==================== design 1
## config.mk

```make
export PLATFORM = sky130hd
export DESIGN_NAME = seg7_scan_mux
export DESIGN_NICKNAME = d
export VERILOG_FILES = /design/src/rtl/seg7_scan_mux.sv
export SDC_FILE = /design/constraint.sdc
export NUM_CORES = 1
export LEC_CHECK = 0
export CAP_MARGIN = 20
export CORE_UTILIZATION = 35
export DETAILED_ROUTE_END_ITERATION = 6
export GPL_TIMING_DRIVEN = 0
export PLACE_DENSITY = 0.64
export SYNTH_ARGS = -nofsm -noshare
export SYNTH_HDL_FRONTEND = slang
export SYNTH_SLANG_ARGS = --single-unit
```

## constraint.sdc

```tcl
create_clock -name clk -period 7.6 [get_ports clk]
set_input_delay 1.9 -clock clk [delete_from_list [all_inputs] [get_ports clk]]
set_output_delay 1.9 -clock clk [all_outputs]
set_load 0.01 [all_outputs]
```

## src/rtl/seg7_scan_mux.sv

```systemverilog
// Multiplexed N-digit hex driver for a common-anode display: double-buffered digit word,
// per-digit dp/blank, PWM brightness, break-before-make and a frame-start tick.
module seg7_scan_mux #(
    parameter int unsigned DIGITS   = 4,
    parameter int unsigned SCAN_DIV = 1000,
    parameter int unsigned BRIGHT_W = 4
) (
    input  logic                  clk,
    input  logic                  rst_n,
    input  logic                  load,
    input  logic [4*DIGITS-1:0]   wr_data,
    input  logic [DIGITS-1:0]     dp_in,
    input  logic [DIGITS-1:0]     blank_in,
    input  logic [BRIGHT_W-1:0]   brightness,
    output logic [6:0]            seg,
    output logic                  dp,
    output logic [DIGITS-1:0]     an,
    output logic                  frame_tick
);

    localparam int unsigned SLOT_W = $clog2(SCAN_DIV);
    localparam int unsigned IDX_W  = (DIGITS > 1) ? $clog2(DIGITS) : 1;
    localparam int unsigned ON_W   = BRIGHT_W + 1 + $clog2(SCAN_DIV + 1);
    localparam logic [SLOT_W-1:0] SLOT_LAST = SLOT_W'(SCAN_DIV - 1);
    localparam logic [IDX_W-1:0]  IDX_LAST  = IDX_W'(DIGITS - 1);

    logic [SLOT_W-1:0]   slot_q, slot_d;
    logic [IDX_W-1:0]    idx_q, idx_d;
    logic [4*DIGITS-1:0] act_data_q, act_data_d, pend_data_q, pend_data_d;
    logic [DIGITS-1:0]   act_dp_q, act_dp_d, pend_dp_q, pend_dp_d;
    logic [DIGITS-1:0]   act_blank_q, act_blank_d, pend_blank_q, pend_blank_d;
    logic                pend_valid_q, pend_valid_d;
    logic                bnd_q, bnd_d;
    logic                tick_q, tick_d;
    logic [6:0]          seg_q, seg_d;
    logic                dp_q, dp_d;
    logic [DIGITS-1:0]   an_q, an_d;

    logic                slot_wrap;
    logic                boundary;
    logic                lit;
    logic [ON_W-1:0]     on_time;
    logic [3:0]          nibble;

    function automatic logic [6:0] hex_to_seg(input logic [3:0] n);
        logic [6:0] s;
        case (n)
            4'h0: s = 7'h01;  4'h1: s = 7'h4F;  4'h2: s = 7'h12;  4'h3: s = 7'h06;
            4'h4: s = 7'h4C;  4'h5: s = 7'h24;  4'h6: s = 7'h20;  4'h7: s = 7'h0F;
            4'h8: s = 7'h00;  4'h9: s = 7'h04;  4'hA: s = 7'h08;  4'hB: s = 7'h60;
            4'hC: s = 7'h31;  4'hD: s = 7'h42;  4'hE: s = 7'h30;  default: s = 7'h38;
        endcase
        return s;
    endfunction

    // Scan counters, buffer swap and registered display outputs
    always_comb begin
        slot_d       = slot_q;
        idx_d        = idx_q;
        act_data_d   = act_data_q;
        act_dp_d     = act_dp_q;
        act_blank_d  = act_blank_q;
        pend_data_d  = pend_data_q;
        pend_dp_d    = pend_dp_q;
        pend_blank_d = pend_blank_q;
        pend_valid_d = pend_valid_q;
        seg_d        = 7'h7F;
        dp_d         = 1'b1;
        an_d         = '1;

        slot_wrap = (slot_q == SLOT_LAST);
        boundary  = slot_wrap && (idx_q == IDX_LAST);
        bnd_d     = boundary;
        tick_d    = bnd_q;

        if (slot_wrap) begin
            slot_d = '0;
            idx_d  = (idx_q == IDX_LAST) ? '0 : idx_q + IDX_W'(1);
        end else begin
            slot_d = slot_q + SLOT_W'(1);
        end

        // A load coinciding with the boundary bypasses pending and goes live this frame
        if (boundary) begin
            if (load) begin
                act_data_d  = wr_data;
                act_dp_d    = dp_in;
                act_blank_d = blank_in;
            end else if (pend_valid_q) begin
                act_data_d  = pend_data_q;
                act_dp_d    = pend_dp_q;
                act_blank_d = pend_blank_q;
            end
            pend_valid_d = 1'b0;
        end else if (load) begin
            pend_data_d  = wr_data;
            pend_dp_d    = dp_in;
            pend_blank_d = blank_in;
            pend_valid_d = 1'b1;
        end

        on_time = ((ON_W'(brightness) + ON_W'(1)) * ON_W'(SCAN_DIV)) >> BRIGHT_W;
        nibble  = act_data_q[{idx_q, 2'b00} +: 4];
        lit     = (ON_W'(slot_q) < on_time) && !slot_wrap && !act_blank_q[idx_q];

        if (lit) begin
            an_d  = ~(DIGITS'(1) << idx_q);
            seg_d = hex_to_seg(nibble);
            dp_d  = ~act_dp_q[idx_q];
        end
    end

    always_ff @(posedge clk) begin
        if (!rst_n) begin
            slot_q       <= '0;
            idx_q        <= '0;
            act_data_q   <= '0;
            act_dp_q     <= '0;
            act_blank_q  <= '1;
            pend_data_q  <= '0;
            pend_dp_q    <= '0;
            pend_blank_q <= '1;
            pend_valid_q <= 1'b0;
            bnd_q        <= 1'b0;
            tick_q       <= 1'b0;
            seg_q        <= 7'h7F;
            dp_q         <= 1'b1;
            an_q         <= '1;
        end else begin
            slot_q       <= slot_d;
            idx_q        <= idx_d;
            act_data_q   <= act_data_d;
            act_dp_q     <= act_dp_d;
            act_blank_q  <= act_blank_d;
            pend_data_q  <= pend_data_d;
            pend_dp_q    <= pend_dp_d;
            pend_blank_q <= pend_blank_d;
            pend_valid_q <= pend_valid_d;
            bnd_q        <= bnd_d;
            tick_q       <= tick_d;
            seg_q        <= seg_d;
            dp_q         <= dp_d;
            an_q         <= an_d;
        end
    end

    assign seg        = seg_q;
    assign dp         = dp_q;
    assign an         = an_q;
    assign frame_tick = tick_q;

endmodule

```

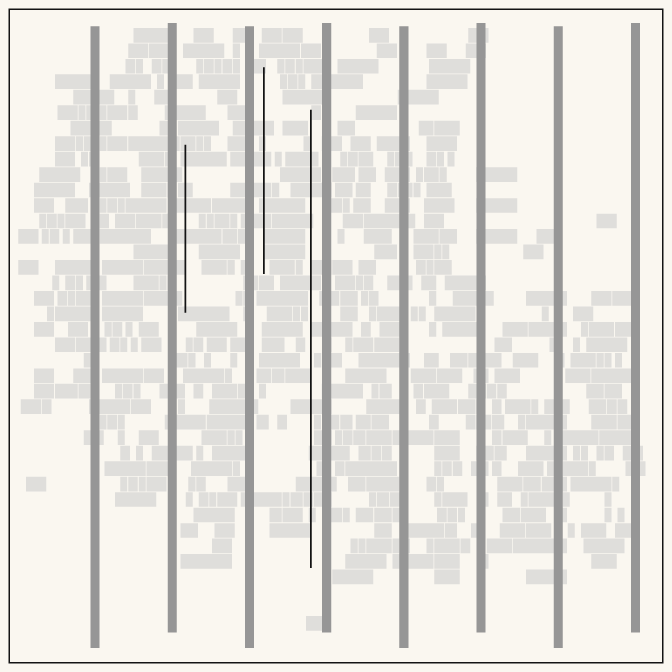
(design_1/m4.png)
Supply wires on this layer in grey. Cells faint in the background.
nets with wire on the layer = 2
longest straight run = 80.2 um
wire length on this layer = 146 um

==> impl_results.rst <==
Run summary
-----------

.. list-table::
   :header-rows: 1

   * - Metric
     - Value
   * - Most used cells in the layout excluding fill and tap cells
     - 75 x sky130_fd_sc_hd__dfxtp_1, 72 x sky130_fd_sc_hd__nand2_1, 42 x sky130_fd_sc_hd__clkdlybuf4s50_1
   * - Root cell of the clock tree
     - sky130_fd_sc_hd__clkbuf_16
   * - Number of warning messages in the logs
     - 40
   * - Clock transition at the registers of the reported paths
     - 0.06 ns
   * - P per Cell Area
     - 202.0 nW/um^2
   * - Buffer depth of the longest clock path
     - 2
   * - Max-capacitance violation count
     - 0
   * - Setup slack on the worst flop-to-flop path
     - 5.12 ns
   * - Number of sequential cells in the layout
     - 75
   * - Fraction of area in clock buffers and inverters
     - 0.05166
   * - Status
     - completed
   * - Clock tree from TritonCTS
     - built
   * - Worst setup path endpoint
     - seg[6]$_SDFF_PN1_
   * - Worst setup slack after placement
     - -0.07291 ns
   * - Sequential fraction of total cell area
     - 0.2805
   * - Antenna-violating nets left
     - 0
   * - ANT cells
     - 0
   * - Filler Cells Inserted
     - 1202
   * - Final Non-Filler Cells
     - 704
   * - Final clock period utilization by the worst path
     - 0.9432
   * - Total number of clock tree sinks
     - 75
   * - Number of iterations in the first detailed-routing pass
     - 4
   * - Required time at the endpoint of the critical path
     - 7.81 ns
   * - Overall power of the completed layout
     - 1.081 mW
   * - Post-synthesis cell count from yosys
     - 478
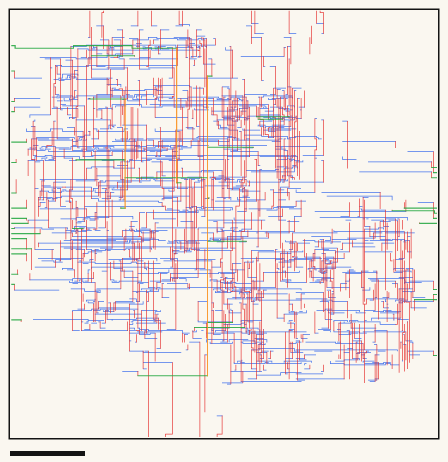
(design_1/layers.png)
The bar under the picture is 20 um long.
M1 -> blue  # wire length 4460 um
M3 -> green  # wire length 270 um
M4 -> orange  # wire length 146 um
M2 -> red  # wire length 4190 um

timing repair:
action                     4_1_cts  5_1_grt
setup endpoints to repair        0        4
gates resized                    0        1
hold endpoints to repair         0        0
hold buffers                     0        0
worst reg2reg max path, cell delays in order, from the launching register on:
cell and delay (ns):
sky130_fd_sc_hd__dfxtp_1 0.35, sky130_fd_sc_hd__buf_2 0.30, sky130_fd_sc_hd__mux4_2 0.62, sky130_fd_sc_hd__inv_1 0.21, sky130_fd_sc_hd__ha_1 0.29, sky130_fd_sc_hd__nor4bb_1 0.32
sky130_fd_sc_hd__a2111oi_0 0.10, sky130_fd_sc_hd__o211ai_1 0.20

==================== design 2
`config.mk`:
```
export PLATFORM = sky130hd
export DESIGN_NAME = valu_fadd_lane_sequencer_flat
export DESIGN_NICKNAME = d
export VERILOG_FILES = /design/src/rtl/valu_fadd_lane_sequencer_if.sv /design/src/rtl/valu_fadd_lane_sequencer.sv /design/src/flat_wrapper.sv
export SDC_FILE = /design/constraint.sdc
export NUM_CORES = 1
export LEC_CHECK = 0
export CAP_MARGIN = 20
export CORE_MARGIN = 2
export CORE_UTILIZATION = 26
export DETAILED_ROUTE_END_ITERATION = 6
export GPL_TIMING_DRIVEN = 0
export PLACE_DENSITY_LB_ADDON = 0.05
export SKIP_CTS_REPAIR_TIMING = 1
export SLEW_MARGIN = 15
export SYNTH_ARGS = -nofsm -noshare
export SYNTH_HDL_FRONTEND = slang
export SYNTH_SLANG_ARGS = --single-unit
export TNS_END_PERCENT = 50
```
`constraint.sdc`:
```
create_clock -name clk -period 6.6 [get_ports clk]
set_clock_uncertainty 0.05 [all_clocks]
set_input_delay 0.66 -clock clk [delete_from_list [all_inputs] [get_ports clk]]
set_output_delay 0.66 -clock clk [all_outputs]
set_load 0.1 [all_outputs]
```
`src/rtl/valu_fadd_lane_sequencer_if.sv`:
```
// Request/response handshake bundle for the vector FP32 add lane sequencer.
// The master side issues requests and consumes responses.
interface valu_fadd_lane_sequencer_if #(
    parameter int LANES = 4
);
    logic                  req_valid;
    logic                  req_ready;
    logic [LANES*32-1:0]   req_a;
    logic [LANES*32-1:0]   req_b;
    logic [LANES-1:0]      req_exec;
    logic                  req_op;
    logic                  rsp_valid;
    logic                  rsp_ready;
    logic [LANES*32-1:0]   rsp_data;
    logic [LANES-1:0]      rsp_nan_mask;
    logic [LANES-1:0]      rsp_ovf_mask;

    modport master (
        output req_valid, req_a, req_b, req_exec, req_op, rsp_ready,
        input  req_ready, rsp_valid, rsp_data, rsp_nan_mask, rsp_ovf_mask
    );

    modport slave (
        input  req_valid, req_a, req_b, req_exec, req_op, rsp_ready,
        output req_ready, rsp_valid, rsp_data, rsp_nan_mask, rsp_ovf_mask
    );
endinterface

```
`src/rtl/valu_fadd_lane_sequencer.sv`:
```
// Time-multiplexes one shared FP32 adder across the active lanes of a request.
// Define VALU_FADD_SUB_EN to honour req_op (subtract by flipping B's sign).
module valu_fadd_lane_sequencer #(
    parameter int LANES   = 4,
    parameter int ADD_LAT = 1
) (
    input  logic        clk,
    input  logic        rst_n,
    valu_fadd_lane_sequencer_if.slave bus,
    output logic [31:0] fadd_a,
    output logic [31:0] fadd_b,
    input  logic [31:0] fadd_out,
    input  logic        fadd_nan,
    input  logic        fadd_ovf,
    output logic        busy
);
    localparam int LW = $clog2(LANES);
    localparam int CW = $clog2(ADD_LAT + 1);
    localparam logic [LW-1:0] LAST = LW'(LANES - 1);

    typedef enum logic [1:0] {
        IDLE,
        ISSUE,
        WAIT,
        DONE
    } state_t;

    state_t               state;
    logic [LW-1:0]        lane;
    logic [CW-1:0]        cnt;
    logic [LANES*32-1:0]  a_q;
    logic [LANES*32-1:0]  b_q;
    logic [LANES-1:0]     exec_q;
    logic                 req_ready_q;
    logic                 rsp_valid_q;
    logic [LANES*32-1:0]  data_q;
    logic [LANES-1:0]     nan_q;
    logic [LANES-1:0]     ovf_q;
    logic [31:0]          a_lane;
    logic [31:0]          b_lane;

`ifdef VALU_FADD_SUB_EN
    logic                 op_q;
`else
    logic                 unused_req_op;
    assign unused_req_op = bus.req_op;
`endif

    assign a_lane = a_q[{lane, 5'd0} +: 32];
    assign b_lane = b_q[{lane, 5'd0} +: 32];

    assign bus.req_ready    = req_ready_q;
    assign bus.rsp_valid    = rsp_valid_q;
    assign bus.rsp_data     = data_q;
    assign bus.rsp_nan_mask = nan_q;
    assign bus.rsp_ovf_mask = ovf_q;

    always_ff @(posedge clk) begin
        if (!rst_n) begin
            state       <= IDLE;
            lane        <= '0;
            cnt         <= '0;
            a_q         <= '0;
            b_q         <= '0;
            exec_q      <= '0;
            req_ready_q <= 1'b1;
            rsp_valid_q <= 1'b0;
            data_q      <= '0;
            nan_q       <= '0;
            ovf_q       <= '0;
            fadd_a      <= '0;
            fadd_b      <= '0;
            busy        <= 1'b0;
`ifdef VALU_FADD_SUB_EN
            op_q        <= 1'b0;
`endif
        end else begin
            unique case (state)
                IDLE: begin
                    if (bus.req_valid && req_ready_q) begin
                        a_q         <= bus.req_a;
                        b_q         <= bus.req_b;
                        exec_q      <= bus.req_exec;
`ifdef VALU_FADD_SUB_EN
                        op_q        <= bus.req_op;
`endif
                        data_q      <= '0;
                        nan_q       <= '0;
                        ovf_q       <= '0;
                        lane        <= '0;
                        req_ready_q <= 1'b0;
                        busy        <= 1'b1;
                        state       <= ISSUE;
                    end
                end
                ISSUE: begin
                    if (exec_q[lane]) begin
                        fadd_a <= a_lane;
`ifdef VALU_FADD_SUB_EN
                        fadd_b <= {b_lane[31] ^ op_q, b_lane[30:0]};
`else
                        fadd_b <= b_lane;
`endif
                        cnt    <= CW'(ADD_LAT);
                        state  <= WAIT;
                    end else if (lane == LAST) begin
                        state <= DONE;
                    end else begin
                        lane <= lane + LW'(1);
                    end
                end
                WAIT: begin
                    cnt <= cnt - CW'(1);
                    // Adder output is valid once ADD_LAT cycles have elapsed
                    if (cnt == CW'(1)) begin
                        data_q[{lane, 5'd0} +: 32] <= fadd_out;
                        nan_q[lane] <= fadd_nan;
                        ovf_q[lane] <= fadd_ovf;
                        if (lane == LAST) begin
                            state <= DONE;
                        end else begin
                            lane  <= lane + LW'(1);
                            state <= ISSUE;
                        end
                    end
                end
                DONE: begin
                    rsp_valid_q <= 1'b1;
                    if (rsp_valid_q && bus.rsp_ready) begin
                        rsp_valid_q <= 1'b0;
                        req_ready_q <= 1'b1;
                        busy        <= 1'b0;
                        state       <= IDLE;
                    end
                end
                default: state <= IDLE;
            endcase
        end
    end
endmodule

```
`src/flat_wrapper.sv`:
```
// flat-port wrapper written by rule: the top's interface ports become plain ports
module valu_fadd_lane_sequencer_flat 
#(
    parameter int LANES   = 4,
    parameter int ADD_LAT = 1
)
  (clk, rst_n, fadd_a, fadd_b, fadd_out, fadd_nan, fadd_ovf, busy, bus_req_valid, bus_req_a, bus_req_b, bus_req_exec, bus_req_op, bus_rsp_ready, bus_req_ready, bus_rsp_valid, bus_rsp_data, bus_rsp_nan_mask, bus_rsp_ovf_mask);
  valu_fadd_lane_sequencer_if #(.LANES(LANES)) bus_i ();
  input  logic clk;
  input  logic rst_n;
  output logic [31:0] fadd_a;
  output logic [31:0] fadd_b;
  input  logic [31:0] fadd_out;
  input  logic fadd_nan;
  input  logic fadd_ovf;
  output logic busy;
  input wire logic [$bits(bus_i.req_valid)-1:0] bus_req_valid;
  input wire logic [$bits(bus_i.req_a)-1:0] bus_req_a;
  input wire logic [$bits(bus_i.req_b)-1:0] bus_req_b;
  input wire logic [$bits(bus_i.req_exec)-1:0] bus_req_exec;
  input wire logic [$bits(bus_i.req_op)-1:0] bus_req_op;
  input wire logic [$bits(bus_i.rsp_ready)-1:0] bus_rsp_ready;
  output wire logic [$bits(bus_i.req_ready)-1:0] bus_req_ready;
  output wire logic [$bits(bus_i.rsp_valid)-1:0] bus_rsp_valid;
  output wire logic [$bits(bus_i.rsp_data)-1:0] bus_rsp_data;
  output wire logic [$bits(bus_i.rsp_nan_mask)-1:0] bus_rsp_nan_mask;
  output wire logic [$bits(bus_i.rsp_ovf_mask)-1:0] bus_rsp_ovf_mask;
  assign bus_i.req_valid = bus_req_valid;
  assign bus_i.req_a = bus_req_a;
  assign bus_i.req_b = bus_req_b;
  assign bus_i.req_exec = bus_req_exec;
  assign bus_i.req_op = bus_req_op;
  assign bus_i.rsp_ready = bus_rsp_ready;
  assign bus_req_ready = bus_i.req_ready;
  assign bus_rsp_valid = bus_i.rsp_valid;
  assign bus_rsp_data = bus_i.rsp_data;
  assign bus_rsp_nan_mask = bus_i.rsp_nan_mask;
  assign bus_rsp_ovf_mask = bus_i.rsp_ovf_mask;
  valu_fadd_lane_sequencer #(.LANES(LANES), .ADD_LAT(ADD_LAT)) u_core (.clk(clk), .rst_n(rst_n), .bus(bus_i), .fadd_a(fadd_a), .fadd_b(fadd_b), .fadd_out(fadd_out), .fadd_nan(fadd_nan), .fadd_ovf(fadd_ovf), .busy(busy));
endmodule
```
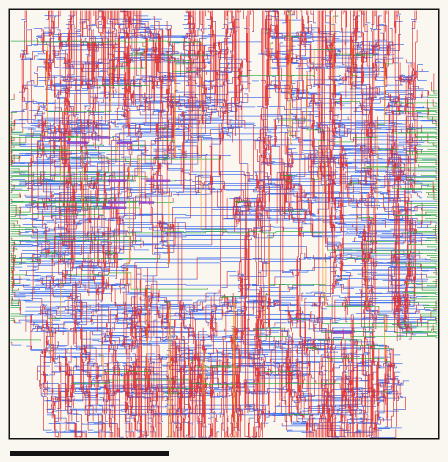
(design_2/layers.png)
The bar under the picture is 100 um long.
M4 -> orange  # wire length 1730 um
M1 -> blue  # wire length 33.7 mm
M3 -> green  # wire length 4390 um
M2 -> red  # wire length 37.3 mm
M5 -> purple  # wire length 117 um
via count of the routed design: 17303
DRT Wirelength: 77230 um
Global Route Usage Sum: 0.2087
routed length per instance: 20.76 um

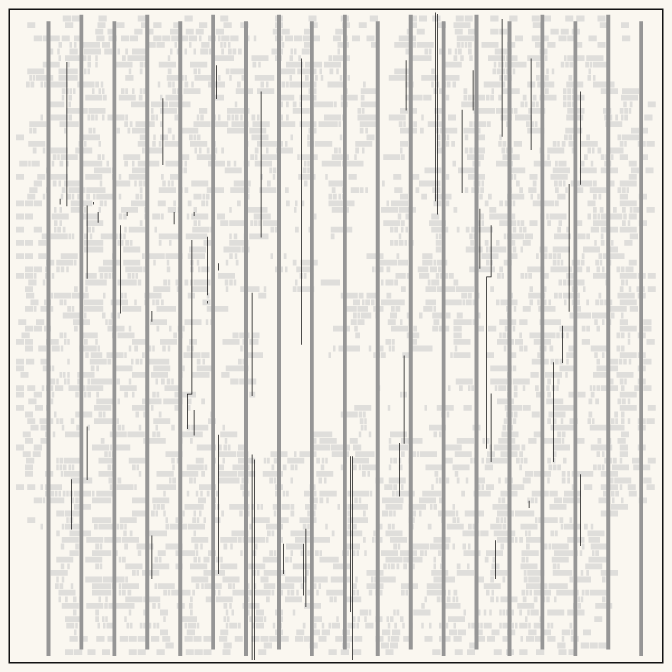
(design_2/m4.png)
Supply wires on this layer in grey. Cells faint in the background.
main direction = vertical
wire length on this layer = 1730 um

==> impl_results.rst <==
Run summary
-----------

.. list-table::
   :header-rows: 1

   * - Metric
     - Value
   * - Global routing usage on met1
     - 0.2663
   * - RSZ-0062 raised after global routing
     - no
   * - Cell internal pwr
     - 5.960 mW
   * - Post-synthesis cell count
     - 2174
   * - Clock latency on the worst-skew pair
     - 0.60 ns
   * - Peak supply drop
     - 188.7 uV
   * - Number of top-level pins
     - 502
   * - Class of the most critical hold timing path
     - register to register
   * - P per Cell Area
     - 358.0 nW/um^2
   * - Total Negative Setup Slacks
     - 0 ns
   * - Status
     - completed
   * - Hold-critical path depth
     - 2
   * - Highest routing layer actually used
     - met5
   * - Final critical-path required period
     - 3.815 ns
   * - Launching point of the worst reg2reg path
     - u_core.lane[1]$_SDFFE_PN0P_
   * - Final tally of max-slew violations
     - 0
   * - Reported combinational group power
     - 2.96 mW
   * - Cell area after placement
     - 24400 sq um
   * - Count of H-tree levels built during CTS
     - 2
   * - Antenna-violating nets left
     - 0
   * - Cell Type Count
     - 40
   * - Tightest Pin Transition
     - 1.115 ns
   * - Global-route wire length before repair
     - 112200 um
   * - Post-Route M1 WL
     - 33690 um
   * - Combinational family with the most area after synthesis
     - simple AND/OR/NAND/NOR gates
   * - Most used cells in the layout excluding fill and tap cells
     - 784 x sky130_fd_sc_hd__nand2_1, 499 x sky130_fd_sc_hd__clkdlybuf4s50_1, 468 x sky130_fd_sc_hd__dfxtp_1
   * - Post-DP HPWL
     - 59760 um
   * - Synth top cells by count
     - 784 x sky130_fd_sc_hd__nand2_1, 468 x sky130_fd_sc_hd__dfxtp_1, 459 x sky130_fd_sc_hd__a21oi_1
   * - Worst hold-check slack
     - 0.3975 ns
   * - Vias per inst
     - 4.651
   * - Hold Vio Cnt, Final
     - 0
   * - Fraction of layout instances using a drive strength above 1
     - 0.08508
   * - Count of library flops with an enable pin
     - 0
   * - Synthesized registers
     - 468
   * - Total CTS buffers
     - 55
   * - Post-route standard cell area excluding fillers
     - 26220 sq um
   * - Chip area in the Yosys report
     - 18220 sq um
   * - CP Depth
     - 9
   * - Setup slack on the worst flop-to-flop path
     - 2.79 ns
   * - Placer congestion estimate
     - 0.8418
   * - Element type at the critical path end
     - register
   * - Met2 WL post-DR
     - 37300 um
   * - AO/OA Area Share
     - 0.1361
   * - Number of warning messages in the logs
     - 37
   * - Post-Synth Adder-Cell Area
     - 0.008241
   * - Worst setup slack after placement
     - 2.646 ns
   * - Remaining global-route overflow
     - 0
   * - Most used routing layer
     - met2
   * - Post-synthesis to final-layout area growth
     - 43.92%
   * - Arrival @ worst endpoint
     - 4.29 ns
   * - Buffer depth of the longest clock path
     - 3
   * - Leading cell type in the layout, fill and taps excluded
     - sky130_fd_sc_hd__nand2_1
   * - # rows
     - 97
   * - Core Util, Final
     - 0.3764
   * - Power spent charging and discharging nets
     - 3.427 mW
   * - Critical path launch point
     - u_core.lane[1]$_SDFFE_PN0P_
   * - Required time at the endpoint of the critical path
     - 7.08 ns
   * - Met2 track demand over resource in global routing
     - 0.3573
   * - Most frequent cell after synthesis
     - sky130_fd_sc_hd__nand2_1
   * - Synth Area in Simple Gates
     - 0.2143
   * - Synthesis warning total
     - 0
   * - Total nets after synthesis
     - 2485
   * - Met3 track demand over resource in global routing
     - 0.04128
   * - Maximum number of pins on one net before global-route repair
     - 14
   * - Clock share of power
     - 0.325
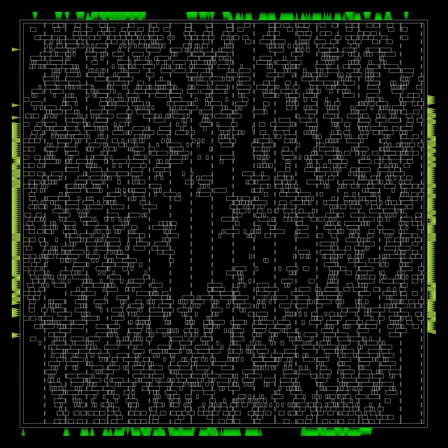
(design_2/placed.png)
Final Non-Filler Cells: 3720
tap cells: 940

-- layout make-up --
| type | count | area, sq um |
|---|---|---|
| timing repair buffer | 500 | 5010 |
| antenna | 6 | 15.01 |
| inverter | 8 | 30.03 |
| clock buffer | 77 | 1559 |
| sequential | 468 | 9369 |
| buffer | 181 | 782.0 |
| tap | 940 | 1176 |
| fill | 7329 | 43440 |
| clock inverter | 23 | 241.5 |
| multi-input combinational | 1517 | 8038 |

==================== design 3
==> design_3/m3.png <==
The bar under the picture is 20 um long.
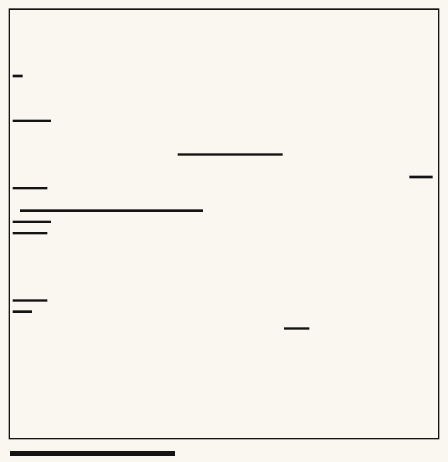
==> design_3/pinout.png <==
The bar under the picture is 20 um long. Pins as bars across the die edge, other pins in grey.
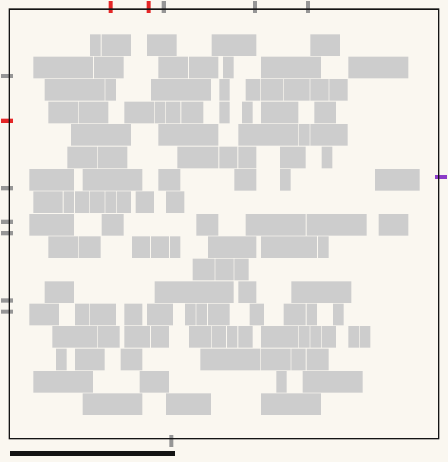
==> design_3/sizing.png <==
The bar under the picture is 20 um long.
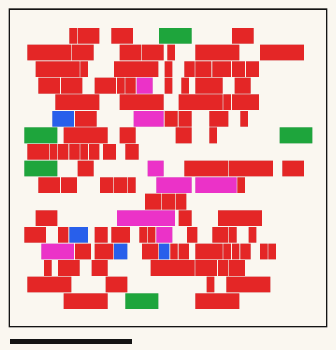
File: config.mk
export PLATFORM = sky130hd
export DESIGN_NAME = io_select_sequencer
export DESIGN_NICKNAME = d
export VERILOG_FILES = /design/src/rtl/iosel_pkg.sv /design/src/rtl/iosel_wait_counter.sv /design/src/rtl/io_select_sequencer.sv
export SDC_FILE = /design/constraint.sdc
export NUM_CORES = 1
export LEC_CHECK = 0
export ABC_CLOCK_PERIOD_IN_PS = 5400
export CAP_MARGIN = 40
export CORE_MARGIN = 2
export CORE_UTILIZATION = 40
export CTS_CLUSTER_DIAMETER = 150
export DETAILED_ROUTE_END_ITERATION = 12
export PLACE_DENSITY_LB_ADDON = 0.08
export RECOVER_POWER = 25
export SYNTH_ARGS = -nofsm -noshare
export SYNTH_HDL_FRONTEND = slang
export SYNTH_HIERARCHICAL = 1
export SYNTH_SLANG_ARGS = --single-unit
File: constraint.sdc
create_clock -name CLK -period 5.4 [get_ports CLK]
set_clock_uncertainty 0.2 [all_clocks]
set_input_delay 0.81 -clock CLK [delete_from_list [all_inputs] [get_ports CLK]]
set_output_delay 0.81 -clock CLK [all_outputs]
set_load 0.1 [all_outputs]
File: src/rtl/iosel_pkg.sv
// ============================================================================
// Module : iosel_pkg
// Brief  : Shared types and constants for the I/O select sequencer.
// Rev    : 1.0  initial release
// ============================================================================
`default_nettype none

package iosel_pkg;

  typedef enum logic [2:0] {
    IDLE    = 3'd0,
    SETUP   = 3'd1,
    ACTIVE  = 3'd2,
    HOLD    = 3'd3,
    RECOVER = 3'd4
  } iosel_state_t;

  typedef enum logic {
    DIR_RD = 1'b0,
    DIR_WR = 1'b1
  } dir_t;

  localparam int HOLD_MAX = 3;

endpackage

`default_nettype wire

File: src/rtl/iosel_wait_counter.sv
// ============================================================================
// Module : iosel_wait_counter
// Brief  : Loadable down-counter for wait states; saturates at zero.
// Rev    : 1.0  initial release
// ============================================================================
`default_nettype none

module iosel_wait_counter #(
  parameter int WAIT_W = 3
) (
  input  logic              clk,
  input  logic              rst,
  input  logic              ld_i,
  input  logic [WAIT_W-1:0] ld_val_i,
  input  logic              dec_i,
  output logic [WAIT_W-1:0] cnt_o,
  output logic              zero_o
);

  logic [WAIT_W-1:0] cnt_q;

  always_ff @(posedge clk) begin
    if (rst) begin
      cnt_q <= '0;
    end else if (ld_i) begin
      cnt_q <= ld_val_i;
    end else if (dec_i && (cnt_q != '0)) begin
      cnt_q <= cnt_q - 1'b1;
    end
  end

  assign cnt_o  = cnt_q;
  assign zero_o = (cnt_q == '0);

endmodule

`default_nettype wire

File: src/rtl/io_select_sequencer.sv
// ============================================================================
// Module : io_select_sequencer
// Brief  : Turns an active-low address decode into a timed chip-select /
//          strobe / READY cycle. Optional macro IOSEL_DEGLITCH_EN requires two
//          consecutive DECODEL samples for both request and abort.
// Rev    : 1.0  initial release
// ============================================================================
`default_nettype none

module io_select_sequencer
  import iosel_pkg::*;
#(
  parameter int WAIT_W   = 3,
  parameter int DEF_WAIT = 2,
  parameter int HOLD_CYC = 1
) (
  input  logic              CLK,
  input  logic              RESET,
  input  logic              DECODEL,
  input  logic              RDL,
  input  logic              WRL,
  input  logic [WAIT_W-1:0] WAITCFG,
  input  logic              CFG_LD,
  output logic              CSL,
  output logic              IORDL,
  output logic              IOWRL,
  output logic              READY,
  output logic              BUSY
);

  generate
    if (DEF_WAIT >= (1 << WAIT_W)) begin : g_bad_def_wait
      $error("DEF_WAIT must be below 2**WAIT_W");
    end
    if ((HOLD_CYC < 1) || (HOLD_CYC > HOLD_MAX)) begin : g_bad_hold_cyc
      $error("HOLD_CYC must be within 1..HOLD_MAX");
    end
  endgenerate

  // The hold window counts the final strobe cycle, so CSL rises in the last HOLD cycle.
  localparam logic [1:0] HOLD_LAST = 2'(HOLD_CYC - 1);

  iosel_state_t      state_q, state_d;
  dir_t              dir_q;
  logic [WAIT_W-1:0] waitreg_q;
  logic [1:0]        hcnt_q, hcnt_d;
  logic              csl_q, csl_d;
  logic              iordl_q, iordl_d;
  logic              iowrl_q, iowrl_d;
  logic              ready_q, ready_d;
  logic              busy_q;

  logic              dec_match;
  logic              dec_lost;
  logic              req;
  logic              strobe_lost;
  logic              abort;
  logic [WAIT_W-1:0] cnt;
  logic              cnt_zero;

`ifdef IOSEL_DEGLITCH_EN
  logic decl_prev_q;

  always_ff @(posedge CLK) begin
    if (RESET) begin
      decl_prev_q <= 1'b1;
    end else begin
      decl_prev_q <= DECODEL;
    end
  end

  assign dec_match = !DECODEL && !decl_prev_q;
  assign dec_lost  = DECODEL && decl_prev_q;
`else
  assign dec_match = !DECODEL;
  assign dec_lost  = DECODEL;
`endif

  assign req         = dec_match && (!RDL || !WRL);
  assign strobe_lost = (dir_q == DIR_RD) ? RDL : WRL;
  assign abort       = dec_lost || strobe_lost;

  iosel_wait_counter #(
    .WAIT_W (WAIT_W)
  ) u_wait_counter (
    .clk      (CLK),
    .rst      (RESET),
    .ld_i     (state_q == SETUP),
    .ld_val_i (waitreg_q),
    .dec_i    (state_q == ACTIVE),
    .cnt_o    (cnt),
    .zero_o   (cnt_zero)
  );

  always_comb begin
    state_d = state_q;
    hcnt_d  = hcnt_q;
    csl_d   = csl_q;
    iordl_d = iordl_q;
    iowrl_d = iowrl_q;
    ready_d = 1'b0;
    case (state_q)
      IDLE: begin
        if (req) begin
          state_d = SETUP;
          csl_d   = 1'b0;
        end
      end
      SETUP: begin
        if (abort) begin
          state_d = HOLD;
          hcnt_d  = 2'd0;
          csl_d   = (HOLD_LAST == 2'd0);
        end else begin
          state_d = ACTIVE;
          iordl_d = (dir_q != DIR_RD);
          iowrl_d = (dir_q != DIR_WR);
          ready_d = (waitreg_q == '0);
        end
      end
      ACTIVE: begin
        if (abort || cnt_zero) begin
          state_d = HOLD;
          hcnt_d  = 2'd0;
          iordl_d = 1'b1;
          iowrl_d = 1'b1;
          csl_d   = (HOLD_LAST == 2'd0);
        end else begin
          // READY is registered, so it is raised one cycle before the count hits zero.
          ready_d = (cnt == WAIT_W'(1));
        end
      end
      HOLD: begin
        if (hcnt_q == HOLD_LAST) begin
          state_d = RECOVER;
          csl_d   = 1'b1;
        end else begin
          hcnt_d  = hcnt_q + 2'd1;
          csl_d   = ((hcnt_q + 2'd1) == HOLD_LAST);
        end
      end
      RECOVER: begin
        if (RDL && WRL) begin
          state_d = IDLE;
        end
      end
      default: begin
        state_d = IDLE;
      end
    endcase
  end

  always_ff @(posedge CLK) begin
    if (RESET) begin
      state_q   <= IDLE;
      dir_q     <= DIR_RD;
      waitreg_q <= WAIT_W'(DEF_WAIT);
      hcnt_q    <= 2'd0;
      csl_q     <= 1'b1;
      iordl_q   <= 1'b1;
      iowrl_q   <= 1'b1;
      ready_q   <= 1'b0;
      busy_q    <= 1'b0;
    end else begin
      state_q <= state_d;
      hcnt_q  <= hcnt_d;
      csl_q   <= csl_d;
      iordl_q <= iordl_d;
      iowrl_q <= iowrl_d;
      ready_q <= ready_d;
      busy_q  <= (state_d != IDLE);
      if (CFG_LD) begin
        waitreg_q <= WAITCFG;
      end
      if ((state_q == IDLE) && req) begin
        dir_q <= RDL ? DIR_WR : DIR_RD;
      end
    end
  end

  assign CSL   = csl_q;
  assign IORDL = iordl_q;
  assign IOWRL = iowrl_q;
  assign READY = ready_q;
  assign BUSY  = busy_q;

endmodule

`default_nettype wire

==> impl_results.rst <==
Run summary
-----------

.. list-table::
   :header-rows: 1

   * - Metric
     - Value
   * - Count of H-tree levels built during CTS
     - 1
   * - Synthesis warning total
     - 6
   * - Xor-xnor portion of the synthesized cell area
     - 0.009563
   * - Final net count
     - 131
   * - Status
     - completed
   * - Final Non-Filler Cells
     - 146
   * - AO/OA Area Share
     - 0.1844
   * - Cell internal pwr
     - 0.2339 mW
   * - Biggest area contributors in the synthesized netlist
     - sky130_fd_sc_hd__dfxtp_1 37%, sky130_fd_sc_hd__mux2i_1 4.4%, sky130_fd_sc_hd__ha_1 4.1%
   * - Routed length per instance
     - 12.45 um
   * - Synthesized area
     - 915.9 sq um
   * - Antenna-violating nets left
     - 0
   * - Mean cell area of the mapped netlist
     - 9.068 sq um
   * - Fp_density
     - 0.4180
   * - Number of top-level pins
     - 14
   * - Std-Cell Core Area
     - 2191 sq um
   * - Highest routing layer actually used
     - met4
   * - Max-capacitance violation count
     - 0
   * - Clock group power
     - 0.0675 mW
   * - Final critical-path required period
     - 2.375 ns
   * - Filler Cells Inserted
     - 209
   * - Post-Synth Adder-Cell Area
     - 0.04098
   * - Most used cells in the layout excluding fill and tap cells
     - 17 x sky130_fd_sc_hd__dfxtp_1, 11 x sky130_fd_sc_hd__clkdlybuf4s50_1, 9 x sky130_fd_sc_hd__nor2_1, 9 x sky130_fd_sc_hd__inv_1, 7 x sky130_fd_sc_hd__nand2_1
   * - RSZ-0062 raised after global routing
     - no
   * - Met3 Wirelength
     - 63 um
   * - Vias per inst
     - 5.137
   * - Power spent charging and discharging nets
     - 0.1376 mW
   * - Leakage power summed over all cells
     - 0.4313 nW
   * - Number of input and output port buffers inserted
     - 13
   * - Most frequent cell after synthesis
     - sky130_fd_sc_hd__dfxtp_1
   * - Startpoint of the tightest hold check path
     - hcnt_q[1]$_SDFFE_PP0P_
   * - Global Route Usage Sum
     - 0.1603
   * - Met2 WL post-DR
     - 755 um
   * - Power drawn by the sequential cells
     - 0.155 mW
   * - Cell area after placement
     - 1126 sq um
   * - Relative contribution of sequential cells to total power
     - 0.417
   * - Met3 track demand over resource in global routing
     - 0.02586
   * - Number of iterations in the first detailed-routing pass
     - 4
   * - Area of combinational cells with multiple inputs
     - 511.7 sq um
   * - Root cell of the clock tree
     - sky130_fd_sc_hd__clkbuf_4
   * - Count of cells along the worst register-to-register path
     - 4
   * - Required time at the endpoint of the critical path
     - 4.39 ns
   * - Clock latency on the worst-skew pair
     - 0.28 ns
   * - Critical path launch point type
     - register
   * - Die width
     - 51.85 um
   * - Tightest Pin Transition
     - 0.5663 ns
   * - Hold-critical path depth
     - 2
   * - P per Cell Area
     - 322.0 nW/um^2
   * - Via count of the routed design
     - 750
   * - Synth top cells by count
     - 17 x sky130_fd_sc_hd__dfxtp_1, 9 x sky130_fd_sc_hd__inv_1, 9 x sky130_fd_sc_hd__nor2_1
   * - Worst setup path endpoint
     - IOWRL
   * - Placed Instances
     - 142
   * - Element type at the critical path end
     - primary output
   * - Chip area in the Yosys report
     - 915.9 sq um
   * - Final tally of max-slew violations
     - 0
   * - Total nets after synthesis
     - 113
   * - Clock tree from TritonCTS
     - built
   * - Max FO, Critical Path
     - 2
   * - Hold path endpoint
     - hcnt_q[1]$_SDFFE_PP0P_
   * - Final setup violation count
     - 0
   * - # hold bufs at CTS
     - 0
   * - Synth area leader
     - sky130_fd_sc_hd__dfxtp_1
   * - Vias in the first global route
     - 722
   * - Peak supply drop
     - 188.0 uV
Notes on design_3/m3.png above:
wire length on this layer = 63.0 um
longest straight run = 21.8 um
main direction = horizontal
nets with wire on the layer = 10

Notes on design_3/pinout.png above:
`WAITCFG` -> red  # pins 3, direction input, edge 2 top, 1 left
`BUSY` -> purple  # pins 1, direction output, edge right
all pins by edge = 7 left, 5 top, 1 right, 1 bottom

Notes on design_3/sizing.png above:
x3 and x4 -> magenta  # cells 8, share 6.8%
x1 and smaller -> red  # cells 101, share 86%
x6 and larger -> green  # cells 5, share 4.2%
x2 -> blue  # cells 4, share 3.4%
count of buffers not belonging to the clock network in the layout: 18
post-synthesis to final-layout area growth: 25.96%

[final cells by class]
cell class / instances / share of cell area
Multi-Input combinational cell: 70 / 0.4436
Sequential cell: 17 / 0.2950
Timing Repair Buffer: 18 / 0.1779
Tap cell: 28 / 0.03037
Inverter: 9 / 0.02928
Clock buffer: 3 / 0.01952
Clock inverter: 1 / 0.004338
[critical path, cell delays in order, from the launching register on]
cell and delay [ns]:
sky130_fd_sc_hd__dfxtp_1 0.35, sky130_fd_sc_hd__clkdlybuf4s50_1 0.53, sky130_fd_sc_hd__buf_8 0.21

==================== design 4
<file path="src/rtl/pal_macrocell_array.sv">
// Registered PAL: serial config chain, AND/OR planes, macrocells with feedback.
// Optional macro CFG_READBACK_EN streams prior chain contents out on cfg_out.
module pal_macrocell_array #(
  parameter int unsigned NUM_INPUTS  = 8,
  parameter int unsigned NUM_TERMS   = 11,
  parameter int unsigned NUM_OUTPUTS = 6
) (
  input  logic                   clk,
  input  logic                   rst,
  input  logic                   cfg_start,
  input  logic                   cfg_valid,
  input  logic                   cfg_bit,
  output logic                   cfg_done,
  output logic                   cfg_err,
  input  logic                   ena,
  input  logic [NUM_INPUTS-1:0]  in,
  output logic [NUM_OUTPUTS-1:0] out,
  output logic                   cfg_out
);

  localparam int unsigned NL      = NUM_INPUTS + NUM_OUTPUTS;
  localparam int unsigned OR_BASE = 2 * NL * NUM_TERMS;
  localparam int unsigned MC_BASE = OR_BASE + NUM_TERMS * NUM_OUTPUTS;
  localparam int unsigned LEN     = MC_BASE + 2 * NUM_OUTPUTS;
  localparam int unsigned CW      = $clog2(LEN + 1);

  typedef enum logic [1:0] {UNCONF, LOADING, CONFIGURED} state_t;

  state_t                 state, state_nx;
  logic [LEN-1:0]         chain;
  logic [CW-1:0]          count;
  logic [NUM_OUTPUTS-1:0] q;
  logic                   err_q;
  logic                   shift_c, last_c, run_c;
  logic [NL-1:0]          lits;
  logic [NUM_TERMS-1:0]   terms;
  logic [NUM_OUTPUTS-1:0] sums;

  assign shift_c  = (state == LOADING) && cfg_valid && !cfg_start;
  assign last_c   = shift_c && (count == CW'(LEN - 1));
  assign run_c    = (state == CONFIGURED) && ena;
  assign cfg_done = (state == CONFIGURED);
  assign cfg_err  = err_q;

  // Load FSM state register
  always_ff @(posedge clk) begin
    if (rst) state <= UNCONF;
    else     state <= state_nx;
  end

  // Start wins over everything; the last accepted bit completes the load
  always_comb begin
    state_nx = state;
    if (cfg_start)   state_nx = LOADING;
    else if (last_c) state_nx = CONFIGURED;
  end

  // Config chain shifts toward index 0, new bits enter at the top
  always_ff @(posedge clk) begin
    if (rst) begin
      chain <= '0;
      count <= '0;
    end else if (cfg_start) begin
      count <= '0;
    end else if (shift_c) begin
      chain <= {cfg_bit, chain[LEN-1:1]};
      count <= count + CW'(1);
    end
  end

  // Sticky overrun: a shift strobe after the array is fully configured
  always_ff @(posedge clk) begin
    if (rst || cfg_start)                          err_q <= 1'b0;
    else if ((state == CONFIGURED) && cfg_valid)   err_q <= 1'b1;
  end

  // Macrocell flops always track the sum while running, whatever reg_sel says
  always_ff @(posedge clk) begin
    if (rst || cfg_start) q <= '0;
    else if (run_c)       q <= sums;
  end

  assign lits = {q, in};

  for (genvar t = 0; t < NUM_TERMS; t++) begin : g_term
    logic [NL-1:0] pos, neg;
    for (genvar j = 0; j < NL; j++) begin : g_lit
      assign pos[j] = chain[t*2*NL + 2*j];
      assign neg[j] = chain[t*2*NL + 2*j + 1];
    end
    // An empty term reads as 0 rather than the AND identity
    assign terms[t] = (|(pos | neg)) & (&((~pos | lits) & (~neg | ~lits)));
  end

  for (genvar o = 0; o < NUM_OUTPUTS; o++) begin : g_mc
    logic reg_sel, inv;
    assign sums[o] = |(terms & chain[OR_BASE + o*NUM_TERMS +: NUM_TERMS]);
    assign reg_sel = chain[MC_BASE + 2*o];
    assign inv     = chain[MC_BASE + 2*o + 1];
    assign out[o]  = run_c & ((reg_sel ? q[o] : sums[o]) ^ inv);
  end

`ifdef CFG_READBACK_EN
  logic rb_q;

  // Bit leaving the bottom of the chain on each accepted shift
  always_ff @(posedge clk) begin
    if (rst)          rb_q <= 1'b0;
    else if (shift_c) rb_q <= chain[0];
  end
  assign cfg_out = rb_q;
`else
  assign cfg_out = 1'b0;
`endif

endmodule

</file>
<file path="config.mk">
export PLATFORM = sky130hd
export DESIGN_NAME = pal_macrocell_array
export DESIGN_NICKNAME = d
export VERILOG_FILES = /design/src/rtl/pal_macrocell_array.sv
export SDC_FILE = /design/constraint.sdc
export NUM_CORES = 1
export LEC_CHECK = 0
export CORE_ASPECT_RATIO = 1.75
export CORE_MARGIN = 5
export CORE_UTILIZATION = 65
export CTS_CLUSTER_DIAMETER = 120
export DETAILED_ROUTE_END_ITERATION = 8
export GPL_TIMING_DRIVEN = 0
export HOLD_SLACK_MARGIN = 0.05
export PLACE_DENSITY = 0.87
export SKIP_CTS_REPAIR_TIMING = 1
export SLEW_MARGIN = 20
export SYNTH_ARGS = -nofsm -noshare
export SYNTH_HDL_FRONTEND = slang
export SYNTH_SLANG_ARGS = --single-unit
</file>
<file path="constraint.sdc">
create_clock -name clk -period 4.25 [get_ports clk]
set_clock_uncertainty 0.05 [all_clocks]
set_input_delay 1.0625 -clock clk [delete_from_list [all_inputs] [get_ports clk]]
set_output_delay 1.0625 -clock clk [all_outputs]
set_load 0.01 [all_outputs]
</file>
==> impl_results.rst <==
Run summary
-----------

.. list-table::
   :header-rows: 1

   * - Metric
     - Value
   * - Status
     - finished with violations
   * - Failing checks
     - negative setup slack
   * - Core Util, Final
     - 0.7528
   * - Cells traversed along the worst timing path
     - clkbuf_4 -> mux2_1 -> a211oi_4 -> and2_1 -> a32oi_1 -> nand4_1 -> or3_1 -> nand3_1 -> clkbuf_2
   * - Highest clock rate
     - 0.2331 GHz
   * - DRT Wirelength
     - 56160 um
   * - Placer congestion estimate
     - 0.9907
   * - Clock share of power
     - 0.450
   * - Count of library flops with an enable pin
     - 0
   * - Peak supply drop
     - 403.5 uV
   * - Cell area after placement
     - 18540 sq um
   * - Final setup violation count
     - 4
   * - Overall power of the completed layout
     - 7.413 mW
   * - Final net count
     - 2388
   * - Fin worst setup slack
     - -0.04090 ns
   * - Remaining design rule violation count
     - 0
   * - Dominant delay contributor by cell family on the critical path
     - simple AND/OR/NAND/NOR gates
   * - Tightest Pin Transition
     - 0.8654 ns
   * - Synth top cells by count
     - 797 x sky130_fd_sc_hd__nand2_1, 404 x sky130_fd_sc_hd__dfxtp_1, 401 x sky130_fd_sc_hd__a21oi_1
per-layer routing:
layer | global-route usage | vias to the layer above
li1 | - | 8035
met3 | 0.07202 | 379
met2 | 0.5524 | 961
met4 | 0.2648 | 0
met1 | 0.3660 | 8116
met5 | 0 | -
state kept, by name, indices dropped and copies added (netlist names):
| name | cells |
|---|---|
| cfg_err | 1 |
| chain | 386 |
| q | 6 |
| state | 2 |
| count | 9 |
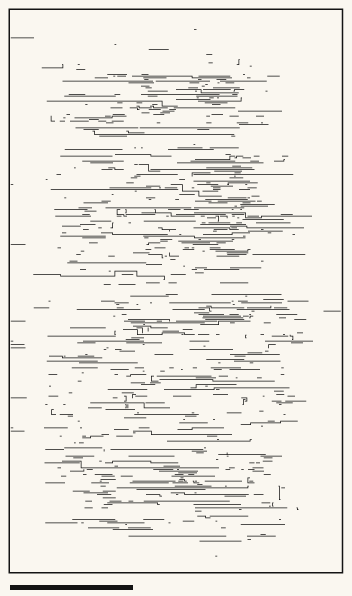
(design_4/m3.png)
The bar under the picture is 50 um long.
longest straight run = 56.8 um
nets with wire on the layer = 294

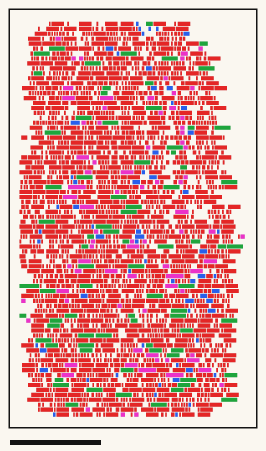
(design_4/sizing.png)
The bar under the picture is 50 um long.
x2 -> blue  # cells 62, share 2.6%
x1 and smaller -> red  # cells 2181, share 91%
x6 and larger -> green  # cells 78, share 3.3%
x3 and x4 -> magenta  # cells 79, share 3.3%
post-synthesis to final-layout area growth: 14.72%
post-route standard cell area excluding fillers: 20490 sq um
count of buffers not belonging to the clock network in the layout: 221
fin worst setup slack: -0.04090 ns


==================== design 5
==> design_5/pinout.png <==
The bar under the picture is 20 um long. Pins as bars across the die edge, other pins in grey.
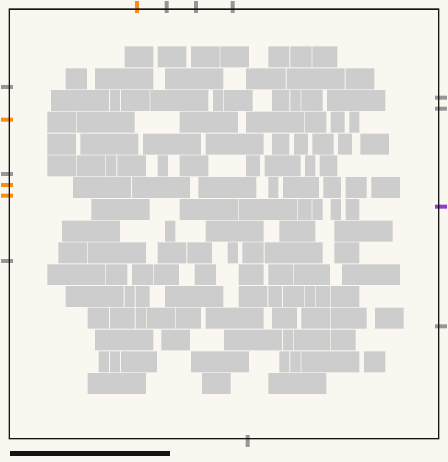
==> design_5/layers.png <==
The bar under the picture is 20 um long.
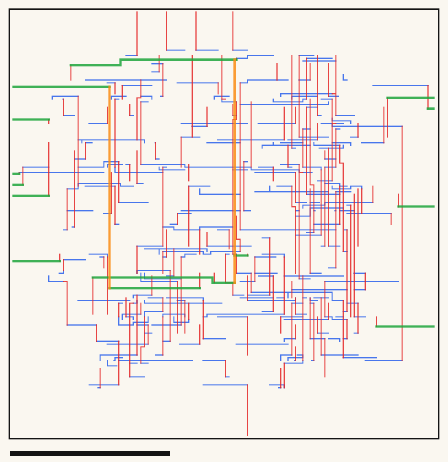
==> design_5/sizing.png <==
The bar under the picture is 20 um long.
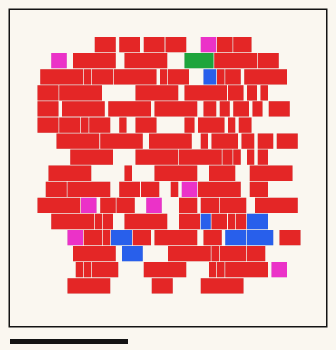
$ cat src/rtl/step_input_ctrl_pkg.sv
// Shared types and constants for the step/clear button front end.
package step_input_pkg;

  typedef enum logic [1:0] {
    IDLE,
    LOAD,
    STEP,
    CLEARING
  } ctrl_state_t;

  localparam int ADDBY_W = 4;

endpackage

$ cat src/rtl/step_input_ctrl_button_debounce.sv
// Two-flop synchroniser plus counter-based debouncer for one raw button.
// rise is a registered one-cycle pulse on each debounced 0->1 transition;
// releases are filtered the same way but produce no pulse.
module button_debounce #(
  parameter int DEBOUNCE_CYCLES = 16
) (
  input  logic clock,
  input  logic clear,
  input  logic raw,
  output logic stable,
  output logic rise
);

  localparam int CNT_W = (DEBOUNCE_CYCLES > 1) ? $clog2(DEBOUNCE_CYCLES) : 1;
  localparam logic [CNT_W-1:0] CNT_LAST = CNT_W'(DEBOUNCE_CYCLES - 1);

  logic             sync1_q, sync2_q;
  logic             stable_d, stable_q;
  logic             rise_d, rise_q;
  logic [CNT_W-1:0] cnt_d, cnt_q;

  // Metastability filter; carries no state worth resetting
  always_ff @(posedge clock) begin
    sync1_q <= raw;
    sync2_q <= sync1_q;
  end

  // Count consecutive disagreeing cycles; flip the stable value on the last one
  always_comb begin
    stable_d = stable_q;
    rise_d   = 1'b0;
    cnt_d    = '0;
    if (sync2_q != stable_q) begin
      if (cnt_q == CNT_LAST) begin
        stable_d = sync2_q;
        rise_d   = sync2_q;
      end else begin
        cnt_d = cnt_q + 1'b1;
      end
    end
  end

  // Debounce state register
  always_ff @(posedge clock) begin
    if (clear) begin
      stable_q <= 1'b0;
      rise_q   <= 1'b0;
      cnt_q    <= '0;
    end else begin
      stable_q <= stable_d;
      rise_q   <= rise_d;
      cnt_q    <= cnt_d;
    end
  end

  assign stable = stable_q;
  assign rise   = rise_q;

endmodule

$ cat src/rtl/step_input_ctrl.sv
// Button/switch front end for the Counter: turns a debounced step press into
// one step pulse with a freshly sampled addBy, and a debounced clear press
// into a CLEAR_HOLD-cycle low pulse on clear_n.
// Optional feature macro: STEP_AUTO_REPEAT_EN (auto-repeat while step held).
module step_input_ctrl
  import step_input_pkg::*;
#(
  parameter int DEBOUNCE_CYCLES = 16,
  parameter int CLEAR_HOLD      = 2,
  parameter int REPEAT_CYCLES   = 64
) (
  input  logic               clock,
  input  logic               clear,
  input  logic               btn_step_raw,
  input  logic               btn_clear_raw,
  input  logic [ADDBY_W-1:0] sw_addby,
  output logic [ADDBY_W-1:0] addBy,
  output logic               step,
  output logic               clear_n,
  output logic               busy
);

  localparam int HOLD_W = (CLEAR_HOLD > 1) ? $clog2(CLEAR_HOLD) : 1;
  localparam logic [HOLD_W-1:0] HOLD_LAST = HOLD_W'(CLEAR_HOLD - 1);

  // Reject parameter values the counters cannot represent
  if (DEBOUNCE_CYCLES < 2) begin : g_bad_debounce
    $error("DEBOUNCE_CYCLES must be at least 2");
  end
  if (CLEAR_HOLD < 1) begin : g_bad_hold
    $error("CLEAR_HOLD must be at least 1");
  end
  if (REPEAT_CYCLES < 1) begin : g_bad_repeat
    $error("REPEAT_CYCLES must be at least 1");
  end

  logic [ADDBY_W-1:0] sw_sync1_q, sw_sync2_q;
  logic               step_stable, step_rise;
  logic               clear_stable, clear_rise;
  logic               step_go;
  logic               unused_stable;

  ctrl_state_t        state_d, state_q;
  logic [HOLD_W-1:0]  hold_d, hold_q;
  logic               pending_d, pending_q;
  logic [ADDBY_W-1:0] addby_d, addby_q;
  logic               step_d, step_q;
  logic               clear_n_d, clear_n_q;

  // Switch synchroniser, bitwise two-flop, not reset
  always_ff @(posedge clock) begin
    sw_sync1_q <= sw_addby;
    sw_sync2_q <= sw_sync1_q;
  end

  button_debounce #(.DEBOUNCE_CYCLES(DEBOUNCE_CYCLES)) u_step_db (
    .clock  (clock),
    .clear  (clear),
    .raw    (btn_step_raw),
    .stable (step_stable),
    .rise   (step_rise)
  );

  button_debounce #(.DEBOUNCE_CYCLES(DEBOUNCE_CYCLES)) u_clear_db (
    .clock  (clock),
    .clear  (clear),
    .raw    (btn_clear_raw),
    .stable (clear_stable),
    .rise   (clear_rise)
  );

  // Only the edges drive the FSM; the levels matter just for auto-repeat
  assign unused_stable = step_stable ^ clear_stable;

`ifdef STEP_AUTO_REPEAT_EN
  localparam int RPT_W = (REPEAT_CYCLES > 1) ? $clog2(REPEAT_CYCLES) : 1;
  localparam logic [RPT_W-1:0] RPT_LAST = RPT_W'(REPEAT_CYCLES - 1);

  logic [RPT_W-1:0] rpt_d, rpt_q;
  logic             rpt_fire;

  // Count idle cycles with step held; fire a synthetic press at the interval
  always_comb begin
    rpt_d    = '0;
    rpt_fire = 1'b0;
    if ((state_q == IDLE) && step_stable) begin
      if (rpt_q == RPT_LAST) begin
        rpt_fire = 1'b1;
      end else begin
        rpt_d = rpt_q + 1'b1;
      end
    end
  end

  // Repeat counter register
  always_ff @(posedge clock) begin
    if (clear) begin
      rpt_q <= '0;
    end else begin
      rpt_q <= rpt_d;
    end
  end

  assign step_go = step_rise | rpt_fire;
`else
  assign step_go = step_rise;
`endif

  // Next-state logic; clear beats step, clears seen mid-step are parked in pending
  always_comb begin
    state_d   = state_q;
    hold_d    = hold_q;
    pending_d = pending_q;
    addby_d   = addby_q;
    case (state_q)
      IDLE: begin
        if (clear_rise || pending_q) begin
          state_d   = CLEARING;
          hold_d    = '0;
          pending_d = 1'b0;
        end else if (step_go) begin
          state_d = LOAD;
        end
      end
      LOAD: begin
        addby_d = sw_sync2_q;
        state_d = STEP;
        if (clear_rise) pending_d = 1'b1;
      end
      STEP: begin
        state_d = IDLE;
        if (clear_rise) pending_d = 1'b1;
      end
      CLEARING: begin
        if (hold_q == HOLD_LAST) begin
          state_d = IDLE;
          hold_d  = '0;
        end else begin
          hold_d = hold_q + 1'b1;
        end
      end
      default: begin
        state_d = CLEARING;
        hold_d  = '0;
      end
    endcase
    step_d    = (state_d == STEP);
    clear_n_d = (state_d != CLEARING);
  end

  // Control and output registers; reset lands in CLEARING so clear_n stays low afterwards
  always_ff @(posedge clock) begin
    if (clear) begin
      state_q   <= CLEARING;
      hold_q    <= '0;
      pending_q <= 1'b0;
      addby_q   <= '0;
      step_q    <= 1'b0;
      clear_n_q <= 1'b0;
    end else begin
      state_q   <= state_d;
      hold_q    <= hold_d;
      pending_q <= pending_d;
      addby_q   <= addby_d;
      step_q    <= step_d;
      clear_n_q <= clear_n_d;
    end
  end

  assign addBy   = addby_q;
  assign step    = step_q;
  assign clear_n = clear_n_q;
  assign busy    = (state_q != IDLE);

endmodule

$ cat config.mk
export PLATFORM = sky130hd
export DESIGN_NAME = step_input_ctrl
export DESIGN_NICKNAME = d
export VERILOG_FILES = /design/src/rtl/step_input_ctrl_pkg.sv /design/src/rtl/step_input_ctrl_button_debounce.sv /design/src/rtl/step_input_ctrl.sv
export SDC_FILE = /design/constraint.sdc
export NUM_CORES = 1
export LEC_CHECK = 0
export CORE_MARGIN = 4
export CORE_UTILIZATION = 56
export DETAILED_ROUTE_END_ITERATION = 7
export PLACE_DENSITY_LB_ADDON = 0.2
export REMOVE_ABC_BUFFERS = 1
export SLEW_MARGIN = 20
export SYNTH_ARGS = -nofsm -noshare
export SYNTH_HDL_FRONTEND = slang
export SYNTH_HIERARCHICAL = 1
export SYNTH_SLANG_ARGS = --single-unit
$ cat constraint.sdc
create_clock -name clock -period 2.2 [get_ports clock]
set_input_delay 0.44 -clock clock [delete_from_list [all_inputs] [get_ports clock]]
set_output_delay 0.44 -clock clock [all_outputs]
set_load 0.005 [all_outputs]
==> impl_results.rst <==
Run summary
-----------

.. list-table::
   :header-rows: 1

   * - Metric
     - Value
   * - Status
     - completed
   * - Synthesized registers
     - 34
   * - Routed length per instance
     - 11.05 um
   * - Fraction of layout instances using a drive strength above 1
     - 0.1220
   * - Clock group power
     - 0.355 mW
   * - Tap cells
     - 27
   * - Final critical-path required period
     - 2.083 ns
   * - Vias in the first global route
     - 707
   * - Placer congestion estimate
     - 0.7332
   * - Final setup violation count
     - 0
   * - Clock transition at the registers of the reported paths
     - 0.10 ns
   * - Hold Vio Cnt, Final
     - 0
   * - Master of the slowest instance on the critical path
     - sky130_fd_sc_hd__clkdlybuf4s50_1
   * - Leading cell type in the layout, fill and taps excluded
     - sky130_fd_sc_hd__dfxtp_1
   * - Number of input and output port buffers inserted
     - 14
   * - Number of antenna violations at the first check in global routing
     - 0
   * - Launching point of the worst reg2reg path
     - state_q[1]$_SDFF_PP1_
   * - # hold bufs at CTS
     - 0
   * - Clock share of power
     - 0.263
   * - Worst hold-check slack
     - 0.3312 ns
   * - Area of combinational cells with multiple inputs
     - 449.2 sq um
   * - Buffer depth of the longest clock path
     - 2
   * - Remaining global-route overflow
     - 0
   * - Total CTS buffers
     - 5
   * - Share of the final layout cell area in multi-input gates
     - 0.3223
   * - Highest clock rate
     - 0.4801 GHz
   * - Number of warning messages in the logs
     - 28
   * - Combinational gates
     - 61
   * - Cells traversed along the worst timing path
     - inv_1 -> ha_1 -> inv_1 -> clkdlybuf4s50_1
   * - Element type at the critical path end
     - primary output
   * - Floorplan die height
     - 53.46 um
   * - Total number of clock tree sinks
     - 34
   * - Group drawing the most power
     - sequential cells
   * - Max-capacitance violation count
     - 0
   * - Post-synthesis cell count from yosys
     - 102
   * - Critical path launch point
     - state_q[1]$_SDFF_PP1_
   * - Switching power share of the total
     - 0.2668
   * - Remaining design rule violation count
     - 0
   * - P per Cell Area
     - 969.0 nW/um^2
   * - Worst-case headroom to the max-slew limit
     - 0.7442
   * - Crit path buf inv count
     - 3
   * - Post-DP HPWL
     - 1236 um
   * - Overall power of the completed layout
     - 1.351 mW
   * - Power spent charging and discharging nets
     - 0.3604 mW
   * - Register cell area after layout
     - 680.7 sq um
   * - Clock tree from TritonCTS
     - built
   * - Filler Cells Inserted
     - 164
   * - Most used cells in the layout excluding fill and tap cells
     - 34 x sky130_fd_sc_hd__dfxtp_1, 14 x sky130_fd_sc_hd__clkdlybuf4s50_1, 12 x sky130_fd_sc_hd__nor2_1
   * - DRT Wirelength
     - 1658 um
   * - Number of sequential cells in the layout
     - 34
   * - Final clock period utilization by the worst path
     - 0.9468
   * - Final net count
     - 136
   * - Max FO, Critical Path
     - 6
   * - Chip area in the Yosys report
     - 1157 sq um
   * - Dominant delay contributor by cell family on the critical path
     - buffers and inverters
   * - Arrival @ worst endpoint
     - 1.64 ns
   * - Biggest area contributors in the synthesized netlist
     - sky130_fd_sc_hd__dfxtp_1 59%, sky130_fd_sc_hd__ha_1 6.5%, sky130_fd_sc_hd__mux2i_1 5.2%
   * - Worst setup path endpoint
     - busy
   * - Tightest Pin Transition
     - 0.3805 ns
   * - Setup slack on the worst flop-to-flop path
     - 0.77 ns
   * - Fp_density
     - 0.5899
   * - Via count of the routed design
     - 746
   * - Final Non-Filler Cells
     - 150
   * - Critical path launch point type
     - register
   * - Comb power frac
     - 0.207
   * - Share of Yosys cell area claimed by the top area cell type
     - 0.5881
   * - Setup fix buffers added after clock tree synthesis
     - 0
   * - Cell area after placement
     - 1330 sq um
   * - Most numerous cell on the critical path
     - sky130_fd_sc_hd__inv_1
Notes on design_5/pinout.png above:
`sw_addby` -> orange  # pins 4, direction input, edge 3 left, 1 top
`busy` -> purple  # pins 1, direction output, edge right

Notes on design_5/layers.png above:
M1 -> blue  # wire length 712 um
M3 -> green  # wire length 98.9 um
M4 -> orange  # wire length 53.0 um
M2 -> red  # wire length 794 um

Notes on design_5/sizing.png above:
x1 and smaller -> red  # cells 108, share 88%
x2 -> blue  # cells 7, share 5.7%
x6 and larger -> green  # cells 1, share 0.81%
x3 and x4 -> magenta  # cells 7, share 5.7%

[cells by family (layout without fill, tap and decap cells)]
group | Yosys count | in the layout | share of synthesized area
flip-flops | 34 | 34 | 0.5881
AND/OR/NAND/NOR | 31 | 31 | 0.1600
AND-OR/OR-AND | 12 | 12 | 0.06595
buffers and inverters | 7 | 28 | 0.02378
adder cells (fa/ha/maj) | 6 | 6 | 0.06486
XOR/XNOR | 6 | 6 | 0.04541
multiplexers | 6 | 6 | 0.05189
[routing by layer]
layer  GRT usage  wire [um]
met5           0          0
met2      0.2449        794
met3     0.07606         98
met4      0.1021         53
met1      0.1372        712

==================== design 6
$ cat config.mk
export PLATFORM = sky130hd
export DESIGN_NAME = perf_window_ctrl_flat
export DESIGN_NICKNAME = d
export VERILOG_FILES = /design/src/rtl/perf_window_if.sv /design/src/rtl/perf_window_ctrl.sv /design/src/flat_wrapper.sv
export SDC_FILE = /design/constraint.sdc
export NUM_CORES = 1
export LEC_CHECK = 0
export CAP_MARGIN = 15
export CORE_MARGIN = 3
export CORE_UTILIZATION = 40
export CTS_CLUSTER_DIAMETER = 100
export DETAILED_ROUTE_END_ITERATION = 8
export PLACE_DENSITY_LB_ADDON = 0.15
export SLEW_MARGIN = 15
export SYNTH_ARGS = -nofsm -noshare
export SYNTH_HDL_FRONTEND = slang
export SYNTH_SLANG_ARGS = --single-unit
$ cat constraint.sdc
create_clock -name clk -period 3.5 [get_ports clk]
set_input_delay 0.525 -clock clk [delete_from_list [all_inputs] [get_ports clk]]
set_output_delay 0.525 -clock clk [all_outputs]
set_load 0.005 [all_outputs]
$ cat src/rtl/perf_window_if.sv
// Bus bundle between the window controller and its environment:
// command inputs, pipeline monitor inputs, counter datapath control and read port.
interface perf_window_if #(
    parameter int CNT_W = 32
);
    logic             arm_i;
    logic             abort_i;
    logic [CNT_W-1:0] timeout_i;
    logic             valid_signal;
    logic [31:0]      inst;
    logic [CNT_W-1:0] high_count_i;
    logic [CNT_W-1:0] low_count_i;
    logic             cnt_clr_o;
    logic             cnt_hi_en_o;
    logic             cnt_lo_en_o;
    logic             busy_o;
    logic             done_o;
    logic [2:0]       state_o;
    logic [1:0]       rd_addr_i;
    logic [CNT_W-1:0] rd_data_o;

    // Environment side: drives commands, pipeline status and counter values.
    modport master (
        output arm_i, abort_i, timeout_i, valid_signal, inst,
               high_count_i, low_count_i, rd_addr_i,
        input  cnt_clr_o, cnt_hi_en_o, cnt_lo_en_o, busy_o, done_o,
               state_o, rd_data_o
    );

    // Controller side.
    modport slave (
        input  arm_i, abort_i, timeout_i, valid_signal, inst,
               high_count_i, low_count_i, rd_addr_i,
        output cnt_clr_o, cnt_hi_en_o, cnt_lo_en_o, busy_o, done_o,
               state_o, rd_data_o
    );
endinterface

$ cat src/rtl/perf_window_ctrl.sv
// Measurement-window controller for the valid/bubble cycle counters.
// Arms on command, opens on the first valid cycle, closes on halt, timeout
// or abort, snapshots the counters and serves them on a registered read port.
module perf_window_ctrl #(
    parameter logic [31:0] HALT_INST = 32'h000000EF,
    parameter int          CNT_W     = 32
) (
    input  logic         clk,
    input  logic         rst,
    perf_window_if.slave bus
);
    localparam logic [2:0] S_IDLE     = 3'd0;
    localparam logic [2:0] S_CLEAR    = 3'd1;
    localparam logic [2:0] S_ARMED    = 3'd2;
    localparam logic [2:0] S_COUNTING = 3'd3;
    localparam logic [2:0] S_SNAP     = 3'd4;
    localparam logic [2:0] S_DONE     = 3'd5;

    localparam logic [CNT_W-1:0] ONE = CNT_W'(1);

    logic [2:0]       state, state_nxt;
    logic [CNT_W-1:0] elapsed, el_inc;
    logic [CNT_W-1:0] snap_hi, snap_lo, snap_el;
    logic [CNT_W-1:0] rd_q;
    logic             halted, timed_out, aborted, done_flag, done_q;
    logic             is_halt, abort_act, tmo_hit, hi_en, lo_en;

    assign is_halt   = (bus.inst == HALT_INST);
    assign abort_act = bus.abort_i && (state != S_IDLE);
    assign el_inc    = elapsed + ONE;
    // Timeout compares the count as it will be after this cycle, so the
    // ARMED start cycle is included in the total.
    assign tmo_hit   = (bus.timeout_i != '0) && (el_inc == bus.timeout_i);

    // Counter enables: only while the window is open and not closing this cycle.
    always_comb begin
        hi_en = 1'b0;
        lo_en = 1'b0;
        if (!rst && !abort_act && !is_halt) begin
            case (state)
                S_ARMED:    hi_en = bus.valid_signal;
                S_COUNTING: begin
                    hi_en = bus.valid_signal;
                    lo_en = ~bus.valid_signal;
                end
                default: ;
            endcase
        end
    end

    // Next-state selection; abort overrides every other event.
    always_comb begin
        state_nxt = state;
        if (abort_act) begin
            state_nxt = S_IDLE;
        end else begin
            case (state)
                S_IDLE, S_DONE: if (bus.arm_i) state_nxt = S_CLEAR;
                S_CLEAR:        state_nxt = S_ARMED;
                S_ARMED: begin
                    if (is_halt)                state_nxt = S_SNAP;
                    else if (bus.valid_signal)  state_nxt = S_COUNTING;
                end
                S_COUNTING: begin
                    if (is_halt || tmo_hit)     state_nxt = S_SNAP;
                end
                S_SNAP:         state_nxt = S_DONE;
                default:        state_nxt = S_IDLE;
            endcase
        end
    end

    // State, elapsed count, status flags and snapshots.
    always_ff @(posedge clk) begin
        if (rst) begin
            state     <= S_IDLE;
            elapsed   <= '0;
            snap_hi   <= '0;
            snap_lo   <= '0;
            snap_el   <= '0;
            halted    <= 1'b0;
            timed_out <= 1'b0;
            aborted   <= 1'b0;
            done_flag <= 1'b0;
            done_q    <= 1'b0;
        end else begin
            state  <= state_nxt;
            done_q <= 1'b0;
            if (abort_act) begin
                aborted <= 1'b1;
            end else begin
                case (state)
                    S_CLEAR: begin
                        elapsed   <= '0;
                        halted    <= 1'b0;
                        timed_out <= 1'b0;
                        aborted   <= 1'b0;
                        done_flag <= 1'b0;
                    end
                    S_ARMED: begin
                        if (is_halt)               halted  <= 1'b1;
                        else if (bus.valid_signal) elapsed <= ONE;
                    end
                    S_COUNTING: begin
                        if (is_halt) begin
                            halted <= 1'b1;
                        end else begin
                            if (elapsed != '1) elapsed <= el_inc;
                            if (tmo_hit)       timed_out <= 1'b1;
                        end
                    end
                    S_SNAP: begin
                        snap_hi   <= bus.high_count_i;
                        snap_lo   <= bus.low_count_i;
                        snap_el   <= elapsed;
                        done_flag <= 1'b1;
                        done_q    <= 1'b1;
                    end
                    default: ;
                endcase
            end
        end
    end

    // Registered snapshot read port.
    always_ff @(posedge clk) begin
        if (rst) begin
            rd_q <= '0;
        end else begin
            case (bus.rd_addr_i)
                2'd0:    rd_q <= snap_hi;
                2'd1:    rd_q <= snap_lo;
                2'd2:    rd_q <= snap_el;
                default: rd_q <= {{(CNT_W-4){1'b0}}, aborted, timed_out, halted, done_flag};
            endcase
        end
    end

    assign bus.cnt_clr_o   = (state == S_CLEAR);
    assign bus.cnt_hi_en_o = hi_en;
    assign bus.cnt_lo_en_o = lo_en;
    assign bus.busy_o      = (state == S_CLEAR) || (state == S_ARMED) ||
                             (state == S_COUNTING) || (state == S_SNAP);
    assign bus.done_o      = done_q;
    assign bus.state_o     = state;
    assign bus.rd_data_o   = rd_q;
endmodule
$ cat src/flat_wrapper.sv
// flat-port wrapper written by rule: the top's interface ports become plain ports
module perf_window_ctrl_flat 
#(
    parameter logic [31:0] HALT_INST = 32'h000000EF,
    parameter int          CNT_W     = 32
)
  (clk, rst, bus_arm_i, bus_abort_i, bus_timeout_i, bus_valid_signal, bus_inst, bus_high_count_i, bus_low_count_i, bus_rd_addr_i, bus_cnt_clr_o, bus_cnt_hi_en_o, bus_cnt_lo_en_o, bus_busy_o, bus_done_o, bus_state_o, bus_rd_data_o);
  perf_window_if #(.CNT_W(CNT_W)) bus_i ();
  input  logic clk;
  input  logic rst;
  input wire logic [$bits(bus_i.arm_i)-1:0] bus_arm_i;
  input wire logic [$bits(bus_i.abort_i)-1:0] bus_abort_i;
  input wire logic [$bits(bus_i.timeout_i)-1:0] bus_timeout_i;
  input wire logic [$bits(bus_i.valid_signal)-1:0] bus_valid_signal;
  input wire logic [$bits(bus_i.inst)-1:0] bus_inst;
  input wire logic [$bits(bus_i.high_count_i)-1:0] bus_high_count_i;
  input wire logic [$bits(bus_i.low_count_i)-1:0] bus_low_count_i;
  input wire logic [$bits(bus_i.rd_addr_i)-1:0] bus_rd_addr_i;
  output wire logic [$bits(bus_i.cnt_clr_o)-1:0] bus_cnt_clr_o;
  output wire logic [$bits(bus_i.cnt_hi_en_o)-1:0] bus_cnt_hi_en_o;
  output wire logic [$bits(bus_i.cnt_lo_en_o)-1:0] bus_cnt_lo_en_o;
  output wire logic [$bits(bus_i.busy_o)-1:0] bus_busy_o;
  output wire logic [$bits(bus_i.done_o)-1:0] bus_done_o;
  output wire logic [$bits(bus_i.state_o)-1:0] bus_state_o;
  output wire logic [$bits(bus_i.rd_data_o)-1:0] bus_rd_data_o;
  assign bus_i.arm_i = bus_arm_i;
  assign bus_i.abort_i = bus_abort_i;
  assign bus_i.timeout_i = bus_timeout_i;
  assign bus_i.valid_signal = bus_valid_signal;
  assign bus_i.inst = bus_inst;
  assign bus_i.high_count_i = bus_high_count_i;
  assign bus_i.low_count_i = bus_low_count_i;
  assign bus_i.rd_addr_i = bus_rd_addr_i;
  assign bus_cnt_clr_o = bus_i.cnt_clr_o;
  assign bus_cnt_hi_en_o = bus_i.cnt_hi_en_o;
  assign bus_cnt_lo_en_o = bus_i.cnt_lo_en_o;
  assign bus_busy_o = bus_i.busy_o;
  assign bus_done_o = bus_i.done_o;
  assign bus_state_o = bus_i.state_o;
  assign bus_rd_data_o = bus_i.rd_data_o;
  perf_window_ctrl #(.HALT_INST(HALT_INST), .CNT_W(CNT_W)) u_core (.clk(clk), .rst(rst), .bus(bus_i));
endmodule
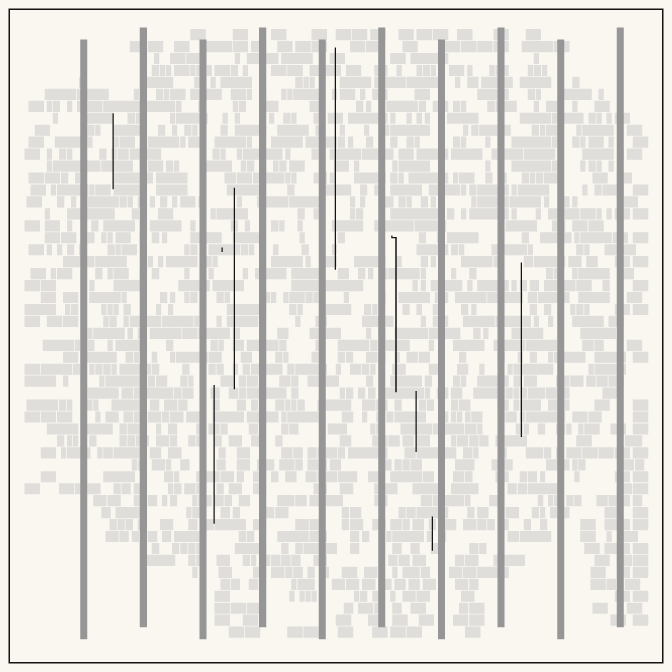
(design_6/m4.png)
Supply wires on this layer in grey. Cells faint in the background.
wire length on this layer = 242 um
longest straight run = 50.3 um
DRT Wirelength: 23630 um
via count of the routed design: 7715

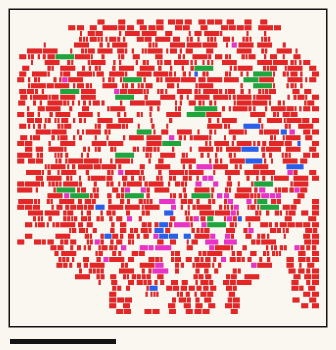
(design_6/sizing.png)
The bar under the picture is 50 um long.
x1 and smaller -> red  # cells 1107, share 92%
x2 -> blue  # cells 17, share 1.4%
x6 and larger -> green  # cells 22, share 1.8%
x3 and x4 -> magenta  # cells 51, share 4.3%

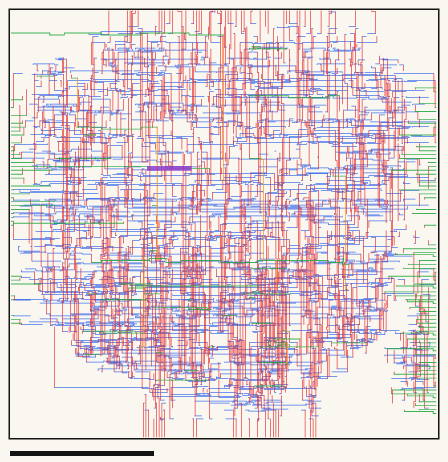
(design_6/layers.png)
The bar under the picture is 50 um long.
M1 -> blue  # wire length 10500 um
M2 -> red  # wire length 11500 um
M3 -> green  # wire length 1370 um
M5 -> purple  # wire length 13.8 um
M4 -> orange  # wire length 242 um

==> impl_results.rst <==
Run summary
-----------

.. list-table::
   :header-rows: 1

   * - Metric
     - Value
   * - Status
     - completed
   * - Clock latency on the worst-skew pair
     - 0.42 ns
   * - Required time at the endpoint of the critical path
     - 3.82 ns
   * - Fraction of layout instances using a drive strength above 1
     - 0.07519
   * - Post-Synth Adder-Cell Area
     - 0.001542
   * - Post-route standard cell area excluding fillers
     - 10650 sq um
   * - Post-Route M1 WL
     - 10490 um
   * - Element type at the critical path end
     - register
   * - Fraction of synthesized area in multiplexers
     - 0.04705
   * - Cell Type Count
     - 57
   * - Final tally of max-slew violations
     - 0
   * - Post-synthesis cell count from yosys
     - 1042
   * - Overall power of the completed layout
     - 4.064 mW
   * - Peak supply drop
     - 327.9 uV
   * - Final net count
     - 1320
   * - Routed length per instance
     - 16.16 um
   * - Std-Cell Core Area
     - 19720 sq um
   * - Core Util, Final
     - 0.5401
   * - Area-dominant cell class after layout
     - logic gates
   * - Crit path buf inv count
     - 0
   * - Reported combinational group power
     - 0.364 mW
   * - Area enclosed by the die boundary
     - 22020 sq um
   * - Most frequently used flop master after synthesis
     - sky130_fd_sc_hd__dfxtp_1
   * - Tap cells
     - 265
   * - Fraction of area in clock buffers and inverters
     - 0.05181
   * - Worst-case clock skew
     - 0.007550 ns
   * - Clock share of power
     - 0.436
   * - Cell area after placement
     - 10100 sq um
   * - Clock tree from TritonCTS
     - built
   * - Total number of clock tree sinks
     - 168
   * - Worst hold-check slack
     - 0.4523 ns
   * - P per Cell Area
     - 381.6 nW/um^2
   * - Count of library flops with an enable pin
     - 0
   * - Placer congestion estimate
     - 0.8512
   * - Hold-critical path depth
     - 2
-- registers in the layout (all words and copies together) (netlist names) --
| signal | flops |
|---|---|
| u_core.timed_out | 1 |
| u_core.done_flag | 1 |
| u_core.bus.done_o | 1 |
| u_core.bus.state_o | 3 |
| u_core.elapsed | 32 |
| u_core.snap_hi | 32 |
| u_core.aborted | 1 |
| u_core.halted | 1 |
| u_core.snap_lo | 32 |
| u_core.bus.rd_data_o | 32 |
| u_core.snap_el | 32 |

==================== design 7
==> config.mk <==
export PLATFORM = sky130hd
export DESIGN_NAME = seq_pattern_tx
export DESIGN_NICKNAME = d
export VERILOG_FILES = /design/src/rtl/seq_pattern_tx.sv
export SDC_FILE = /design/constraint.sdc
export NUM_CORES = 1
export LEC_CHECK = 0
export ABC_CLOCK_PERIOD_IN_PS = 2210
export CAP_MARGIN = 5
export CORE_ASPECT_RATIO = 1.1
export CORE_MARGIN = 2
export CORE_UTILIZATION = 55
export CTS_CLUSTER_SIZE = 12
export DETAILED_ROUTE_END_ITERATION = 12
export PLACE_DENSITY = 0.86
export SLEW_MARGIN = 25
export SYNTH_ARGS = -nofsm -noshare
export SYNTH_HDL_FRONTEND = slang
export SYNTH_SLANG_ARGS = --single-unit
==> constraint.sdc <==
create_clock -name clk -period 2.21 [get_ports clk]
set_input_delay 0.663 -clock clk [delete_from_list [all_inputs] [get_ports clk]]
set_output_delay 0.663 -clock clk [all_outputs]
set_load 0.02 [all_outputs]
==> src/rtl/seq_pattern_tx.sv <==
// Serial pattern transmitter: sends a captured W-bit frame MSB first, reps times.
// Optional even-parity bit per frame under `SEQ_TX_PARITY_EN.
module seq_pattern_tx #(
    parameter int W      = 10,
    parameter int REPS_W = 4,
    parameter int GAP    = 2
) (
    input  logic              clk,
    input  logic              rst,
    input  logic              start,
    input  logic [W-1:0]      pattern,
    input  logic [REPS_W-1:0] reps,
    output logic              data,
    output logic              bit_valid,
    output logic              busy,
    output logic              frame_done,
    output logic              done
);

`ifdef SEQ_TX_PARITY_EN
    localparam int FLEN = W + 1;
`else
    localparam int FLEN = W;
`endif
    localparam int BW = $clog2(W + 1);
    localparam int GW = (GAP > 1) ? $clog2(GAP) : 1;
    localparam logic [BW-1:0]     LAST  = BW'(FLEN - 1);
    localparam logic [GW-1:0]     GLAST = GW'((GAP > 0) ? GAP - 1 : 0);
    localparam logic [REPS_W-1:0] ONE   = REPS_W'(1);

    typedef enum logic [1:0] {
        S_IDLE,
        S_SHIFT,
        S_GAP
    } state_t;

    state_t            state, state_n;
    logic [W-1:0]      shadow, shadow_n;
    logic [W-2:0]      shift_reg, shift_n;
    logic [BW-1:0]     bit_cnt, bit_n;
    logic [REPS_W-1:0] rep_cnt, rep_n;
    logic [GW-1:0]     gap_cnt, gap_n;
    logic              data_n, valid_n, busy_n, fd_n, done_n;
    logic              nxt_bit;

    // shift_reg holds the bits still to go after the one on 'data'
`ifdef SEQ_TX_PARITY_EN
    assign nxt_bit = (bit_cnt == BW'(W - 1)) ? ^shadow
                                             : shift_reg[W-2];
`else
    assign nxt_bit = shift_reg[W-2];
`endif

    always_comb begin
        state_n  = state;
        shadow_n = shadow;
        shift_n  = shift_reg;
        bit_n    = bit_cnt;
        rep_n    = rep_cnt;
        gap_n    = gap_cnt;
        data_n   = 1'b0;
        valid_n  = 1'b0;
        busy_n   = 1'b0;
        fd_n     = 1'b0;
        done_n   = 1'b0;
        unique case (state)
            S_IDLE: begin
                if (start && reps != '0) begin
                    state_n  = S_SHIFT;
                    shadow_n = pattern;
                    shift_n  = pattern[W-2:0];
                    bit_n    = '0;
                    rep_n    = reps;
                    data_n   = pattern[W-1];
                    valid_n  = 1'b1;
                    busy_n   = 1'b1;
                end
            end
            S_SHIFT: begin
                if (bit_cnt != LAST) begin
                    bit_n   = bit_cnt + BW'(1);
                    shift_n = shift_reg << 1;
                    data_n  = nxt_bit;
                    valid_n = 1'b1;
                    busy_n  = 1'b1;
                    fd_n    = (bit_n == LAST);
                    done_n  = fd_n && (rep_cnt == ONE);
                end else if (rep_cnt != ONE) begin
                    rep_n  = rep_cnt - ONE;
                    busy_n = 1'b1;
                    if (GAP > 0) begin
                        state_n = S_GAP;
                        gap_n   = '0;
                    end else begin
                        shift_n = shadow[W-2:0];
                        bit_n   = '0;
                        data_n  = shadow[W-1];
                        valid_n = 1'b1;
                    end
                end else begin
                    state_n = S_IDLE;
                end
            end
            S_GAP: begin
                busy_n = 1'b1;
                if (gap_cnt == GLAST) begin
                    state_n = S_SHIFT;
                    shift_n = shadow[W-2:0];
                    bit_n   = '0;
                    data_n  = shadow[W-1];
                    valid_n = 1'b1;
                end else begin
                    gap_n = gap_cnt + GW'(1);
                end
            end
            default: state_n = S_IDLE;
        endcase
    end

    always_ff @(posedge clk or posedge rst) begin
        if (rst) begin
            state      <= S_IDLE;
            shadow     <= '0;
            shift_reg  <= '0;
            bit_cnt    <= '0;
            rep_cnt    <= '0;
            gap_cnt    <= '0;
            data       <= 1'b0;
            bit_valid  <= 1'b0;
            busy       <= 1'b0;
            frame_done <= 1'b0;
            done       <= 1'b0;
        end else begin
            state      <= state_n;
            shadow     <= shadow_n;
            shift_reg  <= shift_n;
            bit_cnt    <= bit_n;
            rep_cnt    <= rep_n;
            gap_cnt    <= gap_n;
            data       <= data_n;
            bit_valid  <= valid_n;
            busy       <= busy_n;
            frame_done <= fd_n;
            done       <= done_n;
        end
    end

endmodule
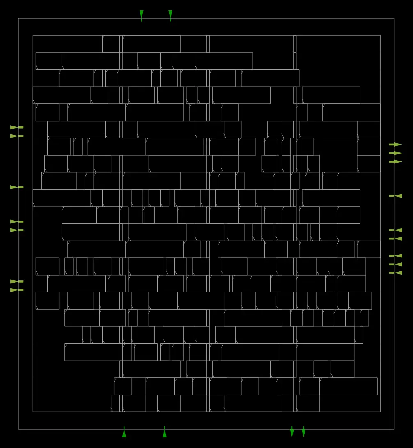
(design_7/placed.png)
tap cells: 36
number of sequential cells in the layout: 35
Core Util, Final: 0.6920
Final Non-Filler Cells: 245

==> impl_results.rst <==
Run summary
-----------

.. list-table::
   :header-rows: 1

   * - Metric
     - Value
   * - Worst hold-check slack
     - 0.4974 ns
   * - Hold path endpoint
     - shadow[0]$_DFFE_PP0P_
   * - Leakage power summed over all cells
     - 1.025 nW
   * - Maximum number of pins on one net before global-route repair
     - 36
   * - Cell Type Count
     - 41
   * - Final clock period utilization by the worst path
     - 0.9425
   * - Clock transition at the registers of the reported paths
     - 0.12 ns
   * - Portion of the layout cell area used by non-clock buffers
     - 0.1554
   * - Total Negative Setup Slacks
     - 0 ns
   * - Synthesized area
     - 1876 sq um
   * - Final critical-path required period
     - 2.083 ns
   * - Logic inverters
     - 11
   * - Count of H-tree levels built during CTS
     - 2
   * - Worst-case headroom to the max-slew limit
     - 0.6391
   * - Fraction of layout instances using a drive strength above 1
     - 0.2249
   * - Placer congestion estimate
     - 0.7675
   * - Most frequently used flop master after synthesis
     - sky130_fd_sc_hd__dfrtp_1
   * - Share of the final layout cell area in multi-input gates
     - 0.3968
   * - Total number of clock tree sinks
     - 35
   * - Root cell of the clock tree
     - sky130_fd_sc_hd__clkbuf_4
   * - Post-DP HPWL
     - 2790 um
   * - Max FO, Critical Path
     - 10
   * - Fraction of synthesized area in multiplexers
     - 0.1414
   * - Post-synthesis cell count from yosys
     - 173
   * - Floorplan die height
     - 65.25 um
   * - Number of top-level pins
     - 22
   * - Area-dominant cell class after layout
     - logic gates
   * - # hold bufs at CTS
     - 0
   * - Class of the most critical hold timing path
     - register to register
   * - Area enclosed by the die boundary
     - 3894 sq um
   * - Arrival @ worst endpoint
     - 2.32 ns
   * - Hold-critical path depth
     - 2
   * - Vias per inst
     - 5.976
   * - Critical path launch point type
     - input port
   * - Chip area in the Yosys report
     - 1876 sq um
   * - Highest routing layer actually used
     - met4
   * - Launching point of the worst reg2reg path
     - bit_cnt[1]$_DFFE_PP0P_
   * - Cell resize tally after clock tree synthesis
     - 0
   * - ANT cells
     - 0
   * - Hold Vio Cnt, Final
     - 0
   * - Register cell area after layout
     - 875.8 sq um
   * - Synth Area in Simple Gates
     - 0.1154
   * - Std-Cell Core Area
     - 3303 sq um
   * - Worst setup path endpoint
     - shadow[2]$_DFFE_PP0P_
   * - Area of combinational cells with multiple inputs
     - 907.1 sq um
   * - Number of antenna violations at the first check in global routing
     - 0
   * - Remaining design rule violation count
     - 0
   * - Combinational gates
     - 118
   * - Status
     - completed
   * - Fp_density
     - 0.5678
   * - Required time at the endpoint of the critical path
     - 2.45 ns
   * - Filler Cells Inserted
     - 254
   * - Element type at the critical path end
     - register
   * - Total nets after synthesis
     - 199
   * - Clock tree from TritonCTS
     - built
   * - Most frequent cell after synthesis
     - sky130_fd_sc_hd__dfrtp_1
   * - Remaining global-route overflow
     - 0
   * - RSZ-0062 raised after global routing
     - no
   * - Post-Route M1 WL
     - 1676 um
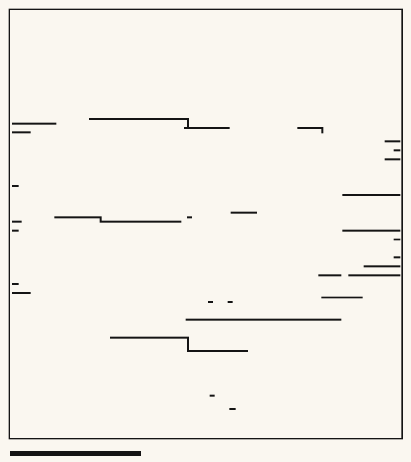
(design_7/m3.png)
The bar under the picture is 20 um long.
longest straight run = 23.5 um
nets with wire on the layer = 24
wire length on this layer = 158 um
share of all routed wire = 4.1%
main direction = horizontal

power by group:
part / internal [mW] / switching, mW / leakage, nW
sequential: 0.934 / 0.175 / 0.428
clock: 0.127 / 0.239 / 0.0278
combinational: 0.932 / 0.888 / 0.569
worst max-delay path: cells and delay by family:
family	cells	cell delay [ns]
and+or+nand+nor	2	0.73
muxes	1	0.34
buffers and inverters	2	0.59
metal layers:
metal / vias to the layer above / global-route usage
li1: 694 / -
met1: 726 / 0.2676
met2: 35 / 0.3954
met3: 9 / 0.05315
met4: 0 / 0.09444
met5: - / 0

==================== design 8
==> design_8/m4.png <==
Supply wires on this layer in grey. Cells faint in the background.
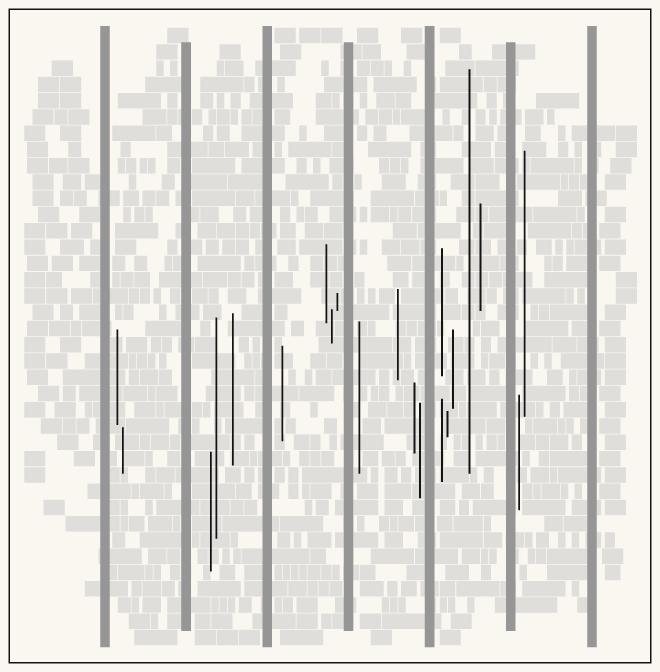
==> design_8/layers.png <==
The bar under the picture is 20 um long.
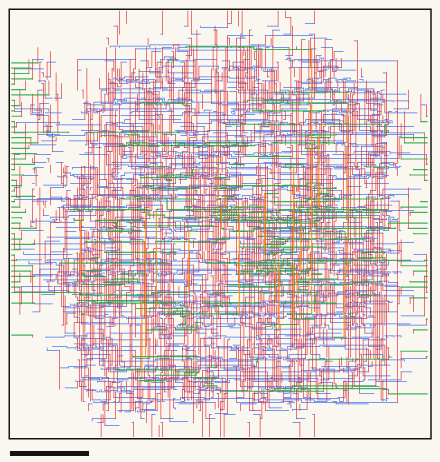
===== config.mk =====
export PLATFORM = sky130hd
export DESIGN_NAME = interrupt_timer_flat
export DESIGN_NICKNAME = d
export VERILOG_FILES = /design/src/rtl/interrupt_timer_pkg.sv /design/src/rtl/interrupt_timer_if.sv /design/src/rtl/interrupt_timer_timer_counter.sv /design/src/rtl/interrupt_timer.sv /design/src/flat_wrapper.sv
export SDC_FILE = /design/constraint.sdc
export NUM_CORES = 1
export LEC_CHECK = 0
export CAP_MARGIN = 20
export CORE_AREA = 2 2 105 107
export CTS_CLUSTER_DIAMETER = 150
export DETAILED_ROUTE_END_ITERATION = 8
export DIE_AREA = 0 0 107 109
export GPL_ROUTABILITY_DRIVEN = 0
export PLACE_DENSITY = 0.84
export RECOVER_POWER = 50
export REMOVE_ABC_BUFFERS = 1
export SETUP_SLACK_MARGIN = 0.05
export SKIP_LAST_GASP = 1
export SLEW_MARGIN = 25
export SYNTH_ARGS = -nofsm -noshare
export SYNTH_HDL_FRONTEND = slang
export SYNTH_SLANG_ARGS = --single-unit

===== constraint.sdc =====
create_clock -name clk -period 6.05 [get_ports clk]
set_clock_uncertainty 0.2 [all_clocks]
set_input_delay 1.21 -clock clk [delete_from_list [all_inputs] [get_ports clk]]
set_output_delay 1.21 -clock clk [all_outputs]
set_load 0.005 [all_outputs]

===== src/rtl/interrupt_timer_pkg.sv =====
// Shared constants for the interrupt timer peripheral: base address,
// register offsets inside the 32-byte window and TCON bit positions.
package interrupt_timer_pkg;

   localparam logic [31:0] IT_BASE_ADDR = 32'h4000_0000;
   localparam int          IT_TCON_W    = 3;

   localparam logic [4:0] TH_OFS      = 5'h00;
   localparam logic [4:0] TL_OFS      = 5'h04;
   localparam logic [4:0] TCON_OFS    = 5'h08;
   localparam logic [4:0] SYSTICK_OFS = 5'h14;

   localparam int EN_BIT = 0;
   localparam int IE_BIT = 1;
   localparam int IS_BIT = 2;

   // True when addr falls inside the 32-byte register window at base.
   function automatic logic in_window(input logic [31:0] addr, input logic [31:0] base);
      return addr[31:5] == base[31:5];
   endfunction

endpackage


===== src/rtl/interrupt_timer_if.sv =====
// Data-memory bus slice seen by the timer: strobes, address, write data and
// the combinational read data returned by the peripheral.
interface interrupt_timer_if;
   logic        rd;
   logic        wr;
   logic [31:0] addr;
   logic [31:0] wdata;
   logic [31:0] rdata;

   modport master (output rd, wr, addr, wdata, input rdata);
   modport slave  (input rd, wr, addr, wdata, output rdata);
endinterface


===== src/rtl/interrupt_timer_timer_counter.sv =====
// TL up-counter with TH reload. overflow_pulse_o is high during any enabled
// cycle in which TL sits at all-ones, even if software overwrites TL that
// cycle: the overflow still happened, only the reload is suppressed.
module timer_counter (
   input  logic        clk,
   input  logic        reset,
   input  logic        en_i,
   input  logic        th_we_i,
   input  logic        tl_we_i,
   input  logic [31:0] wdata_i,
   output logic [31:0] th_o,
   output logic [31:0] tl_o,
   output logic        overflow_pulse_o
);

   logic [31:0] th_q, th_d;
   logic [31:0] tl_q, tl_d;

   assign overflow_pulse_o = en_i && (tl_q == 32'hFFFF_FFFF);

   // Next TL/TH: software write wins over counting; reload uses the old TH.
   always_comb begin
      th_d = th_q;
      tl_d = tl_q;
      if (th_we_i) th_d = wdata_i;
      if (tl_we_i) begin
         tl_d = wdata_i;
      end else if (en_i) begin
         tl_d = overflow_pulse_o ? th_q : tl_q + 32'd1;
      end
   end

   // Register update with synchronous reset.
   always_ff @(posedge clk) begin
      if (reset) begin
         th_q <= '0;
         tl_q <= '0;
      end else begin
         th_q <= th_d;
         tl_q <= tl_d;
      end
   end

   assign th_o = th_q;
   assign tl_o = tl_q;

endmodule


===== src/rtl/interrupt_timer.sv =====
// Memory-mapped interrupt timer: address decode, TCON, SYSTICK, rdata mux
// and the registered IRQ level for Control.
//
// state   | meaning
// IDLE    | EN=0, TL holds
// COUNT   | EN=1, IS=0, TL counts toward overflow
// PENDING | IS=1, irqout follows IE; counting continues while EN=1
// Leaving PENDING only happens through a TCON write with wdata[2]=0.
module interrupt_timer
   import interrupt_timer_pkg::*;
#(
   parameter logic [31:0] BASE_ADDR = IT_BASE_ADDR,
   parameter int          TCON_W    = IT_TCON_W
) (
   input  logic               clk,
   input  logic               reset,
   interrupt_timer_if.slave   bus,
   output logic               irqout
);

   logic              win;
   logic [4:0]        ofs;
   logic              wr_th, wr_tl, wr_tcon;
   logic [31:0]       th, tl;
   logic              overflow;
   logic [TCON_W-1:0] tcon_q, tcon_d;
   logic              irq_q, irq_d;
   logic [31:0]       systick_q;
   logic [31:0]       rdata_mux;
   logic              unused_addr_lsb;

   assign win             = in_window(bus.addr, BASE_ADDR);
   assign ofs             = {bus.addr[4:2], 2'b00};
   assign unused_addr_lsb = ^bus.addr[1:0];

   assign wr_th   = bus.wr && win && (ofs == TH_OFS);
   assign wr_tl   = bus.wr && win && (ofs == TL_OFS);
   assign wr_tcon = bus.wr && win && (ofs == TCON_OFS);

   timer_counter u_counter (
      .clk              (clk),
      .reset            (reset),
      .en_i             (tcon_q[EN_BIT]),
      .th_we_i          (wr_th),
      .tl_we_i          (wr_tl),
      .wdata_i          (bus.wdata),
      .th_o             (th),
      .tl_o             (tl),
      .overflow_pulse_o (overflow)
   );

   // TCON next state; an overflow with IE set forces IS so a same-cycle
   // software clear cannot swallow the interrupt.
   always_comb begin
      tcon_d = tcon_q;
      if (wr_tcon) tcon_d = bus.wdata[TCON_W-1:0];
      if (overflow && tcon_q[IE_BIT]) tcon_d[IS_BIT] = 1'b1;
      irq_d = tcon_d[IS_BIT] & tcon_d[IE_BIT];
   end

   // TCON, IRQ flop and free-running SYSTICK.
   always_ff @(posedge clk) begin
      if (reset) begin
         tcon_q    <= '0;
         irq_q     <= 1'b0;
         systick_q <= '0;
      end else begin
         tcon_q    <= tcon_d;
         irq_q     <= irq_d;
         systick_q <= systick_q + 32'd1;
      end
   end

   // Zero-latency read mux; shows pre-write values on simultaneous rd/wr.
   always_comb begin
      rdata_mux = '0;
      if (bus.rd && win) begin
         case (ofs)
            TH_OFS:      rdata_mux = th;
            TL_OFS:      rdata_mux = tl;
            TCON_OFS:    rdata_mux = {{(32-TCON_W){1'b0}}, tcon_q};
            SYSTICK_OFS: rdata_mux = systick_q;
            default:     rdata_mux = '0;
         endcase
      end
   end

   assign bus.rdata = rdata_mux;
   assign irqout    = irq_q;

endmodule


===== src/flat_wrapper.sv =====
// flat-port wrapper written by rule: the top's interface ports become plain ports
module interrupt_timer_flat import interrupt_timer_pkg::*;
#(
   parameter logic [31:0] BASE_ADDR = IT_BASE_ADDR,
   parameter int          TCON_W    = IT_TCON_W
)
  (clk, reset, irqout, bus_rd, bus_wr, bus_addr, bus_wdata, bus_rdata);
  interrupt_timer_if bus_i ();
  input  logic clk;
  input  logic reset;
  output logic irqout;
  input wire logic [$bits(bus_i.rd)-1:0] bus_rd;
  input wire logic [$bits(bus_i.wr)-1:0] bus_wr;
  input wire logic [$bits(bus_i.addr)-1:0] bus_addr;
  input wire logic [$bits(bus_i.wdata)-1:0] bus_wdata;
  output wire logic [$bits(bus_i.rdata)-1:0] bus_rdata;
  assign bus_i.rd = bus_rd;
  assign bus_i.wr = bus_wr;
  assign bus_i.addr = bus_addr;
  assign bus_i.wdata = bus_wdata;
  assign bus_rdata = bus_i.rdata;
  interrupt_timer #(.BASE_ADDR(BASE_ADDR), .TCON_W(TCON_W)) u_core (.clk(clk), .reset(reset), .bus(bus_i), .irqout(irqout));
endmodule

==> impl_results.rst <==
Run summary
-----------

.. list-table::
   :header-rows: 1

   * - Metric
     - Value
   * - Sequential fraction of total cell area
     - 0.2821
   * - Post-synthesis cell count
     - 754
   * - Synth top cells by count
     - 100 x sky130_fd_sc_hd__dfxtp_1, 97 x sky130_fd_sc_hd__nand2_1, 84 x sky130_fd_sc_hd__nor2_1
   * - Post-route standard cell area excluding fillers
     - 7097 sq um
   * - Number of input and output port buffers inserted
     - 98
   * - Post-DP HPWL
     - 12490 um
   * - Cell Type Count
     - 56
   * - Cell internal pwr
     - 0.9113 mW
   * - Worst hold-check slack
     - 0.2735 ns
   * - Clock latency on the worst-skew pair
     - 0.38 ns
   * - Met3 Wirelength
     - 1845 um
   * - Leakage power summed over all cells
     - 2.233 nW
   * - Max-capacitance violation count
     - 3
   * - Group drawing the most power
     - sequential cells
   * - Power spent charging and discharging nets
     - 0.2847 mW
   * - # hold bufs at CTS
     - 0
   * - Final setup violation count
     - 0
   * - Leading cell type in the layout, fill and taps excluded
     - sky130_fd_sc_hd__dfxtp_1
   * - Maximum number of pins on one net before global-route repair
     - 61
   * - Area-dominant cell class after layout
     - logic gates
   * - Reported combinational group power
     - 0.0896 mW
   * - Seq/Total Area, Yosys
     - 0.3371
   * - Number of top-level pins
     - 101
   * - Class of the most critical hold timing path
     - register to register
   * - Failing checks
     - max-capacitance violations, max-slew violations
   * - Chip area in the Yosys report
     - 5938 sq um
   * - Number of sequential cells in the layout
     - 100
   * - Clock transition at the registers of the reported paths
     - 0.09 ns
   * - Core Util, Final
     - 0.6693
   * - Share of Yosys cell area claimed by the top area cell type
     - 0.3371
   * - Register cell area after layout
     - 2002 sq um
   * - Count of library flops with an enable pin
     - 0
   * - Filler Cells Inserted
     - 921
   * - Met3 track demand over resource in global routing
     - 0.05738
   * - Peak supply drop
     - 102.9 uV
   * - Largest incremental delay on the critical path
     - 0.73 ns
   * - Clock tree from TritonCTS
     - built
   * - Status
     - finished with violations
   * - ANT cells
     - 0
   * - Worst setup path endpoint
     - bus_rdata[15]
   * - Endpoint of the lowest-slack register-to-register path
     - u_core.u_counter.tl_o[24]$_SDFFE_PP0P_
   * - Clock share of power
     - 0.372
   * - Final tally of max-slew violations
     - 111
   * - Synthesized area
     - 5938 sq um
   * - Overall power of the completed layout
     - 1.196 mW
   * - Comb power frac
     - 0.075
   * - Most frequent cell after synthesis
     - sky130_fd_sc_hd__dfxtp_1
   * - Count of buffers not belonging to the clock network in the layout
     - 108
## Picture notes: design_8/m4.png
nets with wire on the layer = 19
main direction = vertical
DRT Wirelength: 18730 um
via count of the routed design: 6412

## Picture notes: design_8/layers.png
M1 -> blue  # wire length 7570 um
M4 -> orange  # wire length 409 um
M3 -> green  # wire length 1850 um
M2 -> red  # wire length 8910 um
Global Route Usage Sum: 0.3186
routed length per instance: 19.37 um

[cell families (layout without fill, tap and decap cells)]
| logic type | Yosys count | in the layout | share of synthesized area |
|---|---|---|---|
| simple gates | 332 | 332 | 0.2790 |
| compound gates | 179 | 179 | 0.2010 |
| flops | 100 | 100 | 0.3371 |
| buf+inv | 62 | 135 | 0.04825 |
| xor+xnor | 42 | 42 | 0.06195 |
| mux | 37 | 37 | 0.06848 |
| fa+ha+maj | 2 | 2 | 0.004213 |

==================== design 9
<file path="src/rtl/bin2bcd_serial_pkg.sv">
// rtl/bin2bcd_serial_pkg.sv - shared FSM encodings and BCD constants for bin2bcd_serial
package bin2bcd_serial_pkg;

    typedef enum logic {
        ST_IDLE  = 1'b0,
        ST_SHIFT = 1'b1
    } state_t;

    localparam int         BCD_NIB     = 4;
    localparam logic [3:0] ADD3_THRESH = 4'd5;
    localparam logic [3:0] ADD3_VAL    = 4'd3;

    // Counter must be able to hold DATA_W itself.
    function automatic int cnt_width(input int data_w);
        return $clog2(data_w + 1);
    endfunction

endpackage

</file>
<file path="src/rtl/bin2bcd_serial_add3.sv">
// rtl/bin2bcd_serial_add3.sv - double-dabble digit correction, one BCD nibble
module bcd_add3
    import bin2bcd_serial_pkg::*;
(
    input  logic [3:0] din,
    output logic [3:0] dout
);

    assign dout = (din >= ADD3_THRESH) ? din + ADD3_VAL : din;

endmodule

</file>
<file path="src/rtl/bin2bcd_serial.sv">
// rtl/bin2bcd_serial.sv - serial shift-add-3 binary to BCD converter; BIN2BCD_LZB_EN adds digit_en
module bin2bcd_serial
    import bin2bcd_serial_pkg::*;
#(
    parameter int DATA_W = 32,
    parameter int DIGITS = 10
) (
    input  logic                  clk,
    input  logic                  rst,
    input  logic                  start,
    input  logic [DATA_W-1:0]     bin_in,
    output logic                  busy,
    output logic                  done,
    output logic [4*DIGITS-1:0]   bcd_out
`ifdef BIN2BCD_LZB_EN
    ,
    output logic [DIGITS-1:0]     digit_en
`endif
);

    localparam int BCD_W = BCD_NIB * DIGITS;
    localparam int CNT_W = cnt_width(DATA_W);
    localparam logic [CNT_W-1:0] LAST_CNT = CNT_W'(DATA_W - 1);

    state_t            state;
    logic [CNT_W-1:0]  cnt;
    logic [DATA_W-1:0] bin_sr;
    logic [BCD_W-1:0]  bcd_sr;
    logic [BCD_W-1:0]  bcd_adj;
    logic [BCD_W-1:0]  bcd_next;

    for (genvar g = 0; g < DIGITS; g++) begin : g_add3
        bcd_add3 u_add3 (
            .din  (bcd_sr[g*BCD_NIB +: BCD_NIB]),
            .dout (bcd_adj[g*BCD_NIB +: BCD_NIB])
        );
    end

    // Corrected digits shifted left with the next binary MSB entering the units digit.
    assign bcd_next = {bcd_adj[BCD_W-2:0], bin_sr[DATA_W-1]};

`ifdef BIN2BCD_LZB_EN
    function automatic logic [DIGITS-1:0] lzb_mask(input logic [BCD_W-1:0] b);
        logic [DIGITS-1:0] m;
        logic              seen;
        m    = '0;
        seen = 1'b0;
        for (int i = DIGITS - 1; i >= 0; i--) begin
            seen = seen | (|b[i*BCD_NIB +: BCD_NIB]);
            m[i] = seen;
        end
        m[0] = 1'b1;
        return m;
    endfunction
`endif

    always_ff @(posedge clk or posedge rst) begin
        if (rst) begin
            state    <= ST_IDLE;
            cnt      <= '0;
            bin_sr   <= '0;
            bcd_sr   <= '0;
            busy     <= 1'b0;
            done     <= 1'b0;
            bcd_out  <= '0;
`ifdef BIN2BCD_LZB_EN
            digit_en <= '0;
`endif
        end else begin
            done <= 1'b0;
            case (state)
                ST_IDLE: begin
                    if (start) begin
                        bin_sr <= bin_in;
                        bcd_sr <= '0;
                        cnt    <= '0;
                        busy   <= 1'b1;
                        state  <= ST_SHIFT;
                    end
                end
                ST_SHIFT: begin
                    bcd_sr <= bcd_next;
                    bin_sr <= {bin_sr[DATA_W-2:0], 1'b0};
                    cnt    <= cnt + 1'b1;
                    if (cnt == LAST_CNT) begin
                        bcd_out  <= bcd_next;
`ifdef BIN2BCD_LZB_EN
                        digit_en <= lzb_mask(bcd_next);
`endif
                        done     <= 1'b1;
                        busy     <= 1'b0;
                        state    <= ST_IDLE;
                    end
                end
                default: state <= ST_IDLE;
            endcase
        end
    end

endmodule

</file>
<file path="config.mk">
export PLATFORM = sky130hd
export DESIGN_NAME = bin2bcd_serial
export DESIGN_NICKNAME = d
export VERILOG_FILES = /design/src/rtl/bin2bcd_serial_pkg.sv /design/src/rtl/bin2bcd_serial_add3.sv /design/src/rtl/bin2bcd_serial.sv
export SDC_FILE = /design/constraint.sdc
export NUM_CORES = 1
export LEC_CHECK = 0
export CAP_MARGIN = 20
export CORE_UTILIZATION = 60
export CTS_CLUSTER_SIZE = 16
export DETAILED_ROUTE_END_ITERATION = 8
export MAX_ROUTING_LAYER = met4
export PLACE_DENSITY = 0.95
export SLEW_MARGIN = 20
export SYNTH_ARGS = -nofsm -noshare
export SYNTH_HDL_FRONTEND = slang
export SYNTH_SLANG_ARGS = --single-unit
</file>
<file path="constraint.sdc">
create_clock -name clk -period 7.4 [get_ports clk]
set_input_delay 0.74 -clock clk [delete_from_list [all_inputs] [get_ports clk]]
set_output_delay 0.74 -clock clk [all_outputs]
set_load 0.005 [all_outputs]
</file>
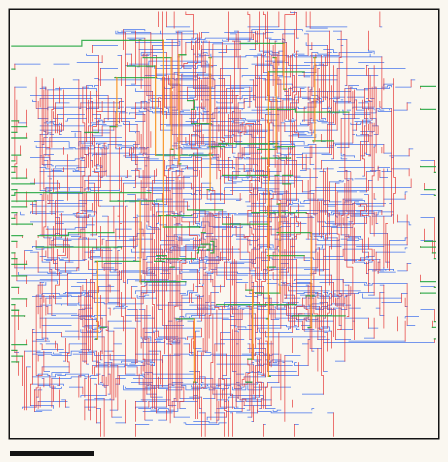
(design_9/layers.png)
The bar under the picture is 20 um long.
M2 -> red  # wire length 6990 um
M1 -> blue  # wire length 5460 um
M3 -> green  # wire length 536 um
M4 -> orange  # wire length 392 um
via count of the routed design: 4397
Global Route Usage Sum: 0.2966
DRT Wirelength: 13380 um

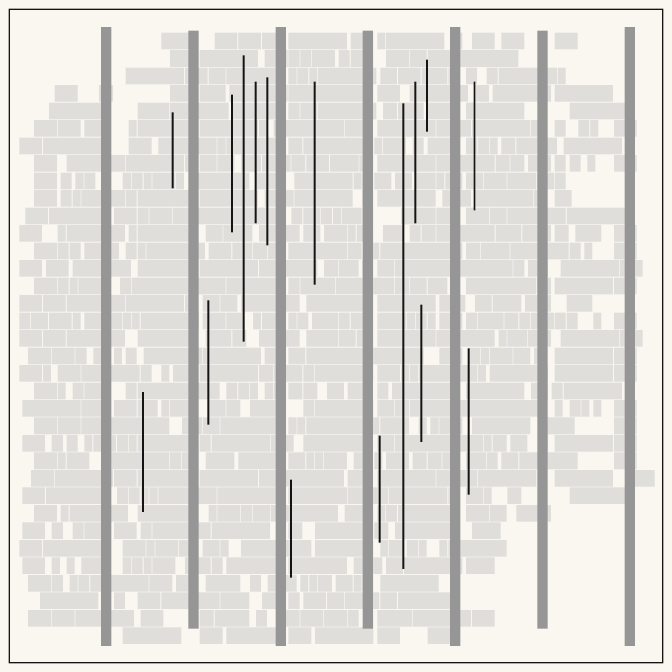
(design_9/m4.png)
Supply wires on this layer in grey. Cells faint in the background.
nets with wire on the layer = 13
wire length on this layer = 392 um
longest straight run = 72.1 um
main direction = vertical

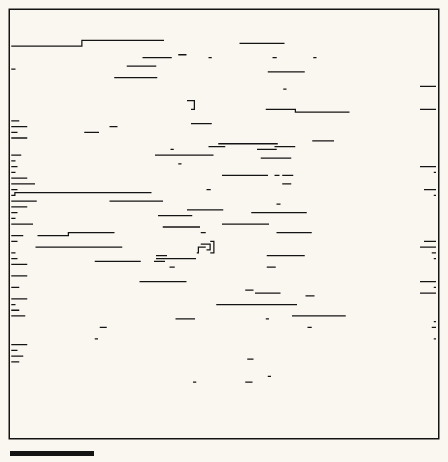
(design_9/m3.png)
The bar under the picture is 20 um long.
nets with wire on the layer = 84
wire length on this layer = 536 um
met3 track demand over resource in global routing: 0.06004

[area by class of cell]
| type | instances | area (sq um) | share of cell area |
|---|---|---|---|
| Tap cell | 129 | 161.4 | 0.02204 |
| Clock buffer | 19 | 431.7 | 0.05894 |
| Sequential cell | 121 | 3032 | 0.4140 |
| Inverter | 23 | 88.84 | 0.01213 |
| Timing Repair Buffer | 79 | 778.2 | 0.1063 |
| Multi-Input combinational cell | 372 | 2638 | 0.3602 |
| Clock inverter | 13 | 193.9 | 0.02648 |
==> impl_results.rst <==
Run summary
-----------

.. list-table::
   :header-rows: 1

   * - Metric
     - Value
   * - Crit path buf inv count
     - 1
   * - Post-DP HPWL
     - 7427 um
   * - Setup slack on the worst flop-to-flop path
     - 4.93 ns
   * - Comb power frac
     - 0.385
   * - Status
     - completed
   * - Count of H-tree levels built during CTS
     - 4
   * - Vias in the first global route
     - 4542
   * - Startpoint of the tightest hold check path
     - bcd_out[21]$_DFFE_PP0P_
   * - Hold-critical path depth
     - 1
   * - Number of warning messages in the logs
     - 36
   * - Chip area in the Yosys report
     - 5926 sq um
   * - CP Depth
     - 4
   * - Tightest Pin Transition
     - 0.9436 ns
   * - Total number of clock tree sinks
     - 121
   * - Post-Synth Adder-Cell Area
     - 0.04434
   * - Post-Route M1 WL
     - 5458 um
   * - Endpoint of the lowest-slack register-to-register path
     - cnt[5]$_DFFE_PP0P_
   * - Highest clock rate
     - 0.4050 GHz
   * - Power spent charging and discharging nets
     - 1.207 mW
   * - Antenna-violating nets left
     - 0
   * - Clock latency on the worst-skew pair
     - 0.53 ns
   * - AO/OA Area Share
     - 0.1178
   * - Fin worst setup slack
     - 4.931 ns
   * - Synthesized area
     - 5926 sq um
   * - Max-capacitance violation count
     - 0
   * - Clock transition at the registers of the reported paths
     - 0.06 ns
   * - Worst setup slack after placement
     - 4.731 ns

==================== design 10
[src/rtl/traffic_ctrl.sv]
// Four-way intersection controller with a pedestrian walk phase.
// A prescaler divides clock into timing ticks; a phase FSM steps the
// lamps through NS green/yellow, all-red, EW green/yellow, all-red, and
// inserts a WALK phase after either all-red when a request is waiting.
//
// Ports:
//   clock       system clock, rising edge
//   reset       asynchronous, active-low
//   en          1 = run, 0 = freeze prescaler and FSM
//   ped_req     pedestrian button (level or pulse)
//   ns_light    north-south lamps {red,yellow,green}, one-hot
//   ew_light    east-west lamps {red,yellow,green}, one-hot
//   walk        pedestrian walk lamp
//   ped_pending a latched pedestrian request is waiting
//   tick        one-cycle timing tick strobe
//   phase       current FSM state code
//
// state | meaning
// NS_G  | north-south green, east-west red
// NS_Y  | north-south yellow, east-west red
// RED_A | all-red clearance after NS traffic
// EW_G  | east-west green, north-south red
// EW_Y  | east-west yellow, north-south red
// RED_B | all-red clearance after EW traffic
// WALK  | all-red with walk lamp lit
module traffic_ctrl #(
  parameter int TICK_DIV = 25000000,
  parameter int GREEN_T  = 10,
  parameter int YELLOW_T = 3,
  parameter int ALLRED_T = 1,
  parameter int WALK_T   = 5
) (
  input  logic       clock,
  input  logic       reset,
  input  logic       en,
  input  logic       ped_req,
  output logic [2:0] ns_light,
  output logic [2:0] ew_light,
  output logic       walk,
  output logic       ped_pending,
  output logic       tick,
  output logic [2:0] phase
);

  localparam int PW = $clog2(TICK_DIV);
  localparam logic [PW-1:0] PRE_MAX = PW'(TICK_DIV - 1);

  typedef enum logic [2:0] {
    NS_G  = 3'd0,
    NS_Y  = 3'd1,
    RED_A = 3'd2,
    EW_G  = 3'd3,
    EW_Y  = 3'd4,
    RED_B = 3'd5,
    WALK  = 3'd6
  } state_t;

  logic [PW-1:0] pre;
  state_t        state, state_nxt;
  logic [7:0]    timer, timer_nxt;
  logic          dir_b, dir_nxt;
  logic          wrap;
  logic          pend_nxt;
  logic [2:0]    ns_nxt, ew_nxt;
  logic          walk_nxt;

  function automatic logic [7:0] dur_m1(input state_t s);
    case (s)
      NS_G, EW_G: dur_m1 = 8'(GREEN_T - 1);
      NS_Y, EW_Y: dur_m1 = 8'(YELLOW_T - 1);
      WALK:       dur_m1 = 8'(WALK_T - 1);
      default:    dur_m1 = 8'(ALLRED_T - 1);
    endcase
  endfunction

  // The FSM advances on the same edge that the prescaler wraps, so the
  // tick strobe and the resulting state change appear together.
  assign wrap = en && (pre == PRE_MAX);

  always_comb begin
    state_nxt = state;
    timer_nxt = timer;
    dir_nxt   = dir_b;
    case (state)
      NS_G, NS_Y, RED_A, EW_G, EW_Y, RED_B, WALK: begin
        if (wrap) begin
          if (timer != 8'd0) begin
            timer_nxt = timer - 8'd1;
          end else begin
            case (state)
              NS_G:  state_nxt = NS_Y;
              NS_Y:  state_nxt = RED_A;
              EW_G:  state_nxt = EW_Y;
              EW_Y:  state_nxt = RED_B;
              RED_A: begin
                if (ped_pending || ped_req) begin
                  state_nxt = WALK;
                  dir_nxt   = 1'b0;
                end else begin
                  state_nxt = EW_G;
                end
              end
              RED_B: begin
                if (ped_pending || ped_req) begin
                  state_nxt = WALK;
                  dir_nxt   = 1'b1;
                end else begin
                  state_nxt = NS_G;
                end
              end
              WALK:    state_nxt = dir_b ? NS_G : EW_G;
              default: state_nxt = NS_G;
            endcase
            timer_nxt = dur_m1(state_nxt);
          end
        end
      end
      default: begin
        // Illegal code: recover regardless of en.
        state_nxt = NS_G;
        timer_nxt = dur_m1(NS_G);
        dir_nxt   = 1'b0;
      end
    endcase
  end

  // Clearing on WALK entry takes priority over a simultaneous request.
  always_comb begin
    pend_nxt = ped_pending;
    if ((state_nxt == WALK) && (state != WALK))
      pend_nxt = 1'b0;
    else if (ped_req && (state != WALK))
      pend_nxt = 1'b1;
  end

  always_comb begin
    ns_nxt   = 3'b100;
    ew_nxt   = 3'b100;
    walk_nxt = 1'b0;
    case (state_nxt)
      NS_G:    ns_nxt = 3'b001;
      NS_Y:    ns_nxt = 3'b010;
      EW_G:    ew_nxt = 3'b001;
      EW_Y:    ew_nxt = 3'b010;
      WALK:    walk_nxt = 1'b1;
      default: ;
    endcase
  end

  always_ff @(posedge clock or negedge reset) begin
    if (!reset) begin
      pre         <= '0;
      tick        <= 1'b0;
      state       <= NS_G;
      timer       <= 8'(GREEN_T - 1);
      dir_b       <= 1'b0;
      phase       <= 3'd0;
      ns_light    <= 3'b001;
      ew_light    <= 3'b100;
      walk        <= 1'b0;
      ped_pending <= 1'b0;
    end else begin
      if (en)
        pre <= (pre == PRE_MAX) ? '0 : pre + PW'(1);
      tick        <= wrap;
      state       <= state_nxt;
      timer       <= timer_nxt;
      dir_b       <= dir_nxt;
      phase       <= state_nxt;
      ns_light    <= ns_nxt;
      ew_light    <= ew_nxt;
      walk        <= walk_nxt;
      ped_pending <= pend_nxt;
    end
  end

endmodule

[config.mk]
export PLATFORM = sky130hd
export DESIGN_NAME = traffic_ctrl
export DESIGN_NICKNAME = d
export VERILOG_FILES = /design/src/rtl/traffic_ctrl.sv
export SDC_FILE = /design/constraint.sdc
export NUM_CORES = 1
export LEC_CHECK = 0
export ABC_AREA = 1
export CORE_ASPECT_RATIO = 0.5
export CORE_MARGIN = 2
export CORE_UTILIZATION = 59
export CTS_CLUSTER_SIZE = 14
export DETAILED_ROUTE_END_ITERATION = 8
export MAX_ROUTING_LAYER = met4
export PLACE_DENSITY = 0.75
export SLEW_MARGIN = 20
export SYNTH_ARGS = -nofsm -noshare
export SYNTH_HDL_FRONTEND = slang
export SYNTH_SLANG_ARGS = --single-unit
export TNS_END_PERCENT = 10
[constraint.sdc]
create_clock -name clock -period 2.6 [get_ports clock]
set_input_delay 0.52 -clock clock [delete_from_list [all_inputs] [get_ports clock]]
set_output_delay 0.52 -clock clock [all_outputs]
set_load 0.02 [all_outputs]
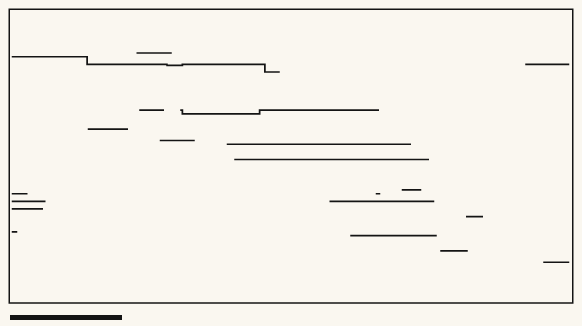
(design_10/m3.png)
The bar under the picture is 20 um long.
nets with wire on the layer = 18
main direction = horizontal

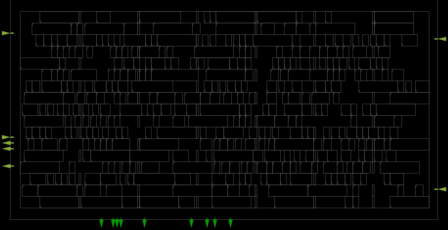
(design_10/placed.png)
Filler Cells Inserted: 384
tap cells: 57
Final Non-Filler Cells: 451
sequential fraction of total cell area: 0.3742
Core Util, Final: 0.6949

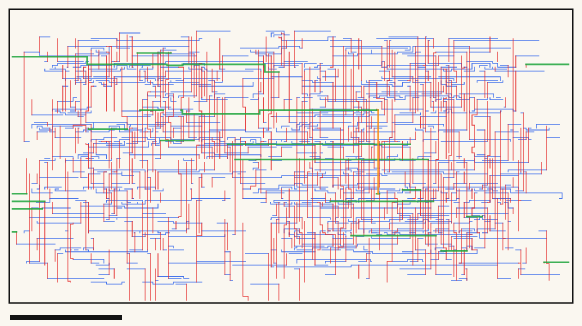
(design_10/layers.png)
The bar under the picture is 20 um long.
M3 -> green  # wire length 248 um
M1 -> blue  # wire length 2980 um
M4 -> orange  # wire length 15.0 um
M2 -> red  # wire length 2760 um
via count of the routed design: 2393
routed length per instance: 13.32 um
DRT Wirelength: 6006 um

==> impl_results.rst <==
Run summary
-----------

.. list-table::
   :header-rows: 1

   * - Metric
     - Value
   * - Total number of clock tree sinks
     - 46
   * - Worst setup path endpoint
     - ped_pending$_DFFE_PN0P_
   * - Number of flip-flops in the largest register
     - 25
   * - Synthesized registers
     - 46
   * - Leakage power summed over all cells
     - 1.520 nW
   * - Number of iterations in the first detailed-routing pass
     - 4
   * - Final clock period utilization by the worst path
     - 0.8232
   * - Maximum number of pins on one net before global-route repair
     - 31
   * - Combinational family with the most area after synthesis
     - simple AND/OR/NAND/NOR gates
   * - Count of cells along the worst register-to-register path
     - 10
   * - Clock tree from TritonCTS
     - built
   * - Critical path launch point type
     - input port
   * - Remaining global-route overflow
     - 0
   * - Portion of the layout cell area used by non-clock buffers
     - 0.05913
   * - Element type at the critical path end
     - register
   * - # hold bufs at CTS
     - 0
   * - Fraction of layout instances using a drive strength above 1
     - 0.1345
   * - Status
     - completed
   * - Most frequently used flop master after synthesis
     - sky130_fd_sc_hd__dfrtp_1
   * - Cell resize tally after clock tree synthesis
     - 0
   * - Highest clock rate
     - 0.4672 GHz
   * - Vias per inst
     - 5.306
   * - Placer congestion estimate
     - 0.9236
   * - Area-dominant cell class after layout
     - logic gates
   * - Final setup violation count
     - 0
   * - Final tally of max-slew violations
     - 0
   * - Worst-case clock skew
     - 0.003204 ns
   * - Floorplan die height
     - 52.22 um
   * - Count of H-tree levels built during CTS
     - 2
## stage by stage
stage          instance area (sq um)  instances  power [mW]  worst slack, ns    util
5_1_grt                         3089        451       1.783           0.2204  0.6949
2_1_floorplan                   2744        368       1.075           0.9314       -
6_report                        3089        451       1.693           0.4597  0.6949
4_1_cts                         3089        451       1.706           0.4698  0.6949
3_3_place_gp                    2975        443       1.144           0.1982  0.6693
3_5_place_dp                    2975        443       1.156           0.1470  0.6693


==> screenshots <==
The metal 3 layer.
Plate I
The bar under the picture is 100 um long.
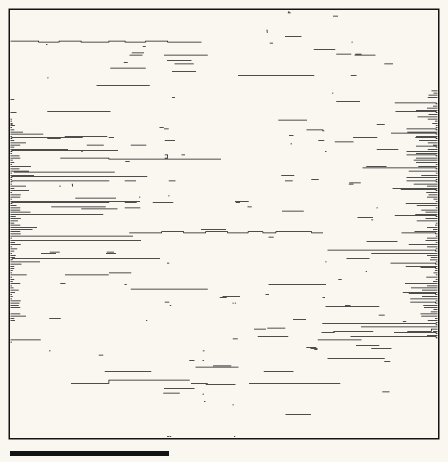
Plate II
The bar under the picture is 20 um long.
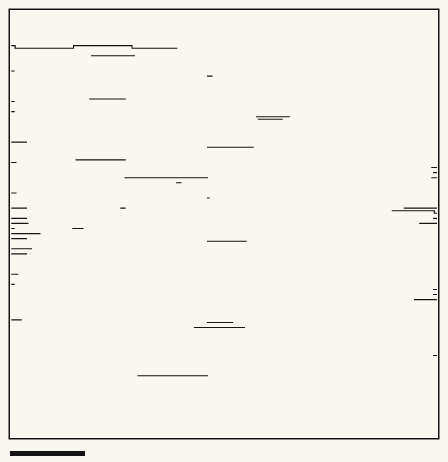
Plate III
The bar under the picture is 20 um long.
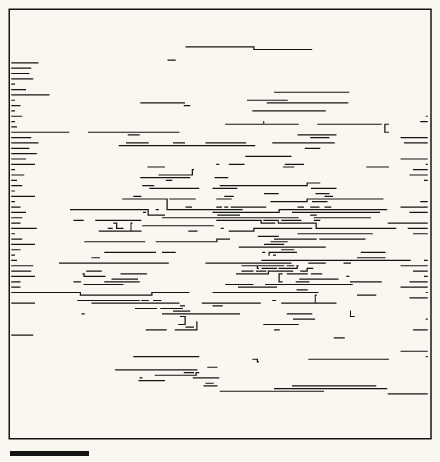
Plate IV
The bar under the picture is 20 um long.
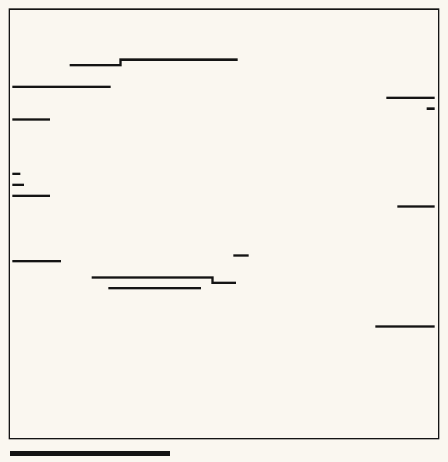
Plate V
The bar under the picture is 50 um long.
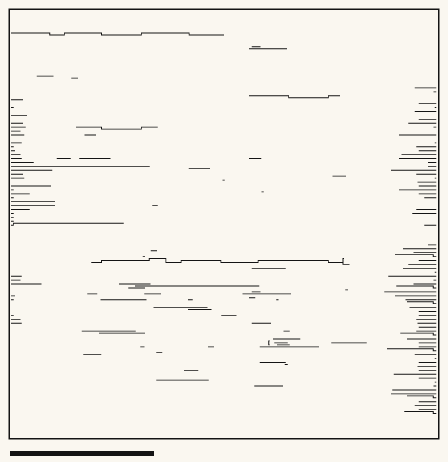
- Plate II = design 1
- Plate V = design 6
- Plate I = design 2
- Plate III = design 8
- Plate IV = design 5
Of these, largest die: Plate I
Of these, smallest die: Plate IV


==> screenshots <==
Cell sizes after repair.
The bar under the picture is 20 um long.
picture 1
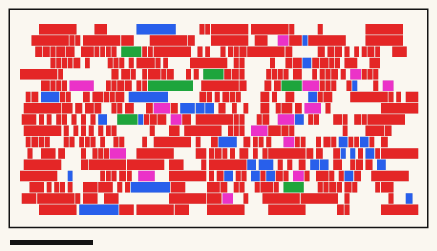
picture 2
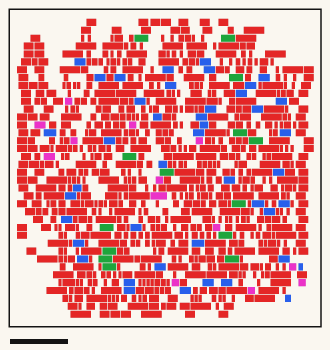
picture 3
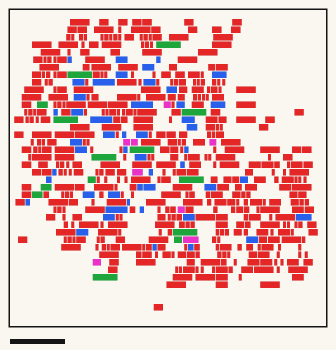
picture 4
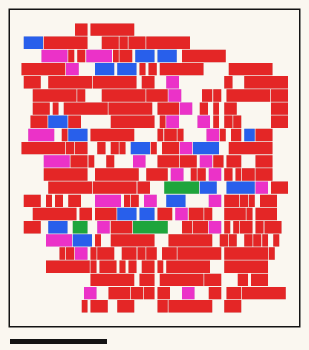
picture 5
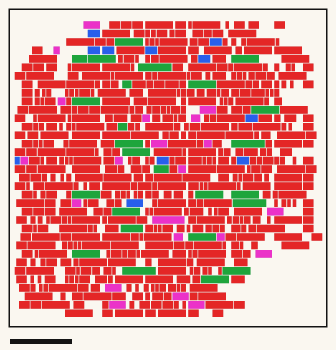
Of these, fewest cells: picture 4
Of these, most cells: picture 2
| from | picture |
|---|---|
| design 8 | picture 2 |
| design 1 | picture 3 |
| design 9 | picture 5 |
| design 10 | picture 1 |
| design 7 | picture 4 |

Key to picture 5:
x1 and smaller -> red  # cells 570, share 91%
x2 -> blue  # cells 11, share 1.8%
x3 and x4 -> magenta  # cells 21, share 3.3%
x6 and larger -> green  # cells 25, share 4.0%

No activity file was given, so power comes from the tool's default toggle rates.
